######## reg_file_scb ########
### Signal wires on met1, reg_file_scb

Scale bar: 100 um. Supply wires on this layer in gray.
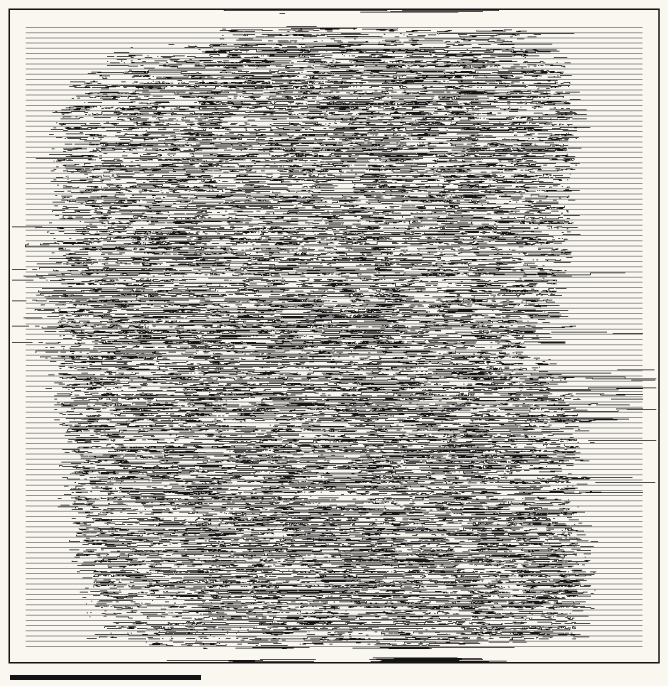
==> config.mk <==
export PLATFORM = sky130hd
export DESIGN_NAME = reg_file_scb
export DESIGN_NICKNAME = d
export VERILOG_FILES = /design/src/rtl/reg_file_pkg.sv /design/src/rtl/reg_scoreboard.sv /design/src/rtl/reg_file_scb.sv
export SDC_FILE = /design/constraint.sdc
export NUM_CORES = 2
export LEC_CHECK = 0
export CAP_MARGIN = 10
export CORE_AREA = 8 8 331 333
export DETAILED_ROUTE_END_ITERATION = 7
export DIE_AREA = 0 0 339 341
export PLACE_DENSITY = 0.73
export SKIP_CTS_REPAIR_TIMING = 1
export SYNTH_ARGS = -nofsm -noshare
export SYNTH_HDL_FRONTEND = slang
export SYNTH_SLANG_ARGS = --single-unit
export TNS_END_PERCENT = 1
==> constraint.sdc <==
create_clock -name clk -period 87.6 [get_ports clk]
set_clock_uncertainty 0.2 [all_clocks]
set_input_delay 21.9 -clock clk [delete_from_list [all_inputs] [get_ports clk]]
set_output_delay 21.9 -clock clk [all_outputs]
set_load 0.005 [all_outputs]
==> src/rtl/reg_file_pkg.sv <==
// Shared types and constants for the integer register file and the stages around it.
// The writeback bundle lets the writeback stage carry valid/addr/data as one value.
package reg_file_pkg;
    localparam int XLEN_DEFAULT = 32;
    localparam int NREGS_DEFAULT = 32;
    localparam int AW_DEFAULT = $clog2(NREGS_DEFAULT);
    localparam int REG_ZERO = 0;

    typedef logic [AW_DEFAULT-1:0] reg_idx_t;

    typedef struct packed {
        logic                    valid;
        reg_idx_t                addr;
        logic [XLEN_DEFAULT-1:0] data;
    } wb_bundle_t;
endpackage

==> src/rtl/reg_scoreboard.sv <==
// Per-register pending-write tracking: busy bits plus a running count of busy registers.
// The set and clear strobes are pre-qualified by the register file (no register-0 traffic).
module reg_scoreboard
    import reg_file_pkg::*;
#(
    parameter int NREGS = NREGS_DEFAULT,
    parameter int AW    = $clog2(NREGS),
    parameter int CW    = $clog2(NREGS + 1)
) (
    input  logic             clk,
    input  logic             rst,
    input  logic             set_valid,
    input  logic [AW-1:0]    set_addr,
    input  logic             clr_valid,
    input  logic [AW-1:0]    clr_addr,
    output logic [NREGS-1:0] busy,
    output logic [CW-1:0]    busy_cnt
);
    logic [NREGS-1:0] busy_reg, busy_next;
    logic [CW-1:0]    cnt_reg, cnt_next;
    logic             inc, dec;

    // A set on the register being cleared wins, so that register stays counted.
    always_comb begin
        busy_next = busy_reg;
        if (clr_valid) busy_next[clr_addr] = 1'b0;
        if (set_valid) busy_next[set_addr] = 1'b1;
        inc      = set_valid && !busy_reg[set_addr];
        dec      = clr_valid && busy_reg[clr_addr] && !(set_valid && set_addr == clr_addr);
        cnt_next = cnt_reg + CW'(inc) - CW'(dec);
    end

    always_ff @(posedge clk or posedge rst) begin
        if (rst) begin
            busy_reg <= '0;
            cnt_reg  <= '0;
        end else begin
            busy_reg <= busy_next;
            cnt_reg  <= cnt_next;
        end
    end

    assign busy     = busy_reg;
    assign busy_cnt = cnt_reg;
endmodule

==> src/rtl/reg_file_scb.sv <==
// Multi-read-port integer register file with pending-write scoreboard and writeback bypass.
// Reads are combinational; writeback data is forwarded to readers in the cycle it arrives.
module reg_file_scb
    import reg_file_pkg::*;
#(
    parameter int XLEN     = XLEN_DEFAULT,
    parameter int NREGS    = NREGS_DEFAULT,
    parameter int NRD      = 2,
    parameter int ZERO_REG = 1,
    localparam int AW      = $clog2(NREGS),
    localparam int CW      = $clog2(NREGS + 1)
) (
    input  logic              clk,
    input  logic              rst,
    input  logic [NRD*AW-1:0] rd_addr,
    output logic [NRD*XLEN-1:0] rd_data,
    output logic [NRD-1:0]    rd_ready,
    input  logic              iss_valid,
    input  logic [AW-1:0]     iss_addr,
    output logic              iss_ready,
    input  logic              wb_valid,
    input  logic [AW-1:0]     wb_addr,
    input  logic [XLEN-1:0]   wb_data,
    output logic [CW-1:0]     busy_cnt
);
    logic [XLEN-1:0]  rf [NREGS];
    logic [NREGS-1:0] busy;
    logic             wb_act, wb_zero, wr_en, iss_zero, set_valid;

    // Bypass is suppressed while reset is held so every port reads the cleared state.
    assign wb_act    = wb_valid && !rst;
    assign wb_zero   = (ZERO_REG != 0) && (wb_addr == AW'(REG_ZERO));
    assign iss_zero  = (ZERO_REG != 0) && (iss_addr == AW'(REG_ZERO));
    assign wr_en     = wb_act && !wb_zero;
    assign iss_ready = !busy[iss_addr] || (wb_act && wb_addr == iss_addr) || iss_zero;
    assign set_valid = iss_valid && iss_ready && !iss_zero;

    always_ff @(posedge clk or posedge rst) begin
        if (rst) begin
            for (int i = 0; i < NREGS; i++) rf[i] <= '0;
        end else if (wr_en) begin
            rf[wb_addr] <= wb_data;
        end
    end

    reg_scoreboard #(
        .NREGS (NREGS),
        .AW    (AW),
        .CW    (CW)
    ) u_scb (
        .clk       (clk),
        .rst       (rst),
        .set_valid (set_valid),
        .set_addr  (iss_addr),
        .clr_valid (wr_en),
        .clr_addr  (wb_addr),
        .busy      (busy),
        .busy_cnt  (busy_cnt)
    );

    genvar gi;
    generate
        for (gi = 0; gi < NRD; gi++) begin : g_rd
            logic [AW-1:0] addr;
            logic          hit_zero, hit_wb;
            assign addr     = rd_addr[gi*AW +: AW];
            assign hit_zero = (ZERO_REG != 0) && (addr == AW'(REG_ZERO));
            assign hit_wb   = wb_act && (wb_addr == addr);
            assign rd_data[gi*XLEN +: XLEN] = hit_zero ? '0 : (hit_wb ? wb_data : rf[addr]);
            assign rd_ready[gi] = hit_zero || hit_wb || !busy[addr];
        end
    endgenerate
endmodule

==> changes_impl.md <==
## Flow update

* Final WS setup at just under 40 ns
* Routed wire length at 187 mm
* Cell type with the largest total area: dfrtp_1
* Nets at 4062
* Worst hold margin at 0.192 ns
* Hold Path Sink: rf[1020]$_DFFE_PP0P_
* Root buf cell: clkbuf_16
* Cell area leaders: dfrtp_1 46%, mux2_2 18%, mux4_2 17%
* Sw Ratio at 0.272
* Comb/total area at 0.460
* Worst path buffer plus inverter count at 4
* Seq area share at 0.417
* Critical path launch point type: input port
* Area Overhead vs Synth at 9.74%
* Reg2Reg Capture Point: u_scb.busy_cnt[4]$_DFF_PP0_
* Adder Share, Synth at 0.00164
* Post-synthesis area per instance at 14.1 um^2
* Crit path capture: rd_data[18]
* Signal buffers at 239
* Seq pwr share at 0.452
* CP startpoint: rd_addr[0]
* Slew Viols, Final at 0
* Synthesized cell area at 58000 um^2
* Comb power frac at 0.185
* Clock power share at 0.363
* Total power at ~1.3 mW
* Clock-cell share of area at 0.0591
* Critical Path Sink Type: output pin
* Late-Pin Clk Latency at roughly 0.69 ns
* Reg area at 26600 um^2
* Number of flip-flops in the largest register at 1024
* Final TNS setup at 0 ns
* Layout Cells excl Fill at 5486
* Delay-heaviest family, CP: buffers and inverters
* WHS Path Cells at 0
* Leading power group: sequential cells
* FF-to-FF path depth at 12
* Wire per inst at 34.0 um
* Mux frac, synth at 0.411
* CTS buffer count at 112
* RSZ-0062 raised after global routing: false
* AND/OR/NAND/NOR Cells, Area Fraction at 0.0238
* Global-route met3 utilization at 0.0811
* Status: finished, final reports clean
* # clk buffers at 173
* Warnings from Yosys at 0
* Crit path arrival time at 26.30 ns
About 'Signal wires on met1' of reg_file_scb:
The wires run mostly horizontal. 3879 nets have wire on it. The layer carries 73.8 mm of wire. The longest straight run is 108 um. The layer holds 40% of the routed length.


######## serial_subtractor ########
**src/rtl/arith_pkg.sv**
```systemverilog
// Shared definitions for the bit-serial arithmetic units: FSM state codes and counter sizing.
package arith_pkg;

  typedef logic [1:0] state_t;

  localparam state_t ST_IDLE  = 2'd0;
  localparam state_t ST_SHIFT = 2'd1;
  localparam state_t ST_DONE  = 2'd2;

  // Bits needed to count 0..w-1, never less than one.
  function automatic int unsigned cnt_width(input int unsigned w);
    return (w <= 2) ? 1 : $clog2(w);
  endfunction

endpackage

```
**src/rtl/full_subtractor.sv**
```systemverilog
// One-bit full subtractor: d = a - b - bi, with borrow out.
module full_subtractor (
  input  logic a,
  input  logic b,
  input  logic bi,
  output logic d,
  output logic bo
);

  assign d  = a ^ b ^ bi;
  assign bo = (~a & b) | (~(a ^ b) & bi);

endmodule

```
**src/rtl/serial_subtractor.sv**
```systemverilog
// Bit-serial two's-complement subtractor d = a - b, LSB first, with start/busy/done handshake.
module serial_subtractor
  import arith_pkg::*;
#(
  parameter int unsigned WIDTH = 8
) (
  input  logic             clk,
  input  logic             rst,
  input  logic             start,
  input  logic [WIDTH-1:0] a,
  input  logic [WIDTH-1:0] b,
  output logic             busy,
  output logic             done,
  output logic [WIDTH-1:0] d,
  output logic             bo,
  output logic             ov
);

  localparam int unsigned CW = cnt_width(WIDTH);
  localparam int unsigned SW = WIDTH - 1;

  state_t           state;
  state_t           state_next;
  logic [WIDTH-1:0] sa;
  logic [WIDTH-1:0] sb;
  logic [SW-1:0]    sr;
  logic             br;
  logic [CW-1:0]    cnt;
  logic             diff;
  logic             br_next;
  logic             last;
  logic             load;

  full_subtractor u_cell (
    .a  (sa[0]),
    .b  (sb[0]),
    .bi (br),
    .d  (diff),
    .bo (br_next)
  );

  assign last = (cnt == CW'(WIDTH - 1));
  assign load = start && (state == ST_IDLE || state == ST_DONE);

  // State register
  always_ff @(posedge clk or posedge rst) begin
    if (rst) state <= ST_IDLE;
    else     state <= state_next;
  end

  // Next-state logic; DONE may reload directly for back-to-back operation
  always_comb begin
    state_next = state;
    case (state)
      ST_IDLE:  if (start) state_next = ST_SHIFT;
      ST_SHIFT: if (last)  state_next = ST_DONE;
      ST_DONE:  state_next = start ? ST_SHIFT : ST_IDLE;
      default:  state_next = ST_IDLE;
    endcase
  end

  // Handshake outputs decoded from the state register
  always_comb begin
    busy = 1'b0;
    done = 1'b0;
    case (state)
      ST_SHIFT: busy = 1'b1;
      ST_DONE:  done = 1'b1;
      default:  ;
    endcase
  end

  // Operand shifters, borrow chain, counter and result registers
  always_ff @(posedge clk or posedge rst) begin
    if (rst) begin
      sa  <= '0;
      sb  <= '0;
      sr  <= '0;
      br  <= 1'b0;
      cnt <= '0;
      d   <= '0;
      bo  <= 1'b0;
      ov  <= 1'b0;
    end else if (load) begin
      sa  <= a;
      sb  <= b;
      br  <= 1'b0;
      cnt <= '0;
    end else if (state == ST_SHIFT) begin
      sa  <= sa >> 1;
      sb  <= sb >> 1;
      sr  <= (sr >> 1) | (SW'(diff) << (SW - 1));
      br  <= br_next;
      cnt <= cnt + CW'(1);
      if (last) begin
        d  <= {diff, sr};
        bo <= br_next;
        ov <= (sa[0] != sb[0]) && (diff != sa[0]);
      end
    end
  end

endmodule
```
**config.mk**
```make
export PLATFORM = sky130hd
export DESIGN_NAME = serial_subtractor
export DESIGN_NICKNAME = d
export VERILOG_FILES = /design/src/rtl/arith_pkg.sv /design/src/rtl/full_subtractor.sv /design/src/rtl/serial_subtractor.sv
export SDC_FILE = /design/constraint.sdc
export NUM_CORES = 1
export LEC_CHECK = 0
export CORE_UTILIZATION = 25
export DETAILED_ROUTE_END_ITERATION = 12
export SYNTH_ARGS = -nofsm -noshare
export SYNTH_HDL_FRONTEND = slang
export SYNTH_HIERARCHICAL = 1
export SYNTH_SLANG_ARGS = --single-unit
```
**constraint.sdc**
```tcl
create_clock -name clk -period 2.6 [get_ports clk]
set_clock_uncertainty 0.1 [all_clocks]
set_input_delay 0.52 -clock clk [delete_from_list [all_inputs] [get_ports clk]]
set_output_delay 0.52 -clock clk [all_outputs]
set_load 0.01 [all_outputs]
```
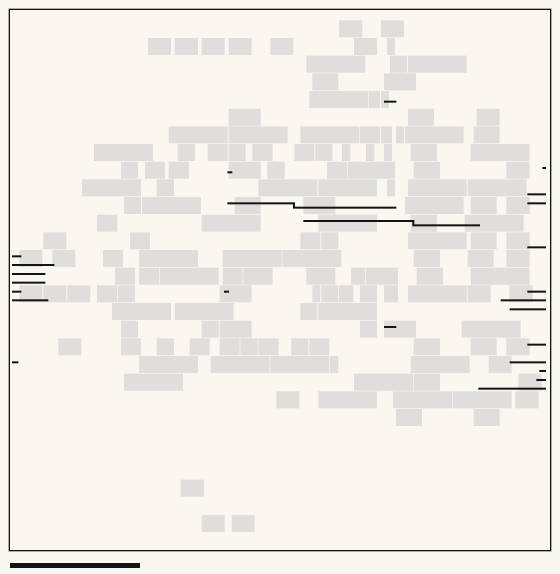
*The metal 3 layer, serial_subtractor*
Scale bar: 20 um.
The layer holds 4.4% of the routed length. The longest straight run is 16.8 um. The layer carries 124 um of wire. 20 nets have wire on it.

==> changes_impl.md <==
## Flow update

* Status: finished, final reports clean
* Cell area leaders: dfrtp_1 59%, mux2_2 12%, a22o_1 10%
* Tap Cells at 77
* Post-layout util at 0.331
* GR Layer Usage met2 at 0.129
* Biggest regs: d: 8 flops, sa: 8 flops, sb: 8 flops
* Post-synth top flop: dfrtp_1
* Worst-path cell chain: nor2b_4, clkdlybuf4s50_1
* CTS buffer count at 5
* Inverters at 6
* Global route hottest layer: met2
* Worst hold margin at 0.375 ns
* Seq pwr share at 0.417
* RSZ-0062 raised after global routing: false
* HP Class: reg -> reg
* Placed instance area at roughly 2000 um^2
* Pint at 1.76 mW
* Final TNS setup at 0 ns
* Leading power group: sequential cells
* Post-synthesis sequential area ratio at 0.593
* DRC Markers at 0
* WP data required at slightly below 2 ns
* Wire per inst at 12.3 um
* P_sw at 0.777 mW
* Critical path launch point type: register
* Warnings from Yosys at 6
* Top logic cell by instance count in the layout: dfrtp_1
* Slew Viols, Final at 0
* Late-Pin Clk Latency at slightly below 0.3 ns
* CP startpoint: state[0]$_DFFE_PP0P_
* Seq area share at 0.465
* Global-route met3 utilization at 0.0278
* DRT iter0 DRCs at 66
* Critical path depth in cells at 2
* WL met2 at 1.24 mm
* FF-to-FF path depth at 4
* Post-synth regs at 39
* Met1 global-route usage at 0.120
* Port bufs at 30
* Leakage power at 1.02 nW
* Critical Path Slowest Stage Cell: clkdlybuf4s50_1
* First-pass GRT wire length at between 4 and 5 mm
* Comb_multi_in at ~64
* Crit path kind: reg -> out
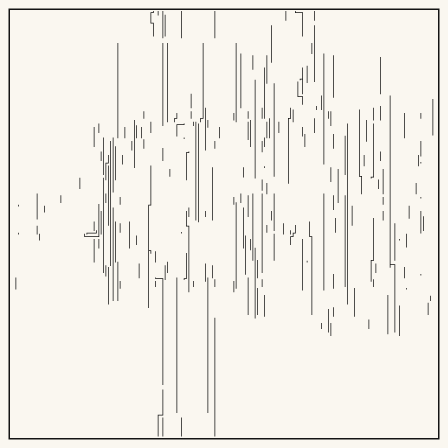
*Metal 2, serial_subtractor*
149 nets have wire on it. The layer holds 44% of the routed length.


######## serial_frame_tx ########
### Signal wires on met1, serial_frame_tx

Scale bar: 10 um. Supply wires on this layer in gray.
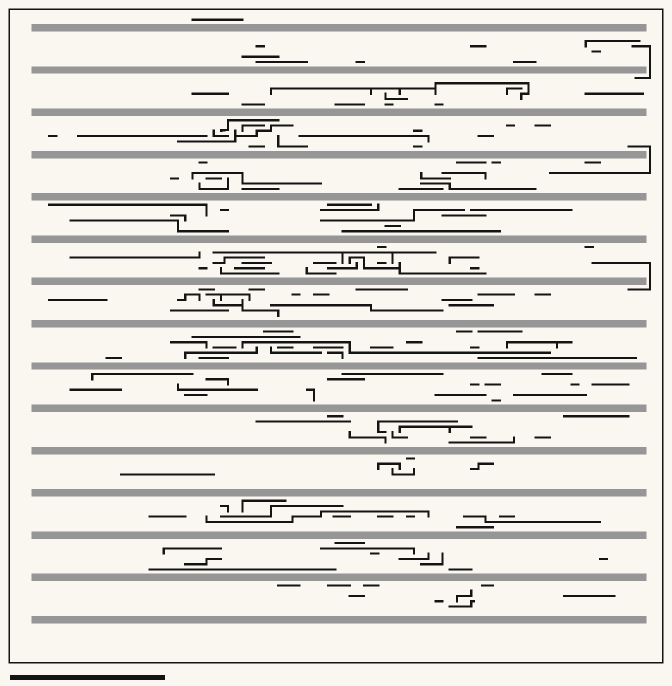
### Metal 2, serial_frame_tx

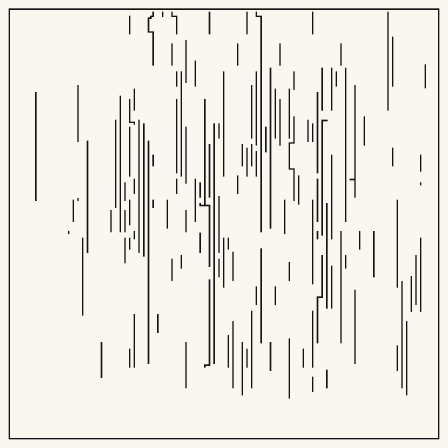
==> config.mk <==
export PLATFORM = sky130hd
export DESIGN_NAME = serial_frame_tx
export DESIGN_NICKNAME = d
export VERILOG_FILES = /design/src/rtl/serial_frame_pkg.sv /design/src/rtl/tx_shifter.sv /design/src/rtl/serial_frame_tx.sv
export SDC_FILE = /design/constraint.sdc
export NUM_CORES = 1
export LEC_CHECK = 0
export ABC_AREA = 1
export CAP_MARGIN = 15
export CORE_UTILIZATION = 48
export CTS_CLUSTER_DIAMETER = 150
export DETAILED_ROUTE_END_ITERATION = 10
export PLACE_DENSITY = 0.75
export SLEW_MARGIN = 20
export SYNTH_ARGS = -nofsm -noshare
export SYNTH_HDL_FRONTEND = slang
export SYNTH_SLANG_ARGS = --single-unit
==> constraint.sdc <==
create_clock -name clk -period 1.3 [get_ports clk]
set_input_delay 0.325 -clock clk [delete_from_list [all_inputs] [get_ports clk]]
set_output_delay 0.325 -clock clk [all_outputs]
set_load 0.005 [all_outputs]
==> src/rtl/serial_frame_pkg.sv <==
// Shared constants for the serial frame transmitter: FSM state encoding and default width.
// Used by serial_frame_tx and tx_shifter.
package serial_frame_pkg;

    localparam int DEFAULT_WIDTH = 8;

    localparam logic [1:0] IDLE   = 2'd0;
    localparam logic [1:0] DATA   = 2'd1;
    localparam logic [1:0] PARITY = 2'd2;
    localparam logic [1:0] DONE   = 2'd3;

endpackage

==> src/rtl/tx_shifter.sv <==
// Payload shift register plus bit counter for serial_frame_tx.
// The serial output is the register LSB, so it is a flop output with no input-to-output path.
module tx_shifter
    import serial_frame_pkg::*;
#(
    parameter int WIDTH = DEFAULT_WIDTH
) (
    input  logic             clk,
    input  logic             reset,
    input  logic             load,
    input  logic             shift,
    input  logic [WIDTH-1:0] data,
    input  logic             tail,
    output logic             ser,
    output logic             last
);

    localparam int CW = $clog2(WIDTH + 1);

    // One bit above the payload holds the trailing bit (parity or 0); zeros shift in behind it
    // so the line is low once the frame body has gone out.
    logic [WIDTH:0]  sh_q;
    logic [CW-1:0]   cnt_q;

    always_ff @(posedge clk or posedge reset) begin
        if (reset) begin
            sh_q  <= '0;
            cnt_q <= '0;
        end else if (load) begin
            sh_q  <= {tail, data};
            cnt_q <= '0;
        end else if (shift) begin
            sh_q  <= {1'b0, sh_q[WIDTH:1]};
            cnt_q <= cnt_q + CW'(1);
        end
    end

    assign ser  = sh_q[0];
    assign last = (cnt_q == CW'(WIDTH - 1));

endmodule

==> src/rtl/serial_frame_tx.sv <==
// Serial frame transmitter: LSB-first payload with start marker, busy and done pulse.
// Define SERIAL_FRAME_TX_PARITY_EN to append an even-parity bit after the payload.
module serial_frame_tx
    import serial_frame_pkg::*;
#(
    parameter int WIDTH = DEFAULT_WIDTH
) (
    input  logic             clk,
    input  logic             reset,
    input  logic             load,
    input  logic [WIDTH-1:0] data,
    output logic             I,
    output logic             S,
    output logic             busy,
    output logic             done
);

    logic [1:0] state_q, state_d;
    logic       s_d, busy_d, done_d;
    logic       sh_load, sh_shift, last, tail;

`ifdef SERIAL_FRAME_TX_PARITY_EN
    assign tail = ^data;
`else
    assign tail = 1'b0;
`endif

    tx_shifter #(
        .WIDTH(WIDTH)
    ) u_shifter (
        .clk  (clk),
        .reset(reset),
        .load (sh_load),
        .shift(sh_shift),
        .data (data),
        .tail (tail),
        .ser  (I),
        .last (last)
    );

    always_comb begin
        state_d  = state_q;
        sh_load  = 1'b0;
        sh_shift = 1'b0;
        s_d      = 1'b0;
        busy_d   = 1'b0;
        done_d   = 1'b0;
        case (state_q)
            IDLE: begin
                if (load) begin
                    sh_load = 1'b1;
                    state_d = DATA;
                    s_d     = 1'b1;
                    busy_d  = 1'b1;
                end
            end
            DATA: begin
                sh_shift = 1'b1;
                busy_d   = 1'b1;
                if (last) begin
`ifdef SERIAL_FRAME_TX_PARITY_EN
                    state_d = PARITY;
`else
                    state_d = DONE;
                    done_d  = 1'b1;
`endif
                end
            end
`ifdef SERIAL_FRAME_TX_PARITY_EN
            PARITY: begin
                sh_shift = 1'b1;
                busy_d   = 1'b1;
                done_d   = 1'b1;
                state_d  = DONE;
            end
`endif
            DONE:    state_d = IDLE;
            default: state_d = IDLE;
        endcase
    end

    always_ff @(posedge clk or posedge reset) begin
        if (reset) begin
            state_q <= IDLE;
            S       <= 1'b0;
            busy    <= 1'b0;
            done    <= 1'b0;
        end else begin
            state_q <= state_d;
            S       <= s_d;
            busy    <= busy_d;
            done    <= done_d;
        end
    end

endmodule

==> changes_impl.md <==
## Flow update

* Status: finished, final reports clean
* CTS buffer count at 3
* Wl on met1 at 554 um
* Crit path capture: I
* Max_slew headroom at 0.774
* Die Width at 41.9 um
* Log Warnings at 26
* Post-synth top flop: dfrtp_1
* Syn Inst Count at 83
* Leading power group: sequential cells
* Critical Path Slowest Stage Cell: dfrtp_1
* Worst r2r src: state_q[1]$_DFFE_PP0P_
* Delay-heaviest family, CP: flip-flops
* Cell area leaders: dfrtp_1 56%, nand2_1 14%, nand3_1 10%
* Met1 global-route usage at 0.238
* Clock power share at 0.158
* Reg2Reg Capture Point: u_shifter.cnt_q[1]$_DFFE_PP0P_
* DRC Markers at 0
* Wire per inst at 11.0 um
* Leakage power at 0.463 nW
* Fin. Hold Viols at 0
* Seq pwr share at 0.484
* Number of flip-flops in the largest register at 8
* Number of enable flip-flop cells at 0
* Fin Clk Skew at 0.00699 ns
* Adder Share, Synth at 0.0163
* HP Class: in -> async
* Clock Path Buffers at 2
* P_clk at 0.268 mW
* AND/OR/NAND/NOR Cells, Area Fraction at 0.325
* Maximum clock frequency at 795 MHz
## Picture notes: 'Signal wires on met1' of serial_frame_tx
93 nets have wire on it. The layer holds 43% of the routed length. The wires run mostly horizontal. The layer carries 555 um of wire. The longest straight run is 14.3 um.

## Picture notes: 'Metal 2' of serial_frame_tx
The wires run mostly vertical. The layer carries 647 um of wire.


######## sum_accumulator ########
<file path="src/rtl/sum_accumulator.sv">
// Accumulates a programmed number of adder S/Cout results into a running total with a sticky overflow flag.
// Optional macro SUM_ACCUMULATOR_SATURATE_EN: clamp the total to all-ones once overflow is seen.
module sum_accumulator #(
    parameter int WIDTH   = 64,
    parameter int COUNT_W = 8
) (
    input  logic               clk,
    input  logic               rst,
    input  logic               start,
    input  logic [COUNT_W-1:0] len,
    input  logic               in_valid,
    output logic               in_ready,
    input  logic [WIDTH-1:0]   in_S,
    input  logic               in_Cout,
    output logic               busy,
    output logic               out_valid,
    input  logic               out_ready,
    output logic [WIDTH-1:0]   out_sum,
    output logic               out_carry,
    output logic [COUNT_W-1:0] out_count
);

    typedef enum logic [1:0] {
        IDLE  = 2'd0,
        ACCUM = 2'd1,
        DONE  = 2'd2
    } state_t;

    state_t             state_q, state_d;
    logic [WIDTH-1:0]   acc_q, acc_d;
    logic               carry_q, carry_d;
    logic [COUNT_W-1:0] count_q, count_d;
    logic [COUNT_W-1:0] remaining_q, remaining_d;

    logic [WIDTH:0]     sum_w;
    logic               carry_next_w;

`ifdef SUM_ACCUMULATOR_SATURATE_EN
    function automatic logic [WIDTH-1:0] saturate(input logic [WIDTH-1:0] sum,
                                                  input logic             ovf);
        return ovf ? {WIDTH{1'b1}} : sum;
    endfunction
`endif

    assign sum_w        = {1'b0, acc_q} + {1'b0, in_S};
    assign carry_next_w = carry_q | sum_w[WIDTH] | in_Cout;

    always_comb begin
        state_d     = state_q;
        acc_d       = acc_q;
        carry_d     = carry_q;
        count_d     = count_q;
        remaining_d = remaining_q;
        case (state_q)
            IDLE: begin
                if (start) begin
                    acc_d       = '0;
                    carry_d     = 1'b0;
                    count_d     = '0;
                    remaining_d = len;
                    state_d     = (len == '0) ? DONE : ACCUM;
                end
            end
            ACCUM: begin
                if (in_valid) begin
`ifdef SUM_ACCUMULATOR_SATURATE_EN
                    acc_d = saturate(sum_w[WIDTH-1:0], carry_next_w);
`else
                    acc_d = sum_w[WIDTH-1:0];
`endif
                    carry_d     = carry_next_w;
                    count_d     = count_q + 1'b1;
                    remaining_d = remaining_q - 1'b1;
                    if (remaining_q == COUNT_W'(1)) begin
                        state_d = DONE;
                    end
                end
            end
            DONE: begin
                if (out_ready) begin
                    state_d = IDLE;
                end
            end
            default: state_d = IDLE;
        endcase
    end

    always_ff @(posedge clk or posedge rst) begin
        if (rst) begin
            state_q     <= IDLE;
            acc_q       <= '0;
            carry_q     <= 1'b0;
            count_q     <= '0;
            remaining_q <= '0;
        end else begin
            state_q     <= state_d;
            acc_q       <= acc_d;
            carry_q     <= carry_d;
            count_q     <= count_d;
            remaining_q <= remaining_d;
        end
    end

    assign in_ready  = (state_q == ACCUM);
    assign busy      = (state_q != IDLE);
    assign out_valid = (state_q == DONE);
    assign out_sum   = acc_q;
    assign out_carry = carry_q;
    assign out_count = count_q;

endmodule

</file>
<file path="config.mk">
export PLATFORM = sky130hd
export DESIGN_NAME = sum_accumulator
export DESIGN_NICKNAME = d
export VERILOG_FILES = /design/src/rtl/sum_accumulator.sv
export SDC_FILE = /design/constraint.sdc
export NUM_CORES = 1
export LEC_CHECK = 0
export ABC_CLOCK_PERIOD_IN_PS = 3600
export CAP_MARGIN = 20
export CORE_MARGIN = 2
export CORE_UTILIZATION = 41
export DETAILED_ROUTE_END_ITERATION = 16
export HOLD_SLACK_MARGIN = 0.12
export PLACE_DENSITY_LB_ADDON = 0.05
export SYNTH_ARGS = -nofsm -noshare
export SYNTH_HDL_FRONTEND = slang
export SYNTH_SLANG_ARGS = --single-unit
export TNS_END_PERCENT = 20
</file>
<file path="constraint.sdc">
create_clock -name clk -period 3.6 [get_ports clk]
set_clock_uncertainty 0.05 [all_clocks]
set_input_delay 0.54 -clock clk [delete_from_list [all_inputs] [get_ports clk]]
set_output_delay 0.54 -clock clk [all_outputs]
set_load 0.02 [all_outputs]
</file>
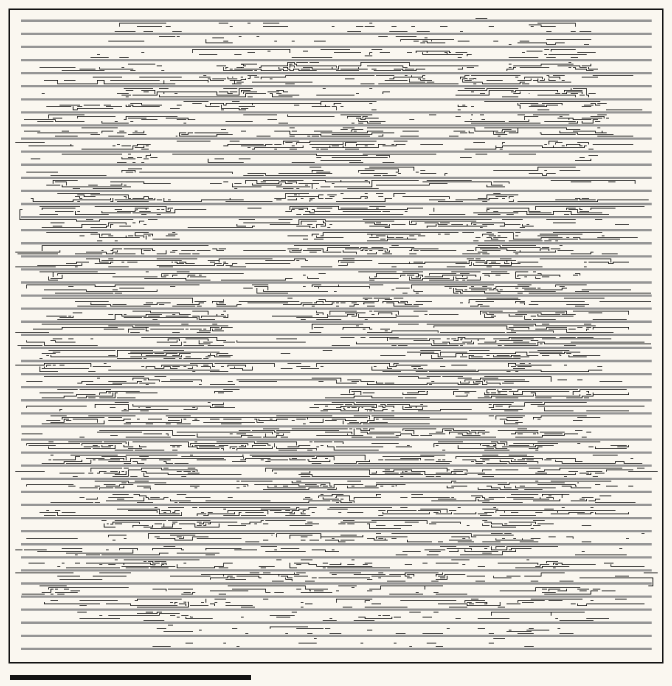
*Signal wires on met1, sum_accumulator*
Scale bar: 50 um. Supply wires on this layer in gray.
1127 nets have wire on it. The wires run mostly horizontal. The layer carries 10400 um of wire. The longest straight run is 41.4 um. The layer holds 48% of the routed length.

==> changes_impl.md <==
## Flow update

* Status: finished, final reports clean
* Log Warnings at 27
* Seq pwr share at 0.199
* Total grt overflow at 0
* Routed wire length at 21.6 mm
* Leading power group: combinational cells
* Filler Cell Count at 1661
* WHS Path Cells at 2
* WL met3 at 1.17 mm
* Leakage power at 4.47 nW
* Synthesized cell area at about 7100 um^2
* Cycle use final at 0.953
* Root buf cell: clkbuf_16
* Top post-synthesis cells by count: 112 x nand2_1, 88 x o21ai_0, 83 x dfrtp_1
* Number of flip-flops in the largest register at 64
* Post-synth regs at ~83
* Hold Path Sink: remaining_q[4]$_DFFE_PP0P_
* WL met2 at approximately 10 mm
* Worst slew pin tran at 0.790 ns
* Critical Path Sink Type: register
* Tap Cells at 225
* Area leader share at 0.293
* Port bufs at 153
* Power per cell area at 845 nW/um^2
* Vias/cell at 5.50
* Global-route met3 utilization at 0.0490
* # H-tree levels at 3
* Maximum clock frequency at 291 MHz
* Clock Path Buffers at 2
* Seq area share at 0.213
* WP data required at 3.78 ns
* CORE AREA at about 17000 um^2
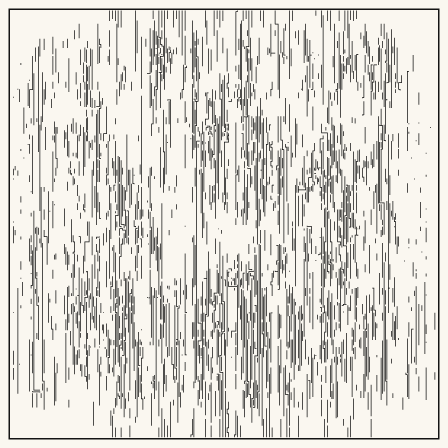
*Metal 2, sum_accumulator*
The layer holds 46% of the routed length. The layer carries 9960 um of wire.


######## reactor_temp_conditioner ########
### Signal wires on met1, reactor_temp_conditioner

Scale bar: 20 um. Supply wires on this layer in gray.
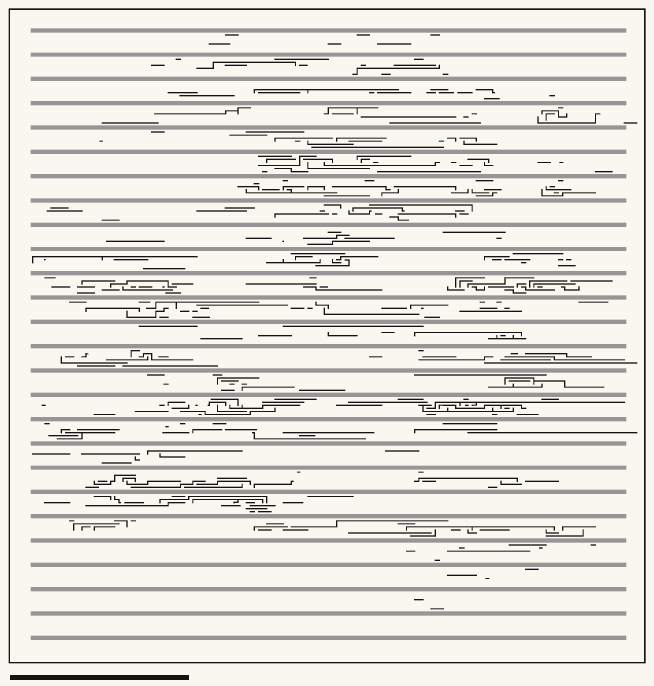
### Metal 2, reactor_temp_conditioner

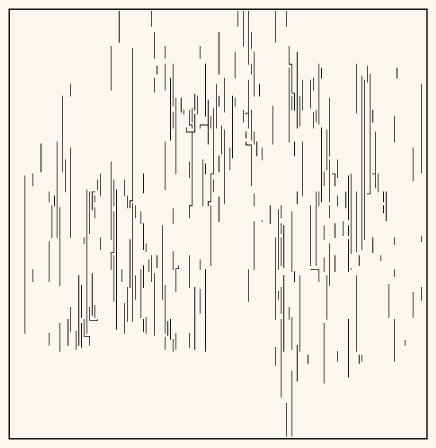
### The metal 3 layer, reactor_temp_conditioner

Scale bar: 20 um.
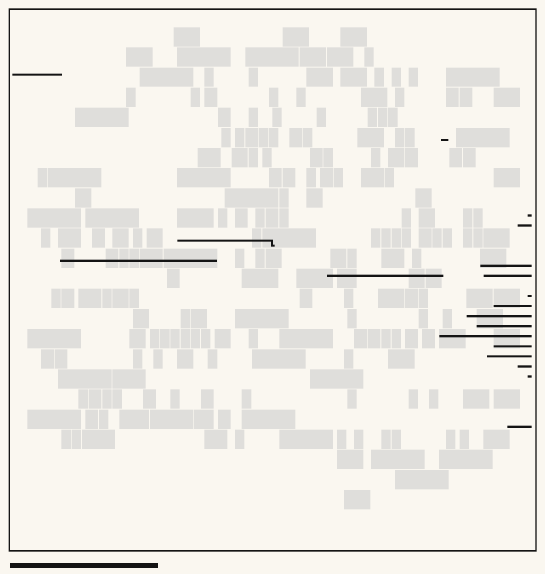
`src/rtl/reactor_temp_conditioner.sv`:
```
// Conditions raw reactor probe samples into the qualified overheat level S:
// hysteresis thresholds, N-sample debounce, stale-sensor watchdog and fail-safe fault latch.
module reactor_temp_conditioner #(
    parameter int W       = 8,
    parameter int T_HI    = 200,
    parameter int T_LO    = 180,
    parameter int N_DEB   = 3,
    parameter int TIMEOUT = 1000
) (
    input  logic         CLOCK,
    input  logic         RESET,
    // TEMP_VALID is a one-cycle strobe with no back-pressure: TEMP is consumed
    // on every rising edge where TEMP_VALID is high, and ignored otherwise.
    input  logic [W-1:0] TEMP,
    input  logic         TEMP_VALID,
    output logic         S,
    output logic         SENSOR_FAULT,
    output logic [W-1:0] TEMP_LATCHED,
    output logic [2:0]   DEBUG_STATE
);

    localparam int DW = (N_DEB > 1) ? $clog2(N_DEB + 1) : 1;
    localparam int WW = $clog2(TIMEOUT + 1);

    localparam logic [W-1:0]  HI_THR   = W'(T_HI);
    localparam logic [W-1:0]  LO_THR   = W'(T_LO);
    localparam logic [DW-1:0] DEB_ONE  = DW'(1);
    localparam logic [DW-1:0] DEB_GOAL = DW'(N_DEB);
    localparam logic [WW-1:0] WD_ONE   = WW'(1);
    localparam logic [WW-1:0] WD_LAST  = WW'(TIMEOUT - 1);
    localparam logic [WW-1:0] WD_SAT   = {WW{1'b1}};

    typedef enum logic [2:0] {
        ST_NORMAL    = 3'd0,
        ST_PEND_HOT  = 3'd1,
        ST_HOT       = 3'd2,
        ST_PEND_COOL = 3'd3,
        ST_FAULT     = 3'd4
    } state_t;

    state_t        state_q, state_d;
    logic [DW-1:0] deb_q, deb_d, deb_inc;
    logic [WW-1:0] wd_q, wd_d;
    logic          is_invalid, is_hot, is_cool;
    logic          take_sample, fault_now, s_d;

    always_comb begin
        is_invalid  = &TEMP;
        is_hot      = !is_invalid && (TEMP >= HI_THR);
        is_cool     = !is_invalid && (TEMP <= LO_THR);
        take_sample = TEMP_VALID && !is_invalid;
        deb_inc     = deb_q + DEB_ONE;
        // Timeout fires on the TIMEOUT-th consecutive edge without a strobe.
        fault_now   = (TEMP_VALID && is_invalid) || (!TEMP_VALID && (wd_q == WD_LAST));

        wd_d = wd_q;
        if (TEMP_VALID)
            wd_d = '0;
        else if (wd_q != WD_SAT)
            wd_d = wd_q + WD_ONE;

        state_d = state_q;
        deb_d   = deb_q;
        if (state_q == ST_FAULT) begin
            deb_d = '0;
        end else if (fault_now) begin
            state_d = ST_FAULT;
            deb_d   = '0;
        end else if (TEMP_VALID) begin
            case (state_q)
                ST_NORMAL: begin
                    deb_d = '0;
                    if (is_hot) begin
                        if (N_DEB == 1) begin
                            state_d = ST_HOT;
                        end else begin
                            state_d = ST_PEND_HOT;
                            deb_d   = DEB_ONE;
                        end
                    end
                end
                ST_PEND_HOT: begin
                    if (is_hot) begin
                        if (deb_inc == DEB_GOAL) begin
                            state_d = ST_HOT;
                            deb_d   = '0;
                        end else begin
                            deb_d = deb_inc;
                        end
                    end else begin
                        state_d = ST_NORMAL;
                        deb_d   = '0;
                    end
                end
                ST_HOT: begin
                    deb_d = '0;
                    if (is_cool) begin
                        if (N_DEB == 1) begin
                            state_d = ST_NORMAL;
                        end else begin
                            state_d = ST_PEND_COOL;
                            deb_d   = DEB_ONE;
                        end
                    end
                end
                ST_PEND_COOL: begin
                    if (is_cool) begin
                        if (deb_inc == DEB_GOAL) begin
                            state_d = ST_NORMAL;
                            deb_d   = '0;
                        end else begin
                            deb_d = deb_inc;
                        end
                    end else begin
                        state_d = ST_HOT;
                        deb_d   = '0;
                    end
                end
                default: begin
                    state_d = ST_FAULT;
                    deb_d   = '0;
                end
            endcase
        end

        s_d = (state_d == ST_HOT) || (state_d == ST_PEND_COOL) || (state_d == ST_FAULT);
    end

    always_ff @(posedge CLOCK) begin
        if (RESET) begin
            state_q      <= ST_NORMAL;
            deb_q        <= '0;
            wd_q         <= '0;
            S            <= 1'b0;
            SENSOR_FAULT <= 1'b0;
            TEMP_LATCHED <= '0;
        end else begin
            state_q      <= state_d;
            deb_q        <= deb_d;
            wd_q         <= wd_d;
            S            <= s_d;
            SENSOR_FAULT <= (state_d == ST_FAULT);
            if (take_sample)
                TEMP_LATCHED <= TEMP;
        end
    end

    assign DEBUG_STATE = state_q;

endmodule

```
`config.mk`:
```
export PLATFORM = sky130hd
export DESIGN_NAME = reactor_temp_conditioner
export DESIGN_NICKNAME = d
export VERILOG_FILES = /design/src/rtl/reactor_temp_conditioner.sv
export SDC_FILE = /design/constraint.sdc
export NUM_CORES = 1
export LEC_CHECK = 0
export ABC_AREA = 1
export CORE_AREA = 2 2 69 71
export DETAILED_ROUTE_END_ITERATION = 6
export DIE_AREA = 0 0 71 73
export PLACE_DENSITY_LB_ADDON = 0.1
export SYNTH_ARGS = -nofsm -noshare
export SYNTH_HDL_FRONTEND = slang
export SYNTH_SLANG_ARGS = --single-unit
```
`constraint.sdc`:
```
create_clock -name CLOCK -period 3.8 [get_ports CLOCK]
set_clock_uncertainty 0.05 [all_clocks]
set_input_delay 0.57 -clock CLOCK [delete_from_list [all_inputs] [get_ports CLOCK]]
set_output_delay 0.57 -clock CLOCK [all_outputs]
set_load 0.03 [all_outputs]
```
==> changes_impl.md <==
## Flow update

* Worst slew pin tran at 0.506 ns
* Top logic cell by instance count in the layout: nand2_1
* Worst hold margin at 0.441 ns
* FF-to-FF path depth at 11
* Post-route design area at 1640 um^2
* Worst-path clk slew at around 0.090 ns
* WP data required at 3.18 ns
* Cycle use final at 0.561
* Min cycle time layout at ~2.1 ns
* Drt pass-1 iters at 4
* Inverters at 31
* Hold Path Sink: deb_q[0]$_SDFFE_PP0P_
* Peak supply drop at 0.000170 V
* Max_slew headroom at 0.661
* Yosys stat area at around 1300 um^2
* Status: finished, final reports clean
* DRT iter0 DRCs at 34
* Tap Cells at 54
* Post-synth top flop: dfxtp_1
* Number of enable flip-flop cells at 0
* # IOs at 24
* Delay-heaviest family, CP: buffers and inverters
* Met1 global-route usage at 0.136
* Critical-path maximum fanout at 7
* Gr usage total at 0.120
* Aoi share at 0.143
* Initial antenna violation count at 0
* Final WS setup at 1.67 ns
* Critical path launch point type: register
* AND/OR/NAND/NOR Cells, Area Fraction at 0.352
* Global route hottest layer: met2
* Post-layout util at 0.362
* WL met2 at roughly 1.4 mm
* Comb_multi_in at 132
* Init Core Util at 0.286
* Vias in the first global route at 1193
* Clock Path Buffers at 2
* Leakage power at 0.716 nW
* Port bufs at 23
* Crit path kind: reg -> out
* Number of flip-flops in the largest register at 10
* GR Layer Usage met2 at 0.219
* # clk buffers at 3
* Log Warnings at 26
* Detail Placement HPWL at 2.36 mm
* CORE AREA at ~4500 um^2
* Synthesized cell area at 1300 um^2
* Routed wire length at 2.96 mm
* CTS Sinks at 25
* Placed instance area at 1600 um^2
* Pint at 0.381 mW
* Placed cell count at 265
* Die Width at 71 um
* Power per cell area at 319 nW/um^2
* Layout cells sized above 1 at 0.167
* Cell type with the largest total area: dfxtp_1
* Area leader share at 0.386
* Sw Ratio at 0.272
* CTS tree: done
* Dominant combinational family: simple AND/OR/NAND/NOR gates
* Maximum clock frequency at 469 MHz
* Max-cap violation count at 0
* Max-area cell class: multi-input combinational cells
* Worst r2r src: wd_q[0]$_SDFFE_PP0P_
* Root buf cell: clkbuf_8
* Final TNS setup at 0 ns
Notes on 'Signal wires on met1' of reactor_temp_conditioner above:
211 nets have wire on it. The longest straight run is 21.2 um.

Notes on 'Metal 2' of reactor_temp_conditioner above:
The longest straight run is 29.6 um. The layer carries 1390 um of wire. 183 nets have wire on it. The layer holds 47% of the routed length.

Notes on 'The metal 3 layer' of reactor_temp_conditioner above:
The layer carries 120 um of wire. The layer holds 4.1% of the routed length.


######## apb_sin_sweep_master ########
### Signal wires on met1, apb_sin_sweep_master

Scale bar: 20 um. Supply wires on this layer in gray.
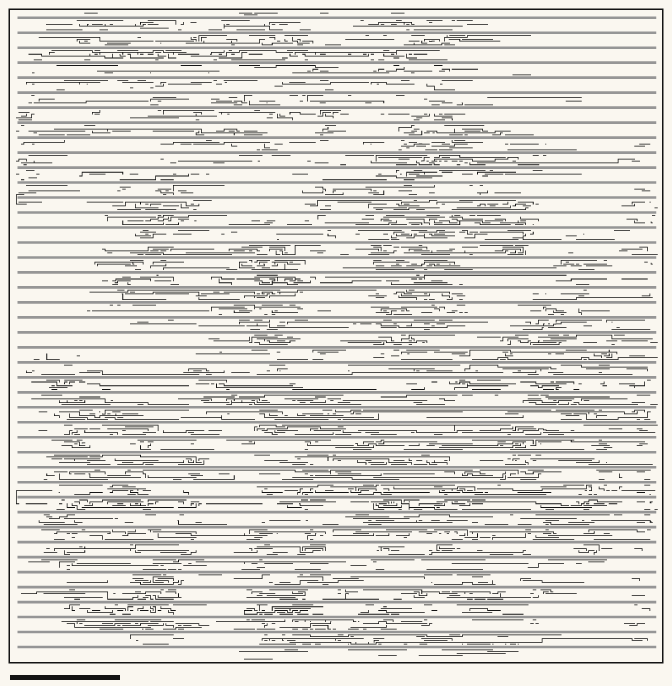
### Metal 2, apb_sin_sweep_master

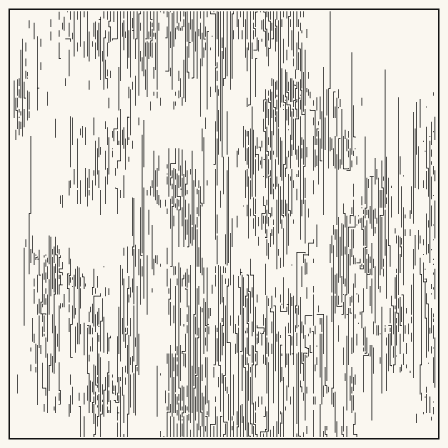
===== src/rtl/apb_sin_pkg.sv =====
// Shared types and constants for the sin-lookup sweep master and its APB transfer engine.
package apb_sin_pkg;

  typedef enum logic [3:0] {
    ST_IDLE,
    ST_WR_SETUP,
    ST_WR_ACCESS,
    ST_SETTLE,
    ST_RD_SETUP,
    ST_RD_ACCESS,
    ST_PUSH,
    ST_FIN,
    ST_ABORT
  } sweep_state_t;

  localparam logic [31:0] CTRL_ADDR_DEF   = 32'h0000_0000;
  localparam logic [31:0] OUT_ADDR_DEF    = 32'h0000_0004;
  localparam int          SETTLE_CYC_DEF  = 1;
  localparam int          TIMEOUT_CYC_DEF = 16;

  // Raw output codes of the sin slave; the master passes them through untouched.
  localparam logic [31:0] SIN_ZERO = 32'h0000_0000;
  localparam logic [31:0] SIN_POS1 = 32'h0000_0001;
  localparam logic [31:0] SIN_NEG1 = 32'hFFFF_FFFE;
  localparam logic [31:0] SIN_R2   = 32'h3F35_04F3;
  localparam logic [31:0] SIN_NR2  = 32'hC0CA_FB0C;

endpackage


===== src/rtl/apb_master_xfer.sv =====
// Single APB transfer engine: SETUP while i_req is first seen, ACCESS until PREADY or timeout.
// The caller holds i_req high across SETUP and ACCESS and drops it the cycle after ack/timeout.
module apb_master_xfer #(
  parameter int TIMEOUT_CYC = 16
) (
  input  logic        PCLK,
  input  logic        PRESET,
  input  logic        i_req,
  input  logic        i_wr,
  input  logic [31:0] i_addr,
  input  logic [31:0] i_wdata,
  input  logic [31:0] i_prdata,
  input  logic        i_pready,
  output logic        o_psel,
  output logic        o_penable,
  output logic        o_pwrite,
  output logic [31:0] o_paddr,
  output logic [31:0] o_pwdata,
  output logic        o_ack,
  output logic        o_timeout,
  output logic [31:0] o_rdata
);

  localparam logic [15:0] TMO_LOAD = 16'(TIMEOUT_CYC - 1);

  logic        r_access;
  logic [15:0] r_tmo;
  logic [31:0] r_rdata;

  assign o_ack     = r_access & i_pready;
  // Down-counter hits zero on the TIMEOUT_CYC-th ACCESS cycle.
  assign o_timeout = r_access & ~i_pready & (r_tmo == 16'd0);

  always_ff @(posedge PCLK) begin
    if (PRESET) begin
      r_access <= 1'b0;
      r_tmo    <= 16'd0;
      r_rdata  <= 32'd0;
    end else begin
      r_access <= i_req & ~o_ack & ~o_timeout;
      if (i_req && !r_access)
        r_tmo <= TMO_LOAD;
      else if (r_access && r_tmo != 16'd0)
        r_tmo <= r_tmo - 16'd1;
      if (o_ack && !i_wr)
        r_rdata <= i_prdata;
    end
  end

  assign o_psel    = i_req;
  assign o_penable = r_access;
  assign o_pwrite  = i_req & i_wr;
  assign o_paddr   = i_req ? i_addr : 32'd0;
  assign o_pwdata  = (i_req && i_wr) ? i_wdata : 32'd0;
  assign o_rdata   = r_rdata;

endmodule


===== src/rtl/apb_sin_sweep_master.sv =====
// Sweeps x over [x_start, x_start+x_count) against the sin slave and streams (x, sin code) results.
// state     | meaning
// IDLE      | waiting for start
// WR_SETUP  | APB setup, write x to control reg
// WR_ACCESS | APB access for the write
// SETTLE    | bus idle while slave output settles
// RD_SETUP  | APB setup, read output reg
// RD_ACCESS | APB access for the read
// PUSH      | result valid, waiting for res_ready
// FIN       | done pulse, sweep complete
// ABORT     | done pulse after APB timeout
module apb_sin_sweep_master
  import apb_sin_pkg::*;
#(
  parameter logic [31:0] CTRL_ADDR   = CTRL_ADDR_DEF,
  parameter logic [31:0] OUT_ADDR    = OUT_ADDR_DEF,
  parameter int          SETTLE_CYC  = SETTLE_CYC_DEF,
  parameter int          TIMEOUT_CYC = TIMEOUT_CYC_DEF
) (
  input  logic        PCLK,
  input  logic        PRESET,
  input  logic        start,
  input  logic [31:0] x_start,
  input  logic [15:0] x_count,
  output logic        busy,
  output logic        done,
  output logic        err,
  output logic        PSEL,
  output logic        PENABLE,
  output logic        PWRITE,
  output logic [31:0] PADDR,
  output logic [31:0] PWDATA,
  input  logic [31:0] PRDATA,
  input  logic        PREADY,
  output logic        res_valid,
  input  logic        res_ready,
  output logic [31:0] res_x,
  output logic [31:0] res_data
);

  sweep_state_t r_state, w_next;
  logic [31:0]  r_x;
  logic [15:0]  r_remaining;
  logic [7:0]   r_settle;
  logic         r_err;

  logic         w_req, w_wr, w_ack, w_timeout;
  logic [31:0]  w_rdata;

  assign w_wr  = (r_state == ST_WR_SETUP) || (r_state == ST_WR_ACCESS);
  assign w_req = w_wr || (r_state == ST_RD_SETUP) || (r_state == ST_RD_ACCESS);

  apb_master_xfer #(.TIMEOUT_CYC(TIMEOUT_CYC)) u_xfer (
    .PCLK      (PCLK),
    .PRESET    (PRESET),
    .i_req     (w_req),
    .i_wr      (w_wr),
    .i_addr    (w_wr ? CTRL_ADDR : OUT_ADDR),
    .i_wdata   (r_x),
    .i_prdata  (PRDATA),
    .i_pready  (PREADY),
    .o_psel    (PSEL),
    .o_penable (PENABLE),
    .o_pwrite  (PWRITE),
    .o_paddr   (PADDR),
    .o_pwdata  (PWDATA),
    .o_ack     (w_ack),
    .o_timeout (w_timeout),
    .o_rdata   (w_rdata)
  );

  always_comb begin
    w_next = r_state;
    case (r_state)
      ST_IDLE:      if (start) w_next = (x_count == 16'd0) ? ST_FIN : ST_WR_SETUP;
      ST_WR_SETUP:  w_next = ST_WR_ACCESS;
      ST_WR_ACCESS: if (w_ack) w_next = ST_SETTLE;
                    else if (w_timeout) w_next = ST_ABORT;
      ST_SETTLE:    if (r_settle == 8'd0) w_next = ST_RD_SETUP;
      ST_RD_SETUP:  w_next = ST_RD_ACCESS;
      ST_RD_ACCESS: if (w_ack) w_next = ST_PUSH;
                    else if (w_timeout) w_next = ST_ABORT;
      ST_PUSH:      if (res_ready) w_next = (r_remaining == 16'd1) ? ST_FIN : ST_WR_SETUP;
      ST_FIN:       w_next = ST_IDLE;
      ST_ABORT:     w_next = ST_IDLE;
      default:      w_next = ST_IDLE;
    endcase
  end

  always_ff @(posedge PCLK) begin
    if (PRESET) begin
      r_state     <= ST_IDLE;
      r_x         <= 32'd0;
      r_remaining <= 16'd0;
      r_settle    <= 8'd0;
      r_err       <= 1'b0;
    end else begin
      r_state <= w_next;
      if (r_state == ST_IDLE && start) begin
        r_x         <= x_start;
        r_remaining <= x_count;
        r_err       <= 1'b0;
      end
      if (r_state == ST_WR_ACCESS && w_ack)
        r_settle <= 8'(SETTLE_CYC - 1);
      else if (r_state == ST_SETTLE && r_settle != 8'd0)
        r_settle <= r_settle - 8'd1;
      if (r_state == ST_PUSH && res_ready) begin
        r_x         <= r_x + 32'd1;
        r_remaining <= r_remaining - 16'd1;
      end
      if (w_timeout)
        r_err <= 1'b1;
    end
  end

  assign busy      = (r_state != ST_IDLE) && (r_state != ST_FIN) && (r_state != ST_ABORT);
  assign done      = (r_state == ST_FIN) || (r_state == ST_ABORT);
  assign err       = r_err;
  assign res_valid = (r_state == ST_PUSH);
  assign res_x     = r_x;
  assign res_data  = w_rdata;

endmodule

===== config.mk =====
export PLATFORM = sky130hd
export DESIGN_NAME = apb_sin_sweep_master
export DESIGN_NICKNAME = d
export VERILOG_FILES = /design/src/rtl/apb_sin_pkg.sv /design/src/rtl/apb_master_xfer.sv /design/src/rtl/apb_sin_sweep_master.sv
export SDC_FILE = /design/constraint.sdc
export NUM_CORES = 1
export LEC_CHECK = 0
export CAP_MARGIN = 25
export CORE_MARGIN = 1
export CORE_UTILIZATION = 45
export DETAILED_ROUTE_END_ITERATION = 6
export DONT_BUFFER_PORTS = 1
export SLEW_MARGIN = 30
export SYNTH_ARGS = -nofsm -noshare
export SYNTH_HDL_FRONTEND = slang
export SYNTH_HIERARCHICAL = 1
export SYNTH_SLANG_ARGS = --single-unit

===== constraint.sdc =====
create_clock -name PCLK -period 2.8 [get_ports PCLK]
set_input_delay 0.28 -clock PCLK [delete_from_list [all_inputs] [get_ports PCLK]]
set_output_delay 0.28 -clock PCLK [all_outputs]
set_load 0.01 [all_outputs]

==> changes_impl.md <==
## Flow update

* Status: finished, final reports clean
* Placed instance area at between 6000 and 7000 um^2
* Global-route met3 utilization at 0.0541
* Placed cell count at 963
* Post-layout util at 0.508
* Yosys top cell by instances: nand2_1
* Layout Cells excl Fill at 982
* Cell row count at between 40 and 50
* Worst slew pin tran at 0.795 ns
* MI comb area at 3720 um^2
* Share of flip-flops with an asynchronous set or reset at 0
* Vias at 6000
* Largest net degree at the start of global routing at 70
* Final TNS setup at 0 ns
* RSZ-0062 raised after global routing: false
* Distinct cells, synth at about 76
* P_clk at 1.32 mW
* Max-area cell class: multi-input combinational cells
* Layout cells sized above 1 at 0.0744
* Critical path launch point type: register
* Reg2Reg Capture Point: r_state[2]$_SDFFE_PP0P_
* Setup Buffers After CTS at 0
* Synthesized cell area at 6090 um^2
* Comb_multi_in at 636
* Post-synth top flop: dfxtp_1
* Number of gates resized after cts at 0
* Dominant combinational family: simple AND/OR/NAND/NOR gates
* CTS buffer count at 9
* Worst r2r src: u_xfer/r_tmo[0]$_SDFFE_PP0P_
* Critical Path Sink Type: output pin
* Yosys Instances at 790
* Mux frac, synth at 0.0140
* AND/OR/NAND/NOR Cells, Area Fraction at 0.354
* Worst-path cell chain: xnor2_1, or3_1, inv_1, buf_4, and3_1
* Crit path kind: reg -> out
* Clock Path Buffers at 2
* Gpl congestion at 0.839
* Comb/total area at 0.553
* Die H at roughly 120 um
* Leading power group: sequential cells
About 'Signal wires on met1' of apb_sin_sweep_master:
The layer holds 43% of the routed length. 794 nets have wire on it. The wires run mostly horizontal. The layer carries 7580 um of wire. The longest straight run is 41.4 um.

About 'Metal 2' of apb_sin_sweep_master:
754 nets have wire on it. The longest straight run is 43.5 um.


######## id_scoreboard ########
--- src/rtl/id_scoreboard.sv ---
// Register-hazard scoreboard for the decode stage: per-register pending-write counters,
// RAW/WAW stall generation and a drain handshake. Optional macro ID_SB_STALL_STATS_EN adds a stall-cycle counter.
module id_scoreboard #(
   parameter int NREGS = 32,
   parameter int CNT_W = 2,
   parameter int BYPASS = 1
) (
   input  logic             i_clk,
   input  logic             i_reset,
   input  logic             i_valid,
   input  logic [4:0]       i_rs1,
   input  logic             i_rs1Used,
   input  logic [4:0]       i_rs2,
   input  logic             i_rs2Used,
   input  logic [4:0]       i_rd,
   input  logic             i_regWrite,
   input  logic             i_hold,
   input  logic             i_flush,
   input  logic             i_relValid,
   input  logic [4:0]       i_relReg,
   input  logic             i_drainReq,
   output logic             o_stall,
   output logic             o_issue,
   output logic             o_drainAck,
   output logic [NREGS-1:0] o_busy,
   output logic             o_err
`ifdef ID_SB_STALL_STATS_EN
   ,
   input  logic             i_statsClr,
   output logic [31:0]      o_stallCycles
`endif
);

   localparam logic [CNT_W-1:0] CNT_MAX = '1;
   localparam logic [CNT_W-1:0] CNT_ONE = 1;

   typedef enum logic [1:0] {RUN, DRAIN, ACK} state_t;

   state_t state_reg, state_next;
   logic   err_reg;
   logic   hazard, waw_limit, issue, all_zero_next;

   logic [NREGS-1:0] eff_nz;
   logic [NREGS-1:0] full;
   logic [NREGS-1:0] zero_next;
   logic [NREGS-1:0] busy;
   logic [NREGS-1:0] rel_zero;

   genvar gi;
   generate
      for (gi = 0; gi < NREGS; gi++) begin : g_reg
         if (gi == 0) begin : g_zero
            // x0 is hard-wired zero: never busy, never full, releases to it are dropped silently
            assign eff_nz[gi]    = 1'b0;
            assign full[gi]      = 1'b0;
            assign zero_next[gi] = 1'b1;
            assign busy[gi]      = 1'b0;
            assign rel_zero[gi]  = 1'b0;
         end else begin : g_cnt
            logic [CNT_W-1:0] cnt_reg, cnt_next, eff;
            logic rel_hit, byp_hit, inc, dec;

            assign rel_hit = i_relValid && (i_relReg == 5'(gi));
            assign byp_hit = rel_hit && (BYPASS != 0);
            assign eff     = cnt_reg - (byp_hit ? CNT_ONE : '0);
            assign inc     = issue && i_regWrite && (i_rd == 5'(gi));
            assign dec     = rel_hit && (cnt_reg != '0);

            always_comb begin
               cnt_next = cnt_reg;
               if (inc && !dec)
                  cnt_next = cnt_reg + CNT_ONE;
               else if (dec && !inc)
                  cnt_next = cnt_reg - CNT_ONE;
            end

            always_ff @(posedge i_clk or posedge i_reset) begin
               if (i_reset)
                  cnt_reg <= '0;
               else
                  cnt_reg <= cnt_next;
            end

            assign eff_nz[gi]    = (eff != '0);
            assign full[gi]      = (cnt_reg == CNT_MAX);
            assign zero_next[gi] = (cnt_next == '0);
            assign busy[gi]      = (cnt_reg != '0);
            assign rel_zero[gi]  = rel_hit && (cnt_reg == '0);
         end
      end
   endgenerate

   assign hazard        = (i_rs1Used && eff_nz[i_rs1]) || (i_rs2Used && eff_nz[i_rs2]);
   // The WAW limit looks at the registered count, so a same-cycle release does not lift it
   assign waw_limit     = i_regWrite && full[i_rd];
   assign o_stall       = i_valid && (hazard || waw_limit || i_hold || (state_reg != RUN));
   assign issue         = i_valid && !o_stall && !i_flush;
   assign o_issue       = issue;
   assign all_zero_next = &zero_next;
   assign o_busy        = busy;
   assign o_err         = err_reg;
   assign o_drainAck    = (state_reg == ACK);

   always_comb begin
      state_next = state_reg;
      case (state_reg)
         RUN:     if (i_drainReq) state_next = DRAIN;
         DRAIN:   if (all_zero_next) state_next = ACK;
         ACK:     state_next = RUN;
         default: state_next = RUN;
      endcase
   end

   always_ff @(posedge i_clk or posedge i_reset) begin
      if (i_reset) begin
         state_reg <= RUN;
         err_reg   <= 1'b0;
      end else begin
         state_reg <= state_next;
         if (|rel_zero)
            err_reg <= 1'b1;
      end
   end

`ifdef ID_SB_STALL_STATS_EN
   logic [31:0] stall_cycles_reg;

   always_ff @(posedge i_clk or posedge i_reset) begin
      if (i_reset)
         stall_cycles_reg <= '0;
      else if (i_statsClr)
         stall_cycles_reg <= '0;
      else if (i_valid && (hazard || waw_limit) && (stall_cycles_reg != 32'hFFFF_FFFF))
         stall_cycles_reg <= stall_cycles_reg + 32'd1;
   end

   assign o_stallCycles = stall_cycles_reg;
`endif

endmodule

--- config.mk ---
export PLATFORM = sky130hd
export DESIGN_NAME = id_scoreboard
export DESIGN_NICKNAME = d
export VERILOG_FILES = /design/src/rtl/id_scoreboard.sv
export SDC_FILE = /design/constraint.sdc
export NUM_CORES = 1
export LEC_CHECK = 0
export CORE_UTILIZATION = 25
export CTS_BUF_LIST = sky130_fd_sc_hd__clkbuf_16
export DETAILED_ROUTE_END_ITERATION = 8
export DONT_BUFFER_PORTS = 1
export PLACE_DENSITY_LB_ADDON = 0.15
export SLEW_MARGIN = 10
export SYNTH_ARGS = -nofsm -noshare
export SYNTH_HDL_FRONTEND = slang
export SYNTH_SLANG_ARGS = --single-unit
--- constraint.sdc ---
create_clock -name i_clk -period 9.05 [get_ports i_clk]
set_input_delay 1.3575 -clock i_clk [delete_from_list [all_inputs] [get_ports i_clk]]
set_output_delay 1.3575 -clock i_clk [all_outputs]
set_load 0.02 [all_outputs]
==> changes_impl.md <==
## Flow update

* Status: finished, violations left
* Failing checks: design-rule violations
* Chip area at 32300 um^2
* Filler Cell Count at 3346
* Number of flip-flops in the largest register at 62
* Post-synth regs at around 65
* MI comb area at 5600 um^2
* CP startpoint: i_relReg[2]
* Die Width at approximately 180 um
* Wire per inst at 26.5 um
* Yosys stat area at 7910 um^2
* Yosys Instances at 998
* Xor/xnor share at 0.0753
* Peak supply drop at 0.0000780 V
* Port bufs at 0
* Hold_buf cts at 0
* Layout cells sized above 1 at 0.0589
* Mux frac, synth at 0.0394
* WHS Path Cells at 1
* Routed wire length at around 36 mm
* Top post-synthesis cells by count: 116 x inv_1, 67 x nor3_1, 66 x nor2_1
* Comb power frac at 0.564
* Aoi share at 0.212
* Log Warnings at 57
* Final setup vio count at 0
* # H-tree levels at 3
* Vias at just under 8000
* Worst path buffer plus inverter count at 1
* Worst hold margin at 0.482 ns
* Nets at 1055
* Reg2Reg Capture Point: state_reg[0]$_DFFE_PP0P_
* Crit path kind: in -> out
* Ant. Diodes at 0
* Post-route design area at ~8500 um^2
* Inverters at roughly 120
* Met1 global-route usage at 0.308
* Number of gates resized after cts at 0
* Die H at 180 um
* DRC Markers at 4
* Max_slew headroom at 0.304
* Sw Ratio at 0.521
* Yosys top cell by instances: inv_1
* Wl on met1 at around 17 mm
* Cell type with the largest total area: dfrtp_1
* Area Overhead vs Synth at 7.52%
* Post-layout util at 0.276
* Gpl congestion at 0.962
* Placed cell count at ~1300
* Power per cell area at about 250 nW/um^2
* Critical path launch point type: input port
* Warnings from Yosys at 0
* Syn Nets at 1090
* Setup Buffers After CTS at 0
* Max incr delay on CP at 0.66 ns
* Crit path arrival time at 5.59 ns
* Post-synthesis area per instance at 7.92 um^2
* # IOs at about 66
* Post-synthesis sequential area ratio at 0.206
* Worst slew pin tran at 1.04 ns
* Fraction of area in non-clock buffers at 0.00618
* Signal buffers at 7
* WL met3 at between 2 and 3 mm
* Critical path depth in cells at 9
* Critical-path maximum fanout at 37
* Worst r2r src: g_reg[8].g_cnt.cnt_reg[0]$_DFF_PP0_
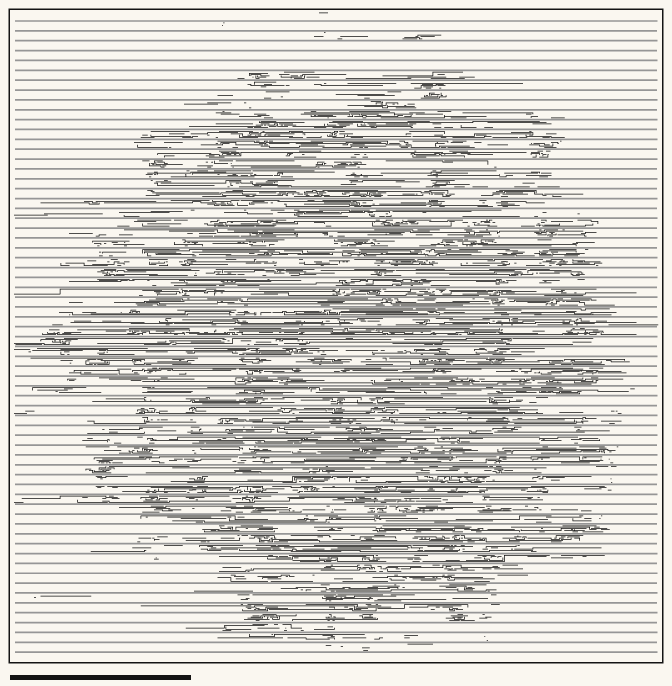
*Signal wires on met1, id_scoreboard*
Scale bar: 50 um. Supply wires on this layer in gray.
The longest straight run is 61.2 um. The layer carries 16700 um of wire.

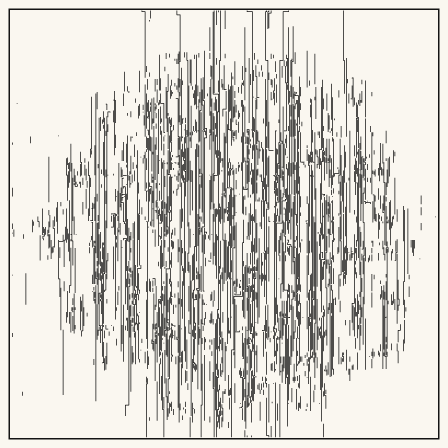
*Metal 2, id_scoreboard*
The longest straight run is 71.2 um. The wires run mostly vertical. 868 nets have wire on it. The layer carries 15200 um of wire. The layer holds 42% of the routed length.


######## sc_nido_detector ########
$ cat config.mk
export PLATFORM = sky130hd
export DESIGN_NAME = sc_nido_detector
export DESIGN_NICKNAME = d
export VERILOG_FILES = /design/src/rtl/sc_nido_detector_pkg.sv /design/src/rtl/sc_nido_detector_respawn_timer.sv /design/src/rtl/sc_nido_detector.sv
export SDC_FILE = /design/constraint.sdc
export NUM_CORES = 1
export LEC_CHECK = 0
export CAP_MARGIN = 20
export CORE_MARGIN = 1
export CORE_UTILIZATION = 46
export CTS_BUF_LIST = sky130_fd_sc_hd__clkbuf_4
export DETAILED_ROUTE_END_ITERATION = 7
export PLACE_DENSITY = 0.71
export REMOVE_ABC_BUFFERS = 1
export SYNTH_ARGS = -nofsm -noshare
export SYNTH_HDL_FRONTEND = slang
export SYNTH_HIERARCHICAL = 1
export SYNTH_SLANG_ARGS = --single-unit
$ cat constraint.sdc
create_clock -name NidoDet_CLOCK_50 -period 2.9 [get_ports NidoDet_CLOCK_50]
set_clock_uncertainty 0.15 [all_clocks]
set_input_delay 0.29 -clock NidoDet_CLOCK_50 [delete_from_list [all_inputs] [get_ports NidoDet_CLOCK_50]]
set_output_delay 0.29 -clock NidoDet_CLOCK_50 [all_outputs]
set_load 0.005 [all_outputs]
$ cat src/rtl/sc_nido_detector_pkg.sv
// Shared definitions for the nest detector: FSM encoding, nest count and
// the column-to-nest decode helper.
package sc_nido_detector_pkg;

  // 3-bit state encoding, also visible on the debug state output.
  localparam logic [2:0] ST_IDLE_ENC    = 3'd0;
  localparam logic [2:0] ST_EVAL_ENC    = 3'd1;
  localparam logic [2:0] ST_SCORE_ENC   = 3'd2;
  localparam logic [2:0] ST_DEATH_ENC   = 3'd3;
  localparam logic [2:0] ST_RESPAWN_ENC = 3'd4;

  // Number of nests in the nest row; one bitmap bit per nest.
  localparam int unsigned NUM_NIDOS = 2;

  typedef enum logic [2:0] {
    ST_IDLE    = ST_IDLE_ENC,
    ST_EVAL    = ST_EVAL_ENC,
    ST_SCORE   = ST_SCORE_ENC,
    ST_DEATH   = ST_DEATH_ENC,
    ST_RESPAWN = ST_RESPAWN_ENC
  } nido_state_e;

  // One-hot nest mask for a column: bit0 = nest A, bit1 = nest B,
  // all zero when the column is not a nest column.
  function automatic logic [NUM_NIDOS-1:0] nest_onehot(
    input logic [2:0] col,
    input logic [2:0] col_a,
    input logic [2:0] col_b
  );
    logic [NUM_NIDOS-1:0] mask;
    mask    = '0;
    mask[0] = (col == col_a);
    mask[1] = (col == col_b);
    return mask;
  endfunction

endpackage

$ cat src/rtl/sc_nido_detector_respawn_timer.sv
// Respawn hold timer: loads a cycle count, counts down while enabled and
// flags the final cycle of the hold so the FSM can leave on that edge.
module SC_RESPAWN_TIMER #(
  parameter int unsigned W = 8
) (
  input  logic         clk_i,
  input  logic         rst_ni,
  input  logic         load_i,
  input  logic [W-1:0] load_val_i,
  input  logic         en_i,
  output logic         done_o
);

  localparam logic [W-1:0] ONE = {{(W-1){1'b0}}, 1'b1};

  logic [W-1:0] cnt_q;
  logic [W-1:0] cnt_d;

  // Next count: load has priority, otherwise decrement while enabled,
  // saturating at zero.
  always_comb begin
    cnt_d = cnt_q;
    if (load_i) begin
      cnt_d = load_val_i;
    end else if (en_i && (cnt_q != '0)) begin
      cnt_d = cnt_q - ONE;
    end
  end

  // Count register, cleared by asynchronous reset.
  always_ff @(posedge clk_i or negedge rst_ni) begin
    if (!rst_ni) begin
      cnt_q <= '0;
    end else begin
      cnt_q <= cnt_d;
    end
  end

  // A count of 1 is the last hold cycle; 0 is treated the same so a zero
  // load can never wedge the FSM.
  always_comb begin
    done_o = (cnt_q == ONE) || (cnt_q == '0);
  end

endmodule

$ cat src/rtl/sc_nido_detector.sv
// Nest detector for the frog game: watches player moves into the nest row,
// scores free nests, kills the player on occupied/non-nest columns, then
// holds a respawn interval before accepting the next move.
//
// Move protocol: NidoDet_move_InLow is a one-cycle active-low strobe with no
// back-pressure. It is accepted only when the FSM is IDLE (busy low) and the
// row equals the nest row; strobes seen while busy are dropped, not queued.
module sc_nido_detector
  import sc_nido_detector_pkg::*;
#(
  parameter logic [3:0] NIDO_FILA      = 4'd0,
  parameter logic [2:0] NIDO_COL_A     = 3'd1,
  parameter logic [2:0] NIDO_COL_B     = 3'd5,
  parameter logic [7:0] RESPAWN_CYCLES = 8'd50
) (
  input  logic       NidoDet_CLOCK_50,
  input  logic       NidoDet_RESET_InLow,
  input  logic       NidoDet_clear_InLow,
  input  logic       NidoDet_move_InLow,
  input  logic [3:0] NidoDet_fila_InBUS,
  input  logic [2:0] NidoDet_col_InBUS,
  output logic       NidoDet_nido_alcanzado_OutLow,
  output logic       NidoDet_perder_vida_OutLow,
  output logic       NidoDet_respawn_OutLow,
  output logic [1:0] NidoDet_nidos_OutBUS,
  output logic       NidoDet_busy_OutHigh,
  output logic [2:0] NidoDet_state_OutBUS
);

  nido_state_e          state_q;
  nido_state_e          state_d;
  logic [3:0]           fila_q;
  logic [3:0]           fila_d;
  logic [2:0]           col_q;
  logic [2:0]           col_d;
  logic [NUM_NIDOS-1:0] nidos_q;
  logic [NUM_NIDOS-1:0] nidos_d;

  logic                 move_accept;
  logic [NUM_NIDOS-1:0] hit_mask;
  logic                 nest_free;
  logic                 timer_load;
  logic                 timer_en;
  logic                 timer_done;

  // A move is taken only from IDLE and only when it lands in the nest row.
  always_comb begin
    move_accept = (state_q == ST_IDLE) && !NidoDet_move_InLow &&
                  (NidoDet_fila_InBUS == NIDO_FILA);
  end

  // Decode the latched position into the nest it targets and whether that
  // nest is still empty.
  always_comb begin
    hit_mask  = nest_onehot(col_q, NIDO_COL_A, NIDO_COL_B);
    if (fila_q != NIDO_FILA) begin
      hit_mask = '0;
    end
    nest_free = |(hit_mask & ~nidos_q);
  end

  // Position capture happens on the accepting edge and is then held
  // stable for the rest of the sequence.
  always_comb begin
    fila_d = fila_q;
    col_d  = col_q;
    if (move_accept) begin
      fila_d = NidoDet_fila_InBUS;
      col_d  = NidoDet_col_InBUS;
    end
  end

  // FSM next-state logic.
  always_comb begin
    state_d = state_q;
    unique case (state_q)
      ST_IDLE: begin
        if (move_accept) begin
          state_d = ST_EVAL;
        end
      end
      ST_EVAL: begin
        state_d = nest_free ? ST_SCORE : ST_DEATH;
      end
      ST_SCORE: begin
        state_d = ST_RESPAWN;
      end
      ST_DEATH: begin
        state_d = ST_RESPAWN;
      end
      ST_RESPAWN: begin
        if (timer_done) begin
          state_d = ST_IDLE;
        end
      end
      default: begin
        state_d = ST_IDLE;
      end
    endcase
  end

  // Nest bitmap: the scored nest is set as SCORE exits; a clear strobe
  // overrides everything, including a simultaneous set.
  always_comb begin
    nidos_d = nidos_q;
    if (state_q == ST_SCORE) begin
      nidos_d = nidos_q | hit_mask;
    end
    if (!NidoDet_clear_InLow) begin
      nidos_d = '0;
    end
  end

  // State, latched position and bitmap registers.
  always_ff @(posedge NidoDet_CLOCK_50 or negedge NidoDet_RESET_InLow) begin
    if (!NidoDet_RESET_InLow) begin
      state_q <= ST_IDLE;
      fila_q  <= '0;
      col_q   <= '0;
      nidos_q <= '0;
    end else begin
      state_q <= state_d;
      fila_q  <= fila_d;
      col_q   <= col_d;
      nidos_q <= nidos_d;
    end
  end

  // The timer is loaded while in the one-cycle pulse states so it holds
  // the full count on the first RESPAWN cycle, then counts down there.
  always_comb begin
    timer_load = (state_q == ST_SCORE) || (state_q == ST_DEATH);
    timer_en   = (state_q == ST_RESPAWN);
  end

  SC_RESPAWN_TIMER #(
    .W(8)
  ) u_respawn_timer (
    .clk_i      (NidoDet_CLOCK_50),
    .rst_ni     (NidoDet_RESET_InLow),
    .load_i     (timer_load),
    .load_val_i (RESPAWN_CYCLES),
    .en_i       (timer_en),
    .done_o     (timer_done)
  );

  // Moore outputs decoded from the state and bitmap registers only.
  always_comb begin
    NidoDet_nido_alcanzado_OutLow = (state_q != ST_SCORE);
    NidoDet_perder_vida_OutLow    = (state_q != ST_DEATH);
    NidoDet_respawn_OutLow        = (state_q != ST_RESPAWN);
    NidoDet_busy_OutHigh          = (state_q != ST_IDLE);
    NidoDet_nidos_OutBUS          = nidos_q;
    NidoDet_state_OutBUS          = state_q;
  end

endmodule

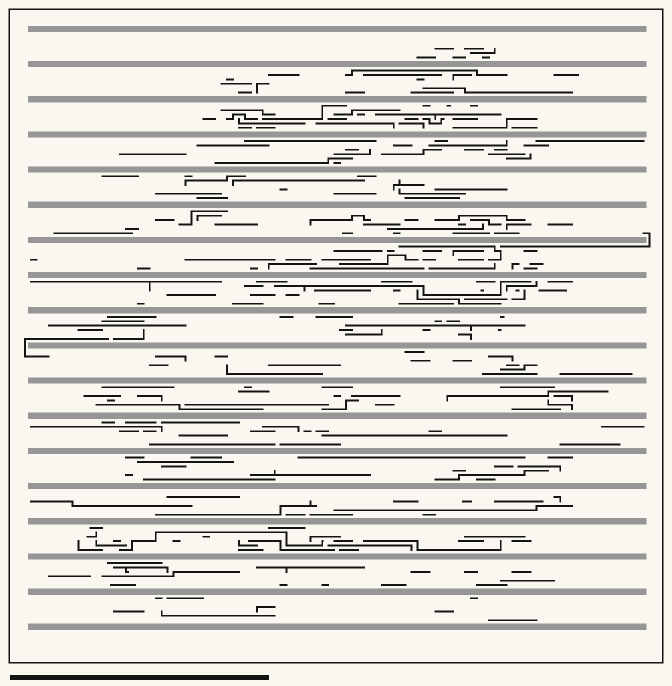
*Signal wires on met1, sc_nido_detector*
Scale bar: 20 um. Supply wires on this layer in gray.
The longest straight run is 17.5 um. 133 nets have wire on it. The wires run mostly horizontal.

==> changes_impl.md <==
## Flow update

* First-pass GRT wire length at 3.43 mm
* Area leader share at 0.464
* Biggest regs: u_respawn_timer/cnt_q: 8 flops, fila_q: 4 flops
* Status: finished, final reports clean
* Post-synth regs at 20
* Seq area share at 0.363
* WP data required at 2.46 ns
* Number of gates resized after cts at 0
* Total grt overflow at 0
* Fin. Hold Viols at 0
* Yosys Instances at 102
* Hold_buf cts at 0
* Pre-CTS setup slack at 0.721 ns
* Cell type with the largest total area: dfrtp_1
* RSZ-0062 raised after global routing: false
* Clock-cell share of area at 0.0381
* Vias at 824
* Xor/xnor share at 0.0325
* Post-layout util at 0.623
* Post-route design area at between 1000 and 1500 um^2
* Global route hottest layer: met2
* Max-cap violation count at 0
* Worst slew pin tran at between 0.8 and 0.9 ns
* Clock Path Buffers at 2
* Reg2Reg Capture Point: u_respawn_timer/cnt_q[5]$_DFFE_PN0P_
* MI comb area at 571 um^2
* Final WS setup at ~0.74 ns
* Crit path capture: NidoDet_nido_alcanzado_OutLow
* Number of enable flip-flop cells at 0
* Peak supply drop at 0.000723 V
* Fraction of area in non-clock buffers at 0.143
* Slew Viols, Final at 0
* Reg area at around 500 um^2
* Layout Cells excl Fill at 158
* Worst R2R Setup Slack at 0.81 ns
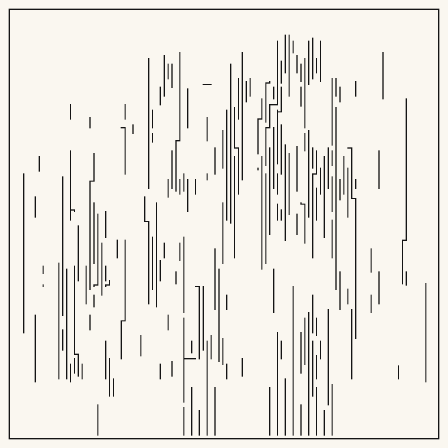
*Metal 2, sc_nido_detector*
121 nets have wire on it. The layer carries 1000 um of wire. The wires run mostly vertical. The layer holds 49% of the routed length.


######## fl_fifo_sf ########
### Signal wires on met1, fl_fifo_sf

Scale bar: 50 um. Supply wires on this layer in gray.
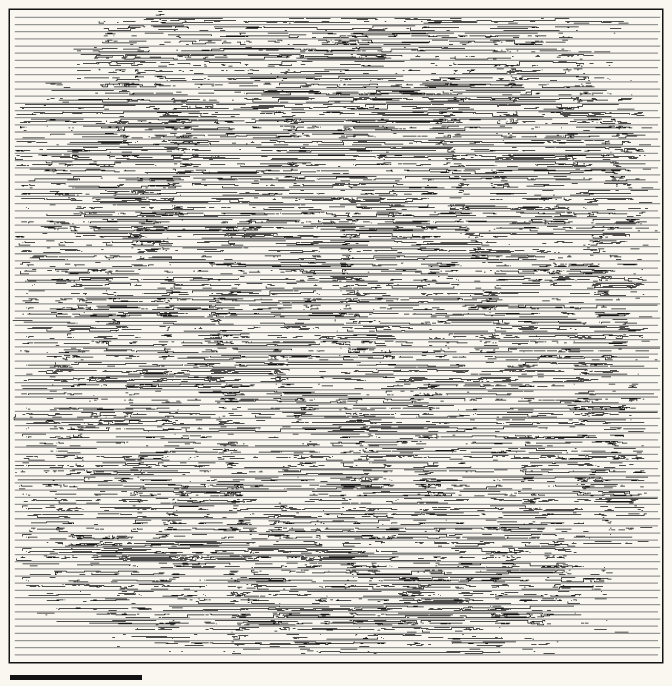
### Metal 2, fl_fifo_sf

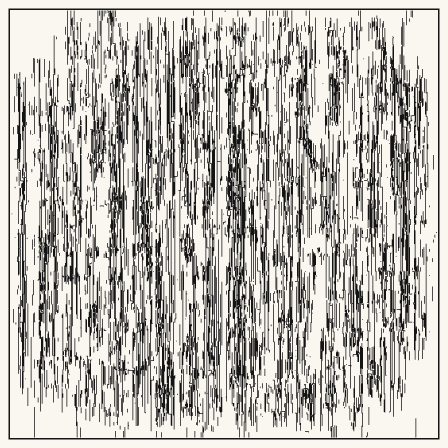
### The metal 3 layer, fl_fifo_sf

Scale bar: 50 um.
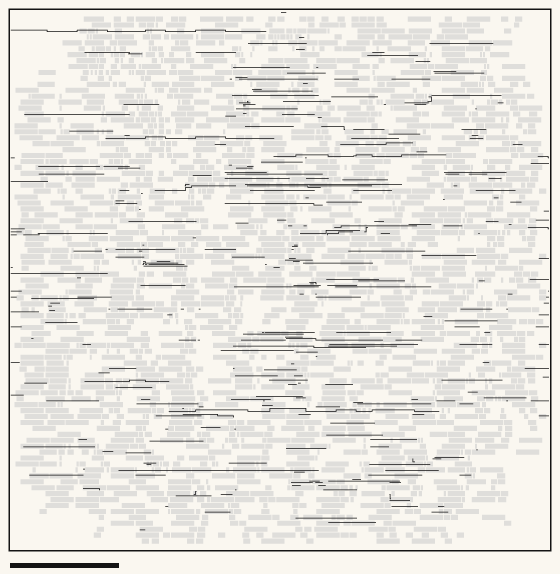
--- config.mk ---
export PLATFORM = sky130hd
export DESIGN_NAME = fl_fifo_sf
export DESIGN_NICKNAME = d
export VERILOG_FILES = /design/src/rtl/fl_fifo_sf.sv
export SDC_FILE = /design/constraint.sdc
export NUM_CORES = 1
export LEC_CHECK = 0
export ABC_AREA = 0
export CORE_MARGIN = 1.5
export CORE_UTILIZATION = 50
export CTS_CLUSTER_SIZE = 25
export DETAILED_ROUTE_END_ITERATION = 8
export PLACE_DENSITY_LB_ADDON = 0.05
export REMOVE_ABC_BUFFERS = 1
export SLEW_MARGIN = 25
export SYNTH_ARGS = -nofsm -noshare
export SYNTH_HDL_FRONTEND = slang
export SYNTH_SLANG_ARGS = --single-unit
--- constraint.sdc ---
create_clock -name CLK -period 3.6 [get_ports CLK]
set_input_delay 0.36 -clock CLK [delete_from_list [all_inputs] [get_ports CLK]]
set_output_delay 0.36 -clock CLK [all_outputs]
set_load 0.05 [all_outputs]
--- src/rtl/fl_fifo_sf.sv ---
// FrameLink FIFO with cut-through or store-and-forward release, writer-side
// frame discard, and registered control/status outputs.
module fl_fifo_sf #(
  parameter int DATA_WIDTH        = 32,
  parameter int ITEMS             = 16,
  parameter int STORE_AND_FORWARD = 0,
  parameter int BLOCK_SIZE        = 4,
  parameter int STATUS_WIDTH      = 3,
  localparam int REM_WIDTH        = $clog2(DATA_WIDTH / 8),
  localparam int K                = $clog2(ITEMS)
) (
  input  logic                    CLK,
  input  logic                    RESET_N,
  input  logic [DATA_WIDTH-1:0]   RX_DATA,
  input  logic [REM_WIDTH-1:0]    RX_REM,
  input  logic                    RX_SOF_N,
  input  logic                    RX_EOF_N,
  input  logic                    RX_SRC_RDY_N,
  output logic                    RX_DST_RDY_N,
  input  logic                    RX_DISCARD,
  output logic [DATA_WIDTH-1:0]   TX_DATA,
  output logic [REM_WIDTH-1:0]    TX_REM,
  output logic                    TX_SOF_N,
  output logic                    TX_EOF_N,
  output logic                    TX_SRC_RDY_N,
  input  logic                    TX_DST_RDY_N,
  output logic                    LSTBLK,
  output logic [STATUS_WIDTH-1:0] STATUS,
  output logic                    EMPTY,
  output logic                    FULL,
  output logic                    FRAME_RDY,
  output logic [K:0]              FRAME_CNT
);

  localparam int W = DATA_WIDTH + REM_WIDTH + 2;
  localparam logic [K:0] DEPTH = (K+1)'(ITEMS);
  localparam logic [K:0] BLK = (K+1)'(BLOCK_SIZE);
  localparam logic SAF = (STORE_AND_FORWARD != 0);
  localparam logic [STATUS_WIDTH-1:0] STATUS_RST = DEPTH[K -: STATUS_WIDTH];

  logic [W-1:0]            mem_q [ITEMS];
  logic [K-1:0]            wr_ptr_q, wr_ptr_d, rd_ptr_q, rd_ptr_d;
  logic [K-1:0]            wr_start_q, wr_start_d;
  logic [K:0]              occ_q, occ_d, free_d, fcnt_q, fcnt_d, drop_cnt;
  logic                    rx_dst_rdy_n_q, tx_vld_q, tx_vld_d;
  logic                    empty_q, full_q, lstblk_q, frame_rdy_q;
  logic [STATUS_WIDTH-1:0] status_q;
  logic [DATA_WIDTH-1:0]   tx_data_q;
  logic [REM_WIDTH-1:0]    tx_rem_q;
  logic                    tx_sof_n_q, tx_eof_n_q;
  logic                    wr_acc, rd_acc, eof_acc, discard, store, commit, rd_eof;
  logic [W-1:0]            wr_word, nxt_word;

  assign wr_acc  = ~RX_SRC_RDY_N & ~rx_dst_rdy_n_q;
  assign rd_acc  = tx_vld_q & ~TX_DST_RDY_N;
  assign eof_acc = wr_acc & ~RX_EOF_N;
  assign discard = SAF & eof_acc & RX_DISCARD;
  assign store   = wr_acc & ~discard;
  assign commit  = eof_acc & ~discard;
  assign rd_eof  = rd_acc & ~tx_eof_n_q;
  assign wr_word = {RX_SOF_N, RX_EOF_N, RX_REM, RX_DATA};

  always_comb begin
    wr_start_d = (wr_acc & ~RX_SOF_N) ? wr_ptr_q : wr_start_q;
    // Words of the current frame already in memory; the discarded EOF itself is never stored.
    drop_cnt   = {1'b0, wr_ptr_q - wr_start_d};
    wr_ptr_d   = wr_ptr_q;
    if (discard)
      wr_ptr_d = wr_start_d;
    else if (store)
      wr_ptr_d = wr_ptr_q + 1'b1;
    rd_ptr_d = rd_acc ? rd_ptr_q + 1'b1 : rd_ptr_q;
    occ_d    = occ_q + (K+1)'(store) - (K+1)'(rd_acc) - (discard ? drop_cnt : '0);
    fcnt_d   = fcnt_q + (K+1)'(commit) - (K+1)'(rd_eof);
    free_d   = DEPTH - occ_d;
    // Only the newest frame can be uncommitted, so any committed frame is the one at the read pointer.
    tx_vld_d = SAF ? (fcnt_d != '0) : (occ_d != '0);
    // A word written this edge into the slot the reader moves to has to bypass memory.
    nxt_word = (store && (wr_ptr_q == rd_ptr_d)) ? wr_word : mem_q[rd_ptr_d];
  end

  always_ff @(posedge CLK) begin
    if (store)
      mem_q[wr_ptr_q] <= wr_word;
  end

  always_ff @(posedge CLK or negedge RESET_N) begin
    if (!RESET_N) begin
      wr_ptr_q       <= '0;
      rd_ptr_q       <= '0;
      wr_start_q     <= '0;
      occ_q          <= '0;
      fcnt_q         <= '0;
      rx_dst_rdy_n_q <= 1'b1;
      tx_vld_q       <= 1'b0;
      empty_q        <= 1'b1;
      full_q         <= 1'b0;
      lstblk_q       <= 1'b0;
      frame_rdy_q    <= 1'b0;
      status_q       <= STATUS_RST;
      tx_data_q      <= '0;
      tx_rem_q       <= '0;
      tx_sof_n_q     <= 1'b1;
      tx_eof_n_q     <= 1'b1;
    end else begin
      wr_ptr_q       <= wr_ptr_d;
      rd_ptr_q       <= rd_ptr_d;
      wr_start_q     <= wr_start_d;
      occ_q          <= occ_d;
      fcnt_q         <= fcnt_d;
      rx_dst_rdy_n_q <= (occ_d == DEPTH);
      tx_vld_q       <= tx_vld_d;
      empty_q        <= (occ_d == '0);
      full_q         <= (occ_d == DEPTH);
      lstblk_q       <= (free_d <= BLK);
      frame_rdy_q    <= (fcnt_d != '0);
      status_q       <= free_d[K -: STATUS_WIDTH];
      if (tx_vld_d) begin
        {tx_sof_n_q, tx_eof_n_q, tx_rem_q, tx_data_q} <= nxt_word;
      end else begin
        tx_data_q  <= '0;
        tx_rem_q   <= '0;
        tx_sof_n_q <= 1'b1;
        tx_eof_n_q <= 1'b1;
      end
    end
  end

  assign RX_DST_RDY_N = rx_dst_rdy_n_q;
  assign TX_DATA      = tx_data_q;
  assign TX_REM       = tx_rem_q;
  assign TX_SOF_N     = tx_sof_n_q;
  assign TX_EOF_N     = tx_eof_n_q;
  assign TX_SRC_RDY_N = ~tx_vld_q;
  assign LSTBLK       = lstblk_q;
  assign STATUS       = status_q;
  assign EMPTY        = empty_q;
  assign FULL         = full_q;
  assign FRAME_RDY    = frame_rdy_q;
  assign FRAME_CNT    = fcnt_q;

endmodule
==> changes_impl.md <==
## Flow update

* Power per cell area at 933 nW/um^2
* Xor/xnor share at 0.00736
* Status: finished, violations left
* Failing checks: design-rule violations
* Comb pwr at 15.1 mW
* Comb/total area at 0.299
* Cell type with the largest total area: edfxtp_1
* Post-synthesis sequential area ratio at 0.631
* Placed instance area at 32000 um^2
* Yosys stat area at 29900 um^2
* Clock-cell share of area at 0.0673
* Signal buffers at 160
* DRC Markers at 2
* Clock power share at 0.225
* Final setup vio count at 0
* Post-synth regs at around 640
* Critical Path Slowest Stage Cell: dfstp_2
Notes on 'Signal wires on met1' of fl_fifo_sf above:
The layer holds 42% of the routed length. The layer carries 32.3 mm of wire. The wires run mostly horizontal.

Notes on 'Metal 2' of fl_fifo_sf above:
The longest straight run is 94.5 um. The wires run mostly vertical.

Notes on 'The metal 3 layer' of fl_fifo_sf above:
The layer carries 4260 um of wire. The longest straight run is 91.5 um.


######## ext_scan_driver ########
### Signal wires on met1, ext_scan_driver

Scale bar: 20 um. Supply wires on this layer in gray.
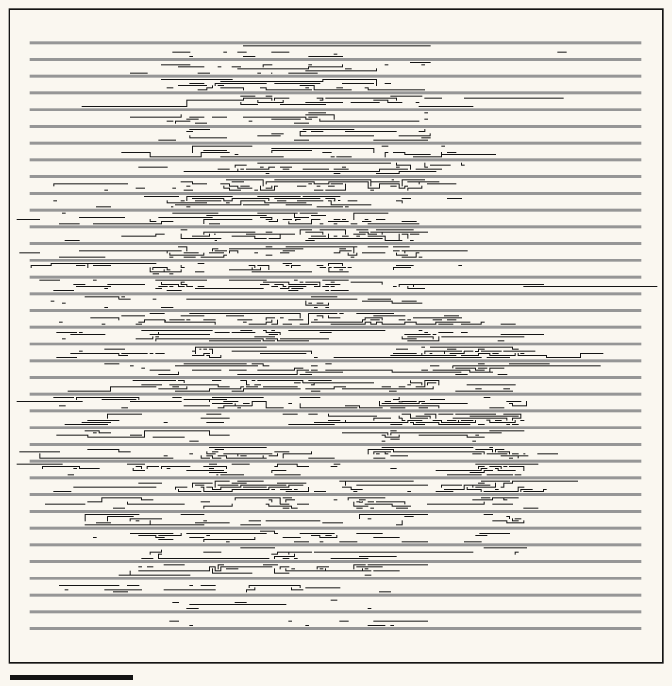
### Metal 2, ext_scan_driver

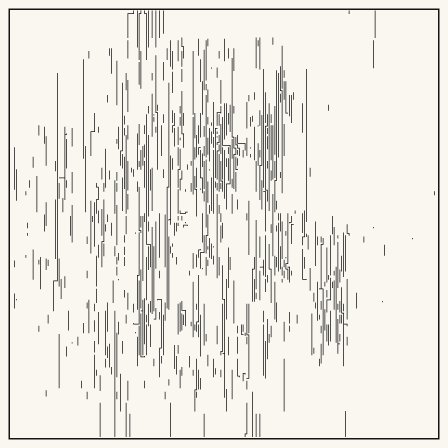
--- config.mk ---
export PLATFORM = sky130hd
export DESIGN_NAME = ext_scan_driver
export DESIGN_NICKNAME = d
export VERILOG_FILES = /design/src/rtl/ext_scan_pkg.sv /design/src/rtl/ext_scan_clkgen.sv /design/src/rtl/ext_scan_driver.sv
export SDC_FILE = /design/constraint.sdc
export NUM_CORES = 1
export LEC_CHECK = 0
export CAP_MARGIN = 20
export CORE_MARGIN = 3
export CORE_UTILIZATION = 35
export DETAILED_ROUTE_END_ITERATION = 10
export PLACE_DENSITY = 0.62
export SLEW_MARGIN = 10
export SYNTH_ARGS = -nofsm -noshare
export SYNTH_HDL_FRONTEND = slang
export SYNTH_SLANG_ARGS = --single-unit
--- constraint.sdc ---
create_clock -name clk -period 4.5 [get_ports clk]
set_input_delay 0.9 -clock clk [delete_from_list [all_inputs] [get_ports clk]]
set_output_delay 0.9 -clock clk [all_outputs]
set_load 0.05 [all_outputs]
--- src/rtl/ext_scan_pkg.sv ---
// Shared types and constants for the external scan-chain driver.
package ext_scan_pkg;

  localparam int IO_BITS = 8;
  localparam logic [1:0] DRIVER_SEL_EXT = 2'b01;

  typedef enum logic [2:0] {
    IDLE,
    WAIT_RDY,
    SHIFT_IN,
    LATCH,
    CAPTURE,
    SHIFT_OUT,
    DONE
  } state_t;

endpackage

--- src/rtl/ext_scan_clkgen.sv ---
// Scan clock divider: CLK_DIV clk low then CLK_DIV clk high per ext_clk cycle,
// with strobes telling the FSM when to sample and when a new low phase begins.
module ext_scan_clkgen #(
  parameter int CLK_DIV = 4
) (
  input  logic clk,
  input  logic reset_n,
  input  logic en,
  output logic ext_clk,
  output logic sample,
  output logic phase_start_low
);

  localparam int DW = (CLK_DIV > 1) ? $clog2(CLK_DIV) : 1;
  localparam logic [DW-1:0] LAST = DW'(CLK_DIV - 1);

  logic [DW-1:0] div_cnt;

  // Disabled means parked at the start of a low phase, ready for a clean cycle.
  always_ff @(posedge clk or negedge reset_n) begin
    if (!reset_n) begin
      div_cnt <= '0;
      ext_clk <= 1'b0;
    end else if (!en) begin
      div_cnt <= '0;
      ext_clk <= 1'b0;
    end else if (div_cnt == LAST) begin
      div_cnt <= '0;
      ext_clk <= ~ext_clk;
    end else begin
      div_cnt <= div_cnt + 1'b1;
    end
  end

  assign sample          = en && !ext_clk && (div_cnt == LAST);
  assign phase_start_low = en &&  ext_clk && (div_cnt == LAST);

endmodule

--- src/rtl/ext_scan_driver.sv ---
// External-side scan initiator: writes one design's input byte into the chain,
// latches it, captures all outputs and shifts the target's output byte back.
module ext_scan_driver
  import ext_scan_pkg::*;
#(
  parameter int         NUM_DESIGNS = 498,
  parameter int         CLK_DIV     = 4,
  parameter logic [1:0] DRIVER_SEL  = DRIVER_SEL_EXT,
  // One spare index code so an out-of-range request is expressible even for
  // power-of-two chain sizes.
  parameter int         IW          = $clog2(NUM_DESIGNS + 1)
) (
  input  logic               clk,
  input  logic               reset_n,
  input  logic               start,
  input  logic [IW-1:0]      design_idx,
  input  logic [IO_BITS-1:0] data_in,
  output logic               busy,
  output logic               done,
  output logic [IO_BITS-1:0] data_out,
  output logic               idx_err,
  input  logic               fw_ready,
  output logic [1:0]         driver_sel,
  output logic               ext_clk,
  output logic               ext_data_in,
  output logic               ext_scan,
  output logic               ext_latch,
  input  logic               ext_data_out
);

  localparam int B  = NUM_DESIGNS * IO_BITS;
  localparam int CW = $clog2(B + 1);
  localparam int PW = $clog2(B);
  localparam int BW = $clog2(IO_BITS);
  localparam int LW = $clog2(2 * CLK_DIV + 1);

  localparam logic [CW-1:0] LAST_BIT  = CW'(B - 1);
  localparam logic [IW-1:0] MAX_IDX   = IW'(NUM_DESIGNS);
  localparam logic [LW-1:0] LATCH_OFF = LW'(CLK_DIV - 1);
  localparam logic [LW-1:0] LATCH_END = LW'(2 * CLK_DIV - 1);

  state_t             state;
  logic [IW-1:0]      idx_q;
  logic [IO_BITS-1:0] data_q;
  logic [IO_BITS-1:0] shadow;
  logic [CW-1:0]      bit_cnt;
  logic [LW-1:0]      lat_cnt;

  logic          clk_en;
  logic          sample;
  logic          phase_start_low;
  logic [PW-1:0] pos_cur;
  logic [PW-1:0] pos_nxt;
  logic          hit_cur;
  logic          hit_nxt;

  assign clk_en = (state == SHIFT_IN) || (state == CAPTURE) || (state == SHIFT_OUT);

  ext_scan_clkgen #(
    .CLK_DIV(CLK_DIV)
  ) u_clkgen (
    .clk             (clk),
    .reset_n         (reset_n),
    .en              (clk_en),
    .ext_clk         (ext_clk),
    .sample          (sample),
    .phase_start_low (phase_start_low)
  );

  // Shift count c maps to chain position B-1-c; its upper bits name the design.
  assign pos_cur = PW'(B - 1) - PW'(bit_cnt);
  assign pos_nxt = pos_cur - PW'(1);
  assign hit_cur = (IW'(pos_cur >> BW) == idx_q);
  assign hit_nxt = (IW'(pos_nxt >> BW) == idx_q);

  always_ff @(posedge clk or negedge reset_n) begin
    if (!reset_n) begin
      state       <= IDLE;
      idx_q       <= '0;
      data_q      <= '0;
      shadow      <= '0;
      bit_cnt     <= '0;
      lat_cnt     <= '0;
      busy        <= 1'b0;
      done        <= 1'b0;
      idx_err     <= 1'b0;
      data_out    <= '0;
      driver_sel  <= 2'b00;
      ext_data_in <= 1'b0;
      ext_scan    <= 1'b0;
      ext_latch   <= 1'b0;
    end else begin
      driver_sel <= DRIVER_SEL;
      done       <= 1'b0;
      idx_err    <= 1'b0;

      case (state)
        IDLE: begin
          if (start) begin
            if (design_idx < MAX_IDX) begin
              idx_q   <= design_idx;
              data_q  <= data_in;
              bit_cnt <= '0;
              busy    <= 1'b1;
              state   <= WAIT_RDY;
            end else begin
              idx_err <= 1'b1;
            end
          end
        end

        WAIT_RDY: begin
          if (fw_ready) begin
            ext_data_in <= hit_cur && data_q[pos_cur[BW-1:0]];
            state       <= SHIFT_IN;
          end
        end

        // Next bit is presented as each high phase ends, so it settles for a full low phase.
        SHIFT_IN: begin
          if (phase_start_low) begin
            if (bit_cnt == LAST_BIT) begin
              bit_cnt     <= '0;
              ext_data_in <= 1'b0;
              ext_latch   <= 1'b1;
              lat_cnt     <= '0;
              state       <= LATCH;
            end else begin
              bit_cnt     <= bit_cnt + 1'b1;
              ext_data_in <= hit_nxt && data_q[pos_nxt[BW-1:0]];
            end
          end
        end

        LATCH: begin
          lat_cnt <= lat_cnt + 1'b1;
          if (lat_cnt == LATCH_OFF) begin
            ext_latch <= 1'b0;
          end
          if (lat_cnt == LATCH_END) begin
            ext_scan <= 1'b1;
            state    <= CAPTURE;
          end
        end

        CAPTURE: begin
          if (phase_start_low) begin
            ext_scan <= 1'b0;
            bit_cnt  <= '0;
            state    <= SHIFT_OUT;
          end
        end

        SHIFT_OUT: begin
          if (sample && hit_cur) begin
            shadow[pos_cur[BW-1:0]] <= ext_data_out;
          end
          if (phase_start_low) begin
            if (bit_cnt == LAST_BIT) begin
              bit_cnt  <= '0;
              data_out <= shadow;
              done     <= 1'b1;
              busy     <= 1'b0;
              state    <= DONE;
            end else begin
              bit_cnt <= bit_cnt + 1'b1;
            end
          end
        end

        DONE: begin
          state <= IDLE;
        end

        default: begin
          state <= IDLE;
        end
      endcase
    end
  end

endmodule
==> changes_impl.md <==
## Flow update

* Comb pwr at 0.686 mW
* Leading power group: sequential cells
* Pre-CTS setup slack at 0.803 ns
* Max_slew headroom at 0.560
* Cell area leaders: dfrtp_1 44%, mux2_2 6.8%, nand2_1 5.3%
* FF-to-FF path depth at 9
* Post-synth top flop: dfrtp_1
* Status: finished, final reports clean
* Number of enable flip-flop cells at 0
* Layout Cells excl Fill at 526
* Init Core Util at 0.370
* Global-route met3 utilization at 0.0383
* CP startpoint: bit_cnt[4]$_DFFE_PN0P_
* Remaining antenna violation count at 0
* Vias in the first global route at about 2700
* Hold Startpoint: u_clkgen.div_cnt[0]$_DFF_PN0_
* Power per cell area at 506 nW/um^2
* Final TNS setup at 0 ns
* Critical path depth in cells at 9
* Signal buffers at 41
* Worst-path clk slew at 0.09 ns
* Worst slew pin tran at 0.655 ns
* Comb/total area at 0.436
* Drt pass-1 iters at 4
* Area Overhead vs Synth at 19.5%
* Cycle use final at 0.817
* Cell row count at 35
* Crit path capture: shadow[3]$_DFFE_PN0P_
* CORE AREA at 9460 um^2
* Global route hottest layer: met2
* DRT iter0 DRCs at 129
* Gr usage total at 0.147
* Peak supply drop at approximately 0.00021 V
* Critical path launch point type: register
* CTS Sinks at 62
Notes on 'Signal wires on met1' of ext_scan_driver above:
The layer holds 49% of the routed length. The longest straight run is 31.7 um. The layer carries 3750 um of wire.

Notes on 'Metal 2' of ext_scan_driver above:
The layer carries 3460 um of wire. The longest straight run is 51.3 um. 340 nets have wire on it.


######## flit_mux_2to1 ########
### config.mk
export PLATFORM = sky130hd
export DESIGN_NAME = flit_mux_2to1
export DESIGN_NICKNAME = d
export VERILOG_FILES = /design/src/rtl/flit_mux_2to1.sv
export SDC_FILE = /design/constraint.sdc
export NUM_CORES = 1
export LEC_CHECK = 0
export CORE_MARGIN = 2
export CORE_UTILIZATION = 30
export DETAILED_ROUTE_END_ITERATION = 8
export PLACE_DENSITY = 0.66
export SYNTH_ARGS = -nofsm -noshare
export SYNTH_HDL_FRONTEND = slang
export SYNTH_SLANG_ARGS = --single-unit
### constraint.sdc
create_clock -name clk -period 1.4 [get_ports clk]
set_input_delay 0.35 -clock clk [delete_from_list [all_inputs] [get_ports clk]]
set_output_delay 0.35 -clock clk [all_outputs]
set_load 0.01 [all_outputs]
### src/rtl/flit_mux_2to1.sv
`default_nettype none
// ============================================================================
// Module      : flit_mux_2to1
// Description : Registered two-input flit multiplexer for the NoC router
//               datapath. A one-hot select, sized for the router's full port
//               count, chooses which input port's {data, valid, vc} is
//               forwarded. The output is one pipeline stage. Select values
//               other than 0, bit0-only or bit1-only raise a registered
//               error flag and force an idle output.
//
// Ports       : clk       - rising-edge clock
//               rst_      - asynchronous active-low reset
//               idata_0   - flit data, port 0           (DATA_W)
//               ivalid_0  - flit valid, port 0
//               ivch_0    - virtual channel, port 0     (VCH_W)
//               idata_1   - flit data, port 1           (DATA_W)
//               ivalid_1  - flit valid, port 1
//               ivch_1    - virtual channel, port 1     (VCH_W)
//               sel       - one-hot port select         (SEL_W)
//               odata     - selected flit data, registered
//               ovalid    - selected flit valid, registered
//               ovch      - selected virtual channel, registered
//               sel_err   - registered illegal-select flag (not sticky)
//               flit_cnt  - wrapping count of valid flits forwarded (CNT_W)
//
// Revision    : 1.0 - initial release
// ============================================================================
module flit_mux_2to1 #(
   parameter int DATA_W = 64,
   parameter int VCH_W  = 2,
   parameter int SEL_W  = 5,
   parameter int CNT_W  = 32
) (
   input  logic              clk,
   input  logic              rst_,
   input  logic [DATA_W-1:0] idata_0,
   input  logic              ivalid_0,
   input  logic [VCH_W-1:0]  ivch_0,
   input  logic [DATA_W-1:0] idata_1,
   input  logic              ivalid_1,
   input  logic [VCH_W-1:0]  ivch_1,
   input  logic [SEL_W-1:0]  sel,
   output logic [DATA_W-1:0] odata,
   output logic              ovalid,
   output logic [VCH_W-1:0]  ovch,
   output logic              sel_err,
   output logic [CNT_W-1:0]  flit_cnt
);

   localparam logic [SEL_W-1:0] c_sel_idle  = SEL_W'(0);
   localparam logic [SEL_W-1:0] c_sel_port0 = SEL_W'(1);
   localparam logic [SEL_W-1:0] c_sel_port1 = SEL_W'(2);

   logic              w_pick_0;
   logic              w_pick_1;
   logic              w_err;
   logic [DATA_W-1:0] w_data;
   logic              w_valid;
   logic [VCH_W-1:0]  w_vch;

   logic [DATA_W-1:0] r_data;
   logic              r_valid;
   logic [VCH_W-1:0]  r_vch;
   logic              r_err;
   logic [CNT_W-1:0]  r_cnt;

   // Exact compares: any multi-hot value or any bit at index >= 2 is illegal,
   // so only the three legal encodings are recognised and everything else
   // falls through to the error case.
   assign w_pick_0 = (sel == c_sel_port0);
   assign w_pick_1 = (sel == c_sel_port1);
   assign w_err    = !(w_pick_0 || w_pick_1 || (sel == c_sel_idle));

   // Next-output select. Idle and illegal selects both yield an all-zero
   // flit; the selected port is forwarded as-is even when its valid is low.
   always_comb begin
      w_data  = '0;
      w_valid = 1'b0;
      w_vch   = '0;
      if (w_pick_0) begin
         w_data  = idata_0;
         w_valid = ivalid_0;
         w_vch   = ivch_0;
      end else if (w_pick_1) begin
         w_data  = idata_1;
         w_valid = ivalid_1;
         w_vch   = ivch_1;
      end
   end

   always_ff @(posedge clk or negedge rst_) begin
      if (!rst_) begin
         r_data  <= '0;
         r_valid <= 1'b0;
         r_vch   <= '0;
         r_err   <= 1'b0;
         r_cnt   <= '0;
      end else begin
         r_data  <= w_data;
         r_valid <= w_valid;
         r_vch   <= w_vch;
         r_err   <= w_err;
         // Counts edges where the registered output becomes valid; wraps
         // naturally at 2^CNT_W.
         r_cnt   <= r_cnt + CNT_W'(w_valid);
      end
   end

   assign odata    = r_data;
   assign ovalid   = r_valid;
   assign ovch     = r_vch;
   assign sel_err  = r_err;
   assign flit_cnt = r_cnt;

endmodule
`default_nettype wire

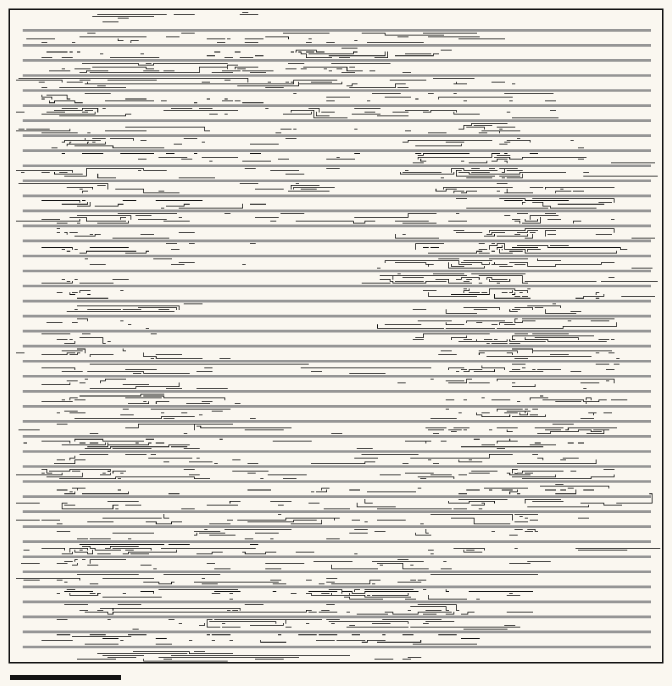
*Signal wires on met1, flit_mux_2to1*
Scale bar: 20 um. Supply wires on this layer in gray.
The longest straight run is 41.4 um. 617 nets have wire on it.

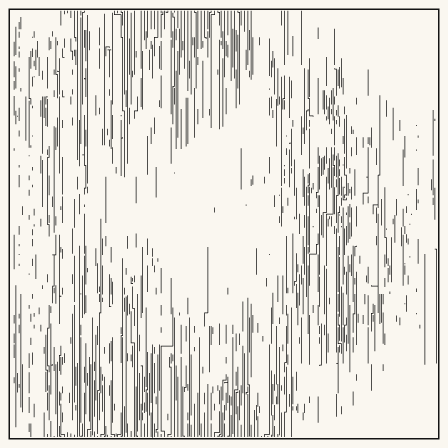
*Metal 2, flit_mux_2to1*
The longest straight run is 52.4 um. 629 nets have wire on it.

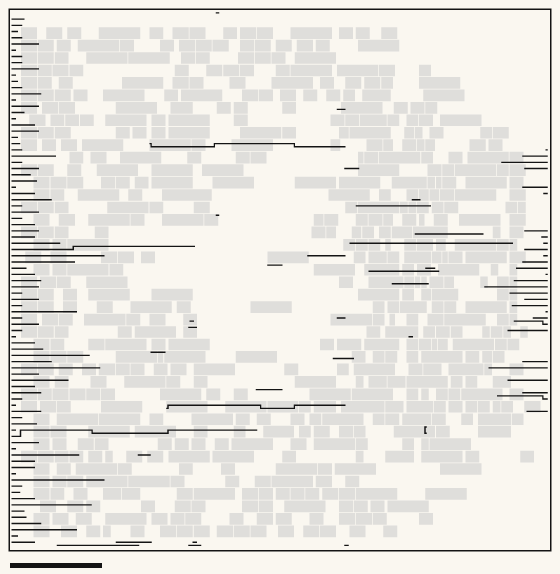
*The metal 3 layer, flit_mux_2to1*
Scale bar: 20 um.
The wires run mostly horizontal. The layer carries 935 um of wire. 129 nets have wire on it. The longest straight run is 35.4 um. The layer holds 7.5% of the routed length.

==> changes_impl.md <==
## Flow update

* Status: finished, violations left
* Leakage power at 3.68 nW
* DRC Markers at 0
* Final WS setup at -0.661 ns
* Worst hold margin at 0.352 ns
* WL met3 at 934 um
* Number of enable flip-flop cells at 0
* Yosys stat area at 3890 um^2
* Yosys top cell by instances: dfrtp_1
* Nets at 726
* Max-area cell class: buffers
* Pre-CTS setup slack at -1.39 ns
* Tap Cells at 172
* Fin. Hold Viols at 0
* Area Overhead vs Synth at 88.1%
* # IOs at 241
* Die H at around 120 um
* Fraction of area in non-clock buffers at 0.379
* Final setup vio count at 97
* Die Width at 118 um
* Seq pwr share at 0.474
* FF-to-FF path depth at 8
* CTS tree: done
* Adder Share, Synth at 0.00964
* Gr usage total at 0.183
* Failing checks: negative setup slack
* Post-synthesis area per instance at 14.1 um^2
* # clk buffers at 13
* Critical path depth in cells at 11
* Dominant combinational family: AND-OR/OR-AND gates
* Number of gates resized after cts at about 180
* Worst-path clk slew at 0.06 ns
* Total grt overflow at 0
* Total power at about 6.4 mW
* Clock Path Buffers at 2

######## calc_1_flat ########
### Signal wires on met1, calc_1_flat

Scale bar: 100 um. Supply wires on this layer in gray.
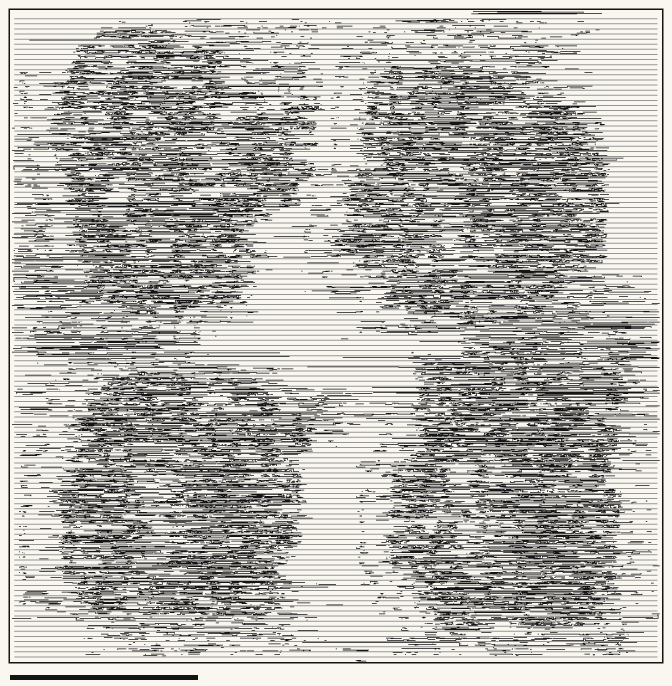
$ cat src/rtl/calc1_pkg.sv
// Shared constants and types for the four-port calc_1 integer calculator.
package calc1_pkg;

  localparam int DATA_W  = 32;
  localparam int CMD_W   = 4;
  localparam int RESP_W  = 2;
  localparam int SHAMT_W = 5;

  localparam logic [CMD_W-1:0] CMD_NOP = 4'd0;
  localparam logic [CMD_W-1:0] CMD_ADD = 4'd1;
  localparam logic [CMD_W-1:0] CMD_SUB = 4'd2;
  localparam logic [CMD_W-1:0] CMD_SHL = 4'd5;
  localparam logic [CMD_W-1:0] CMD_SHR = 4'd6;

  localparam logic [RESP_W-1:0] RESP_NONE = 2'd0;
  localparam logic [RESP_W-1:0] RESP_OK   = 2'd1;
  localparam logic [RESP_W-1:0] RESP_ERR  = 2'd2;

  typedef enum logic [1:0] {
    ST_IDLE = 2'd0,
    ST_OP2  = 2'd1,
    ST_RESP = 2'd2
  } port_state_t;

  typedef struct packed {
    logic [RESP_W-1:0] resp;
    logic [DATA_W-1:0] data;
  } alu_res_t;

endpackage

$ cat src/rtl/calc1_if.sv
// Request/response bundle for all four calculator ports (big-endian vectors, bit 0 = MSB).
interface calc1_if;

  logic [0:3]  req1_cmd_in, req2_cmd_in, req3_cmd_in, req4_cmd_in;
  logic [0:31] req1_data_in, req2_data_in, req3_data_in, req4_data_in;
  logic [0:31] out_data1, out_data2, out_data3, out_data4;
  logic [0:1]  out_resp1, out_resp2, out_resp3, out_resp4;

  modport master (
    output req1_cmd_in, req2_cmd_in, req3_cmd_in, req4_cmd_in,
    output req1_data_in, req2_data_in, req3_data_in, req4_data_in,
    input  out_data1, out_data2, out_data3, out_data4,
    input  out_resp1, out_resp2, out_resp3, out_resp4
  );

  modport slave (
    input  req1_cmd_in, req2_cmd_in, req3_cmd_in, req4_cmd_in,
    input  req1_data_in, req2_data_in, req3_data_in, req4_data_in,
    output out_data1, out_data2, out_data3, out_data4,
    output out_resp1, out_resp2, out_resp3, out_resp4
  );

endinterface

$ cat src/rtl/calc1_port.sv
// One calculator port: two-beat request capture, ALU and one-cycle registered response.
module calc1_port
  import calc1_pkg::*;
(
  input  logic              i_clk,
  input  logic              i_rst_n,
  input  logic [CMD_W-1:0]  i_cmd,
  input  logic [DATA_W-1:0] i_data,
  output logic [DATA_W-1:0] o_data,
  output logic [RESP_W-1:0] o_resp
);

  port_state_t       r_state;
  logic [CMD_W-1:0]  r_cmd;
  logic [DATA_W-1:0] r_op1;
  logic [DATA_W-1:0] r_op2;
  logic [DATA_W-1:0] r_data;
  logic [RESP_W-1:0] r_resp;
  alu_res_t          w_res;
  logic              w_accept;

  function automatic alu_res_t alu(input logic [CMD_W-1:0]  cmd,
                                   input logic [DATA_W-1:0] a,
                                   input logic [DATA_W-1:0] b);
    alu_res_t       res;
    logic [DATA_W:0] sum;
    res = '{resp: RESP_ERR, data: '0};
    sum = {1'b0, a} + {1'b0, b};
    case (cmd)
      CMD_ADD: if (!sum[DATA_W]) res = '{resp: RESP_OK, data: sum[DATA_W-1:0]};
      CMD_SUB: if (b <= a)       res = '{resp: RESP_OK, data: a - b};
      CMD_SHL: res = '{resp: RESP_OK, data: a << b[SHAMT_W-1:0]};
      CMD_SHR: res = '{resp: RESP_OK, data: a >> b[SHAMT_W-1:0]};
      default: res = '{resp: RESP_ERR, data: '0};
    endcase
    return res;
  endfunction

  // A new command is taken from IDLE or on the edge that retires a response.
  assign w_accept = (i_cmd != CMD_NOP) && (r_state == ST_IDLE || r_state == ST_RESP);
  assign w_res    = alu(r_cmd, r_op1, r_op2);

  // Operand capture: pure data, no reset needed.
  always_ff @(posedge i_clk) begin
    if (w_accept) begin
      r_cmd <= i_cmd;
      r_op1 <= i_data;
    end
    if (r_state == ST_OP2) begin
      r_op2 <= i_data;
    end
  end

  always_ff @(posedge i_clk or negedge i_rst_n) begin
    if (!i_rst_n) begin
      r_state <= ST_IDLE;
      r_resp  <= RESP_NONE;
      r_data  <= '0;
    end else begin
      case (r_state)
        ST_IDLE: begin
          r_resp <= RESP_NONE;
          r_data <= '0;
          if (w_accept) r_state <= ST_OP2;
        end
        ST_OP2: begin
          r_resp  <= RESP_NONE;
          r_data  <= '0;
          r_state <= ST_RESP;
        end
        ST_RESP: begin
          r_resp  <= w_res.resp;
          r_data  <= w_res.data;
          r_state <= w_accept ? ST_OP2 : ST_IDLE;
        end
        default: begin
          r_resp  <= RESP_NONE;
          r_data  <= '0;
          r_state <= ST_IDLE;
        end
      endcase
    end
  end

  assign o_data = r_data;
  assign o_resp = r_resp;

endmodule

$ cat src/rtl/calc_1.sv
// Four independent calculator ports sharing only clock and reset.
module calc_1
  import calc1_pkg::*;
(
  input  logic       c_clk,
  input  logic [1:7] reset,
  calc1_if.slave     bus
);

  logic w_rst_n;
  logic w_unused_rst;

  // Only reset[1] is meaningful; the remaining bits are don't-care.
  assign w_rst_n      = reset[1];
  assign w_unused_rst = ^reset[2:7];

  calc1_port u_port1 (
    .i_clk   (c_clk),
    .i_rst_n (w_rst_n),
    .i_cmd   (bus.req1_cmd_in),
    .i_data  (bus.req1_data_in),
    .o_data  (bus.out_data1),
    .o_resp  (bus.out_resp1)
  );

  calc1_port u_port2 (
    .i_clk   (c_clk),
    .i_rst_n (w_rst_n),
    .i_cmd   (bus.req2_cmd_in),
    .i_data  (bus.req2_data_in),
    .o_data  (bus.out_data2),
    .o_resp  (bus.out_resp2)
  );

  calc1_port u_port3 (
    .i_clk   (c_clk),
    .i_rst_n (w_rst_n),
    .i_cmd   (bus.req3_cmd_in),
    .i_data  (bus.req3_data_in),
    .o_data  (bus.out_data3),
    .o_resp  (bus.out_resp3)
  );

  calc1_port u_port4 (
    .i_clk   (c_clk),
    .i_rst_n (w_rst_n),
    .i_cmd   (bus.req4_cmd_in),
    .i_data  (bus.req4_data_in),
    .o_data  (bus.out_data4),
    .o_resp  (bus.out_resp4)
  );

endmodule

$ cat src/flat_wrapper.sv
// flat-port wrapper written by rule: the top's interface ports become plain ports
module calc_1_flat import calc1_pkg::*;
  (c_clk, reset, bus_req1_cmd_in, bus_req2_cmd_in, bus_req3_cmd_in, bus_req4_cmd_in, bus_req1_data_in, bus_req2_data_in, bus_req3_data_in, bus_req4_data_in, bus_out_data1, bus_out_data2, bus_out_data3, bus_out_data4, bus_out_resp1, bus_out_resp2, bus_out_resp3, bus_out_resp4);
  calc1_if bus_i ();
  input  logic c_clk;
  input  logic [1:7] reset;
  input wire logic [$bits(bus_i.req1_cmd_in)-1:0] bus_req1_cmd_in;
  input wire logic [$bits(bus_i.req2_cmd_in)-1:0] bus_req2_cmd_in;
  input wire logic [$bits(bus_i.req3_cmd_in)-1:0] bus_req3_cmd_in;
  input wire logic [$bits(bus_i.req4_cmd_in)-1:0] bus_req4_cmd_in;
  input wire logic [$bits(bus_i.req1_data_in)-1:0] bus_req1_data_in;
  input wire logic [$bits(bus_i.req2_data_in)-1:0] bus_req2_data_in;
  input wire logic [$bits(bus_i.req3_data_in)-1:0] bus_req3_data_in;
  input wire logic [$bits(bus_i.req4_data_in)-1:0] bus_req4_data_in;
  output wire logic [$bits(bus_i.out_data1)-1:0] bus_out_data1;
  output wire logic [$bits(bus_i.out_data2)-1:0] bus_out_data2;
  output wire logic [$bits(bus_i.out_data3)-1:0] bus_out_data3;
  output wire logic [$bits(bus_i.out_data4)-1:0] bus_out_data4;
  output wire logic [$bits(bus_i.out_resp1)-1:0] bus_out_resp1;
  output wire logic [$bits(bus_i.out_resp2)-1:0] bus_out_resp2;
  output wire logic [$bits(bus_i.out_resp3)-1:0] bus_out_resp3;
  output wire logic [$bits(bus_i.out_resp4)-1:0] bus_out_resp4;
  assign bus_i.req1_cmd_in = bus_req1_cmd_in;
  assign bus_i.req2_cmd_in = bus_req2_cmd_in;
  assign bus_i.req3_cmd_in = bus_req3_cmd_in;
  assign bus_i.req4_cmd_in = bus_req4_cmd_in;
  assign bus_i.req1_data_in = bus_req1_data_in;
  assign bus_i.req2_data_in = bus_req2_data_in;
  assign bus_i.req3_data_in = bus_req3_data_in;
  assign bus_i.req4_data_in = bus_req4_data_in;
  assign bus_out_data1 = bus_i.out_data1;
  assign bus_out_data2 = bus_i.out_data2;
  assign bus_out_data3 = bus_i.out_data3;
  assign bus_out_data4 = bus_i.out_data4;
  assign bus_out_resp1 = bus_i.out_resp1;
  assign bus_out_resp2 = bus_i.out_resp2;
  assign bus_out_resp3 = bus_i.out_resp3;
  assign bus_out_resp4 = bus_i.out_resp4;
  calc_1 u_core (.c_clk(c_clk), .reset(reset), .bus(bus_i));
endmodule
$ cat config.mk
export PLATFORM = sky130hd
export DESIGN_NAME = calc_1_flat
export DESIGN_NICKNAME = d
export VERILOG_FILES = /design/src/rtl/calc1_pkg.sv /design/src/rtl/calc1_if.sv /design/src/rtl/calc1_port.sv /design/src/rtl/calc_1.sv /design/src/flat_wrapper.sv
export SDC_FILE = /design/constraint.sdc
export NUM_CORES = 2
export LEC_CHECK = 0
export CAP_MARGIN = 10
export CORE_MARGIN = 2
export CORE_UTILIZATION = 35
export DETAILED_ROUTE_END_ITERATION = 16
export HOLD_SLACK_MARGIN = 0.12
export PLACE_DENSITY_LB_ADDON = 0.12
export SLEW_MARGIN = 20
export SYNTH_ARGS = -nofsm -noshare
export SYNTH_HDL_FRONTEND = slang
export SYNTH_HIERARCHICAL = 1
export SYNTH_SLANG_ARGS = --single-unit
$ cat constraint.sdc
create_clock -name c_clk -period 4.9 [get_ports c_clk]
set_clock_uncertainty 0.2 [all_clocks]
set_input_delay 0.49 -clock c_clk [delete_from_list [all_inputs] [get_ports c_clk]]
set_output_delay 0.49 -clock c_clk [all_outputs]
set_load 0.005 [all_outputs]
==> changes_impl.md <==
## Flow update

* CTS tree: done
* Seq pwr share at 0.264
* Critical Path Sink Type: register
* Syn Inst Count at about 4900
* Top logic cell by instance count in the layout: nor2_1
* Max incr delay on CP at 0.73 ns
* Placed instance area at 45600 um^2
* WL met2 at 72.4 mm
* Comb/total area at 0.574
* Worst-path clk slew at 0.06 ns
* Yosys Instances at 4856
* # H-tree levels at 2
* Status: finished, final reports clean
* Seq area share at 0.249
* FF-to-FF path depth at 11
About 'Signal wires on met1' of calc_1_flat:
The longest straight run is 116 um. The layer carries 74.5 mm of wire. The layer holds 45% of the routed length.



## Gallery

Clock nets.
picture 1
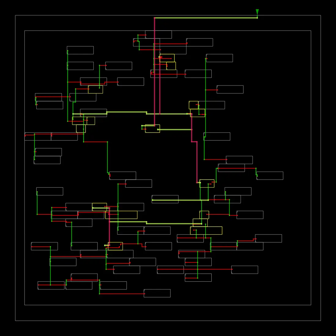
picture 2
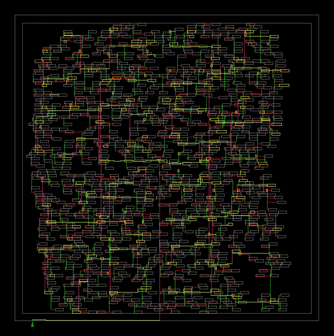
picture 3
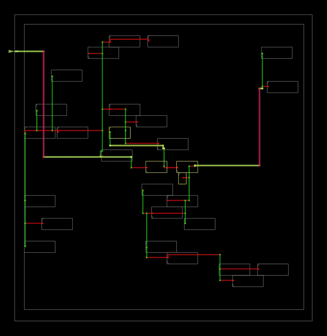
picture 4
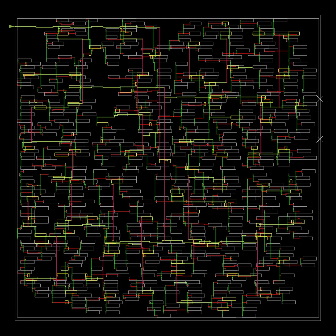
picture 5
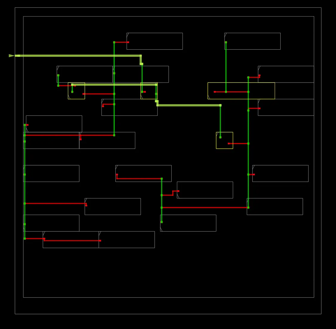
picture 6
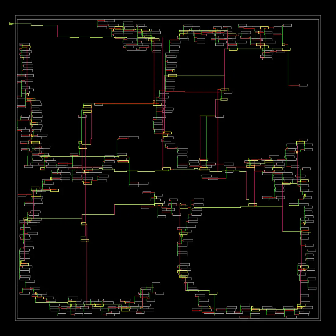
Of these, most sequential cells: picture 2
Of these, most clock buffers: picture 2
- picture 2 = reg_file_scb
- picture 5 = sc_nido_detector
- picture 3 = reactor_temp_conditioner
- picture 1 = ext_scan_driver
- picture 4 = fl_fifo_sf
- picture 6 = calc_1_flat


==> screenshots <==
Met4 routing.
Supply wires on this layer in gray.
Plate I
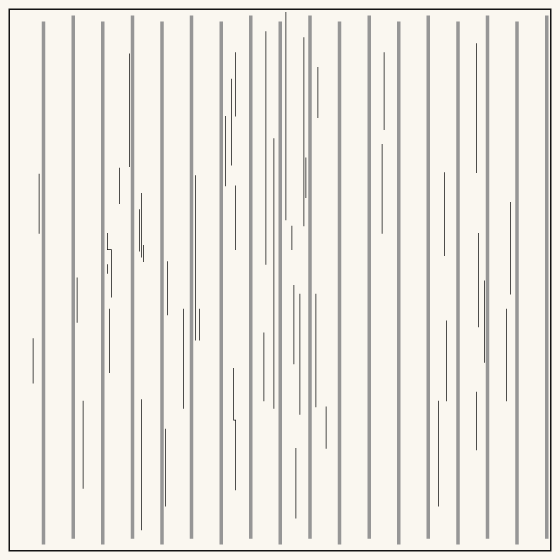
Plate II
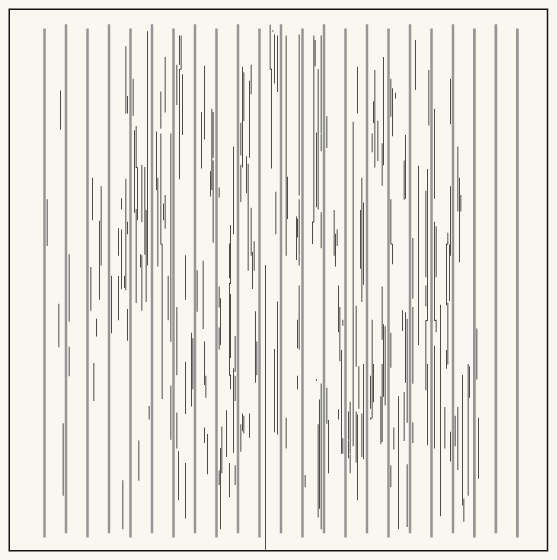
Plate III
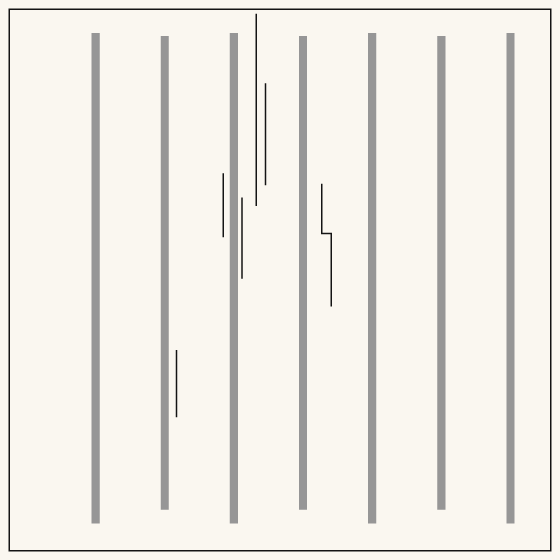
Plate IV
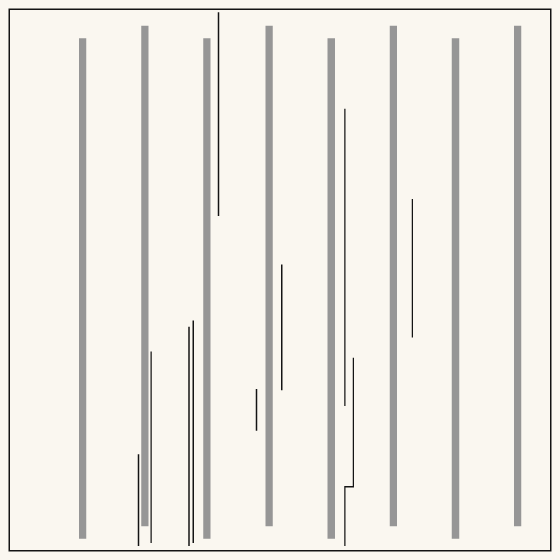
Plate V
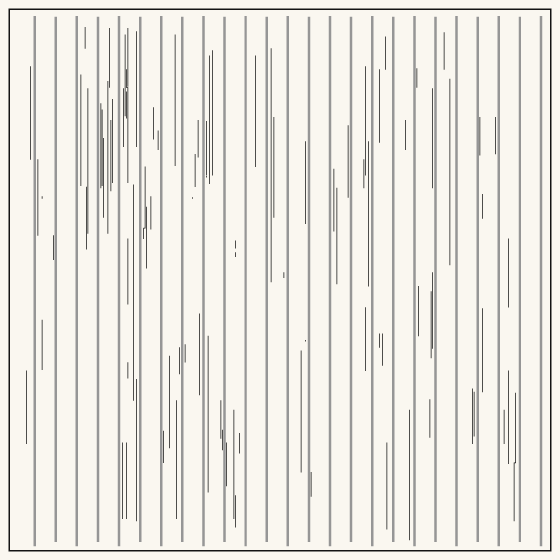
Plate VI
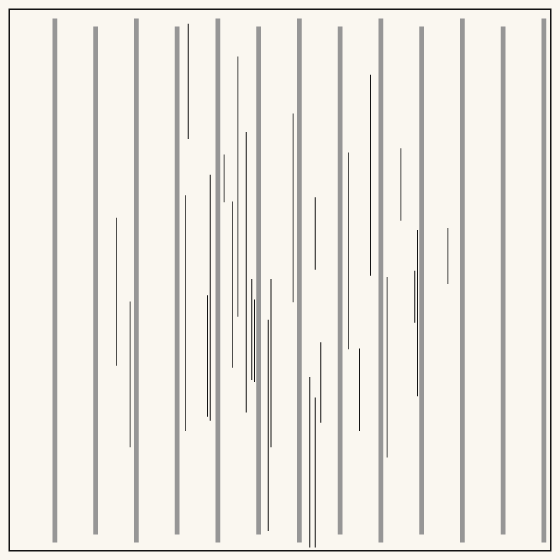
Plate II: reg_file_scb
Plate III: ext_scan_driver
Plate IV: flit_mux_2to1
Plate V: calc_1_flat
Plate I: fl_fifo_sf
Plate VI: id_scoreboard

Power figures rest on the tool's default switching activity, not on a simulated workload.
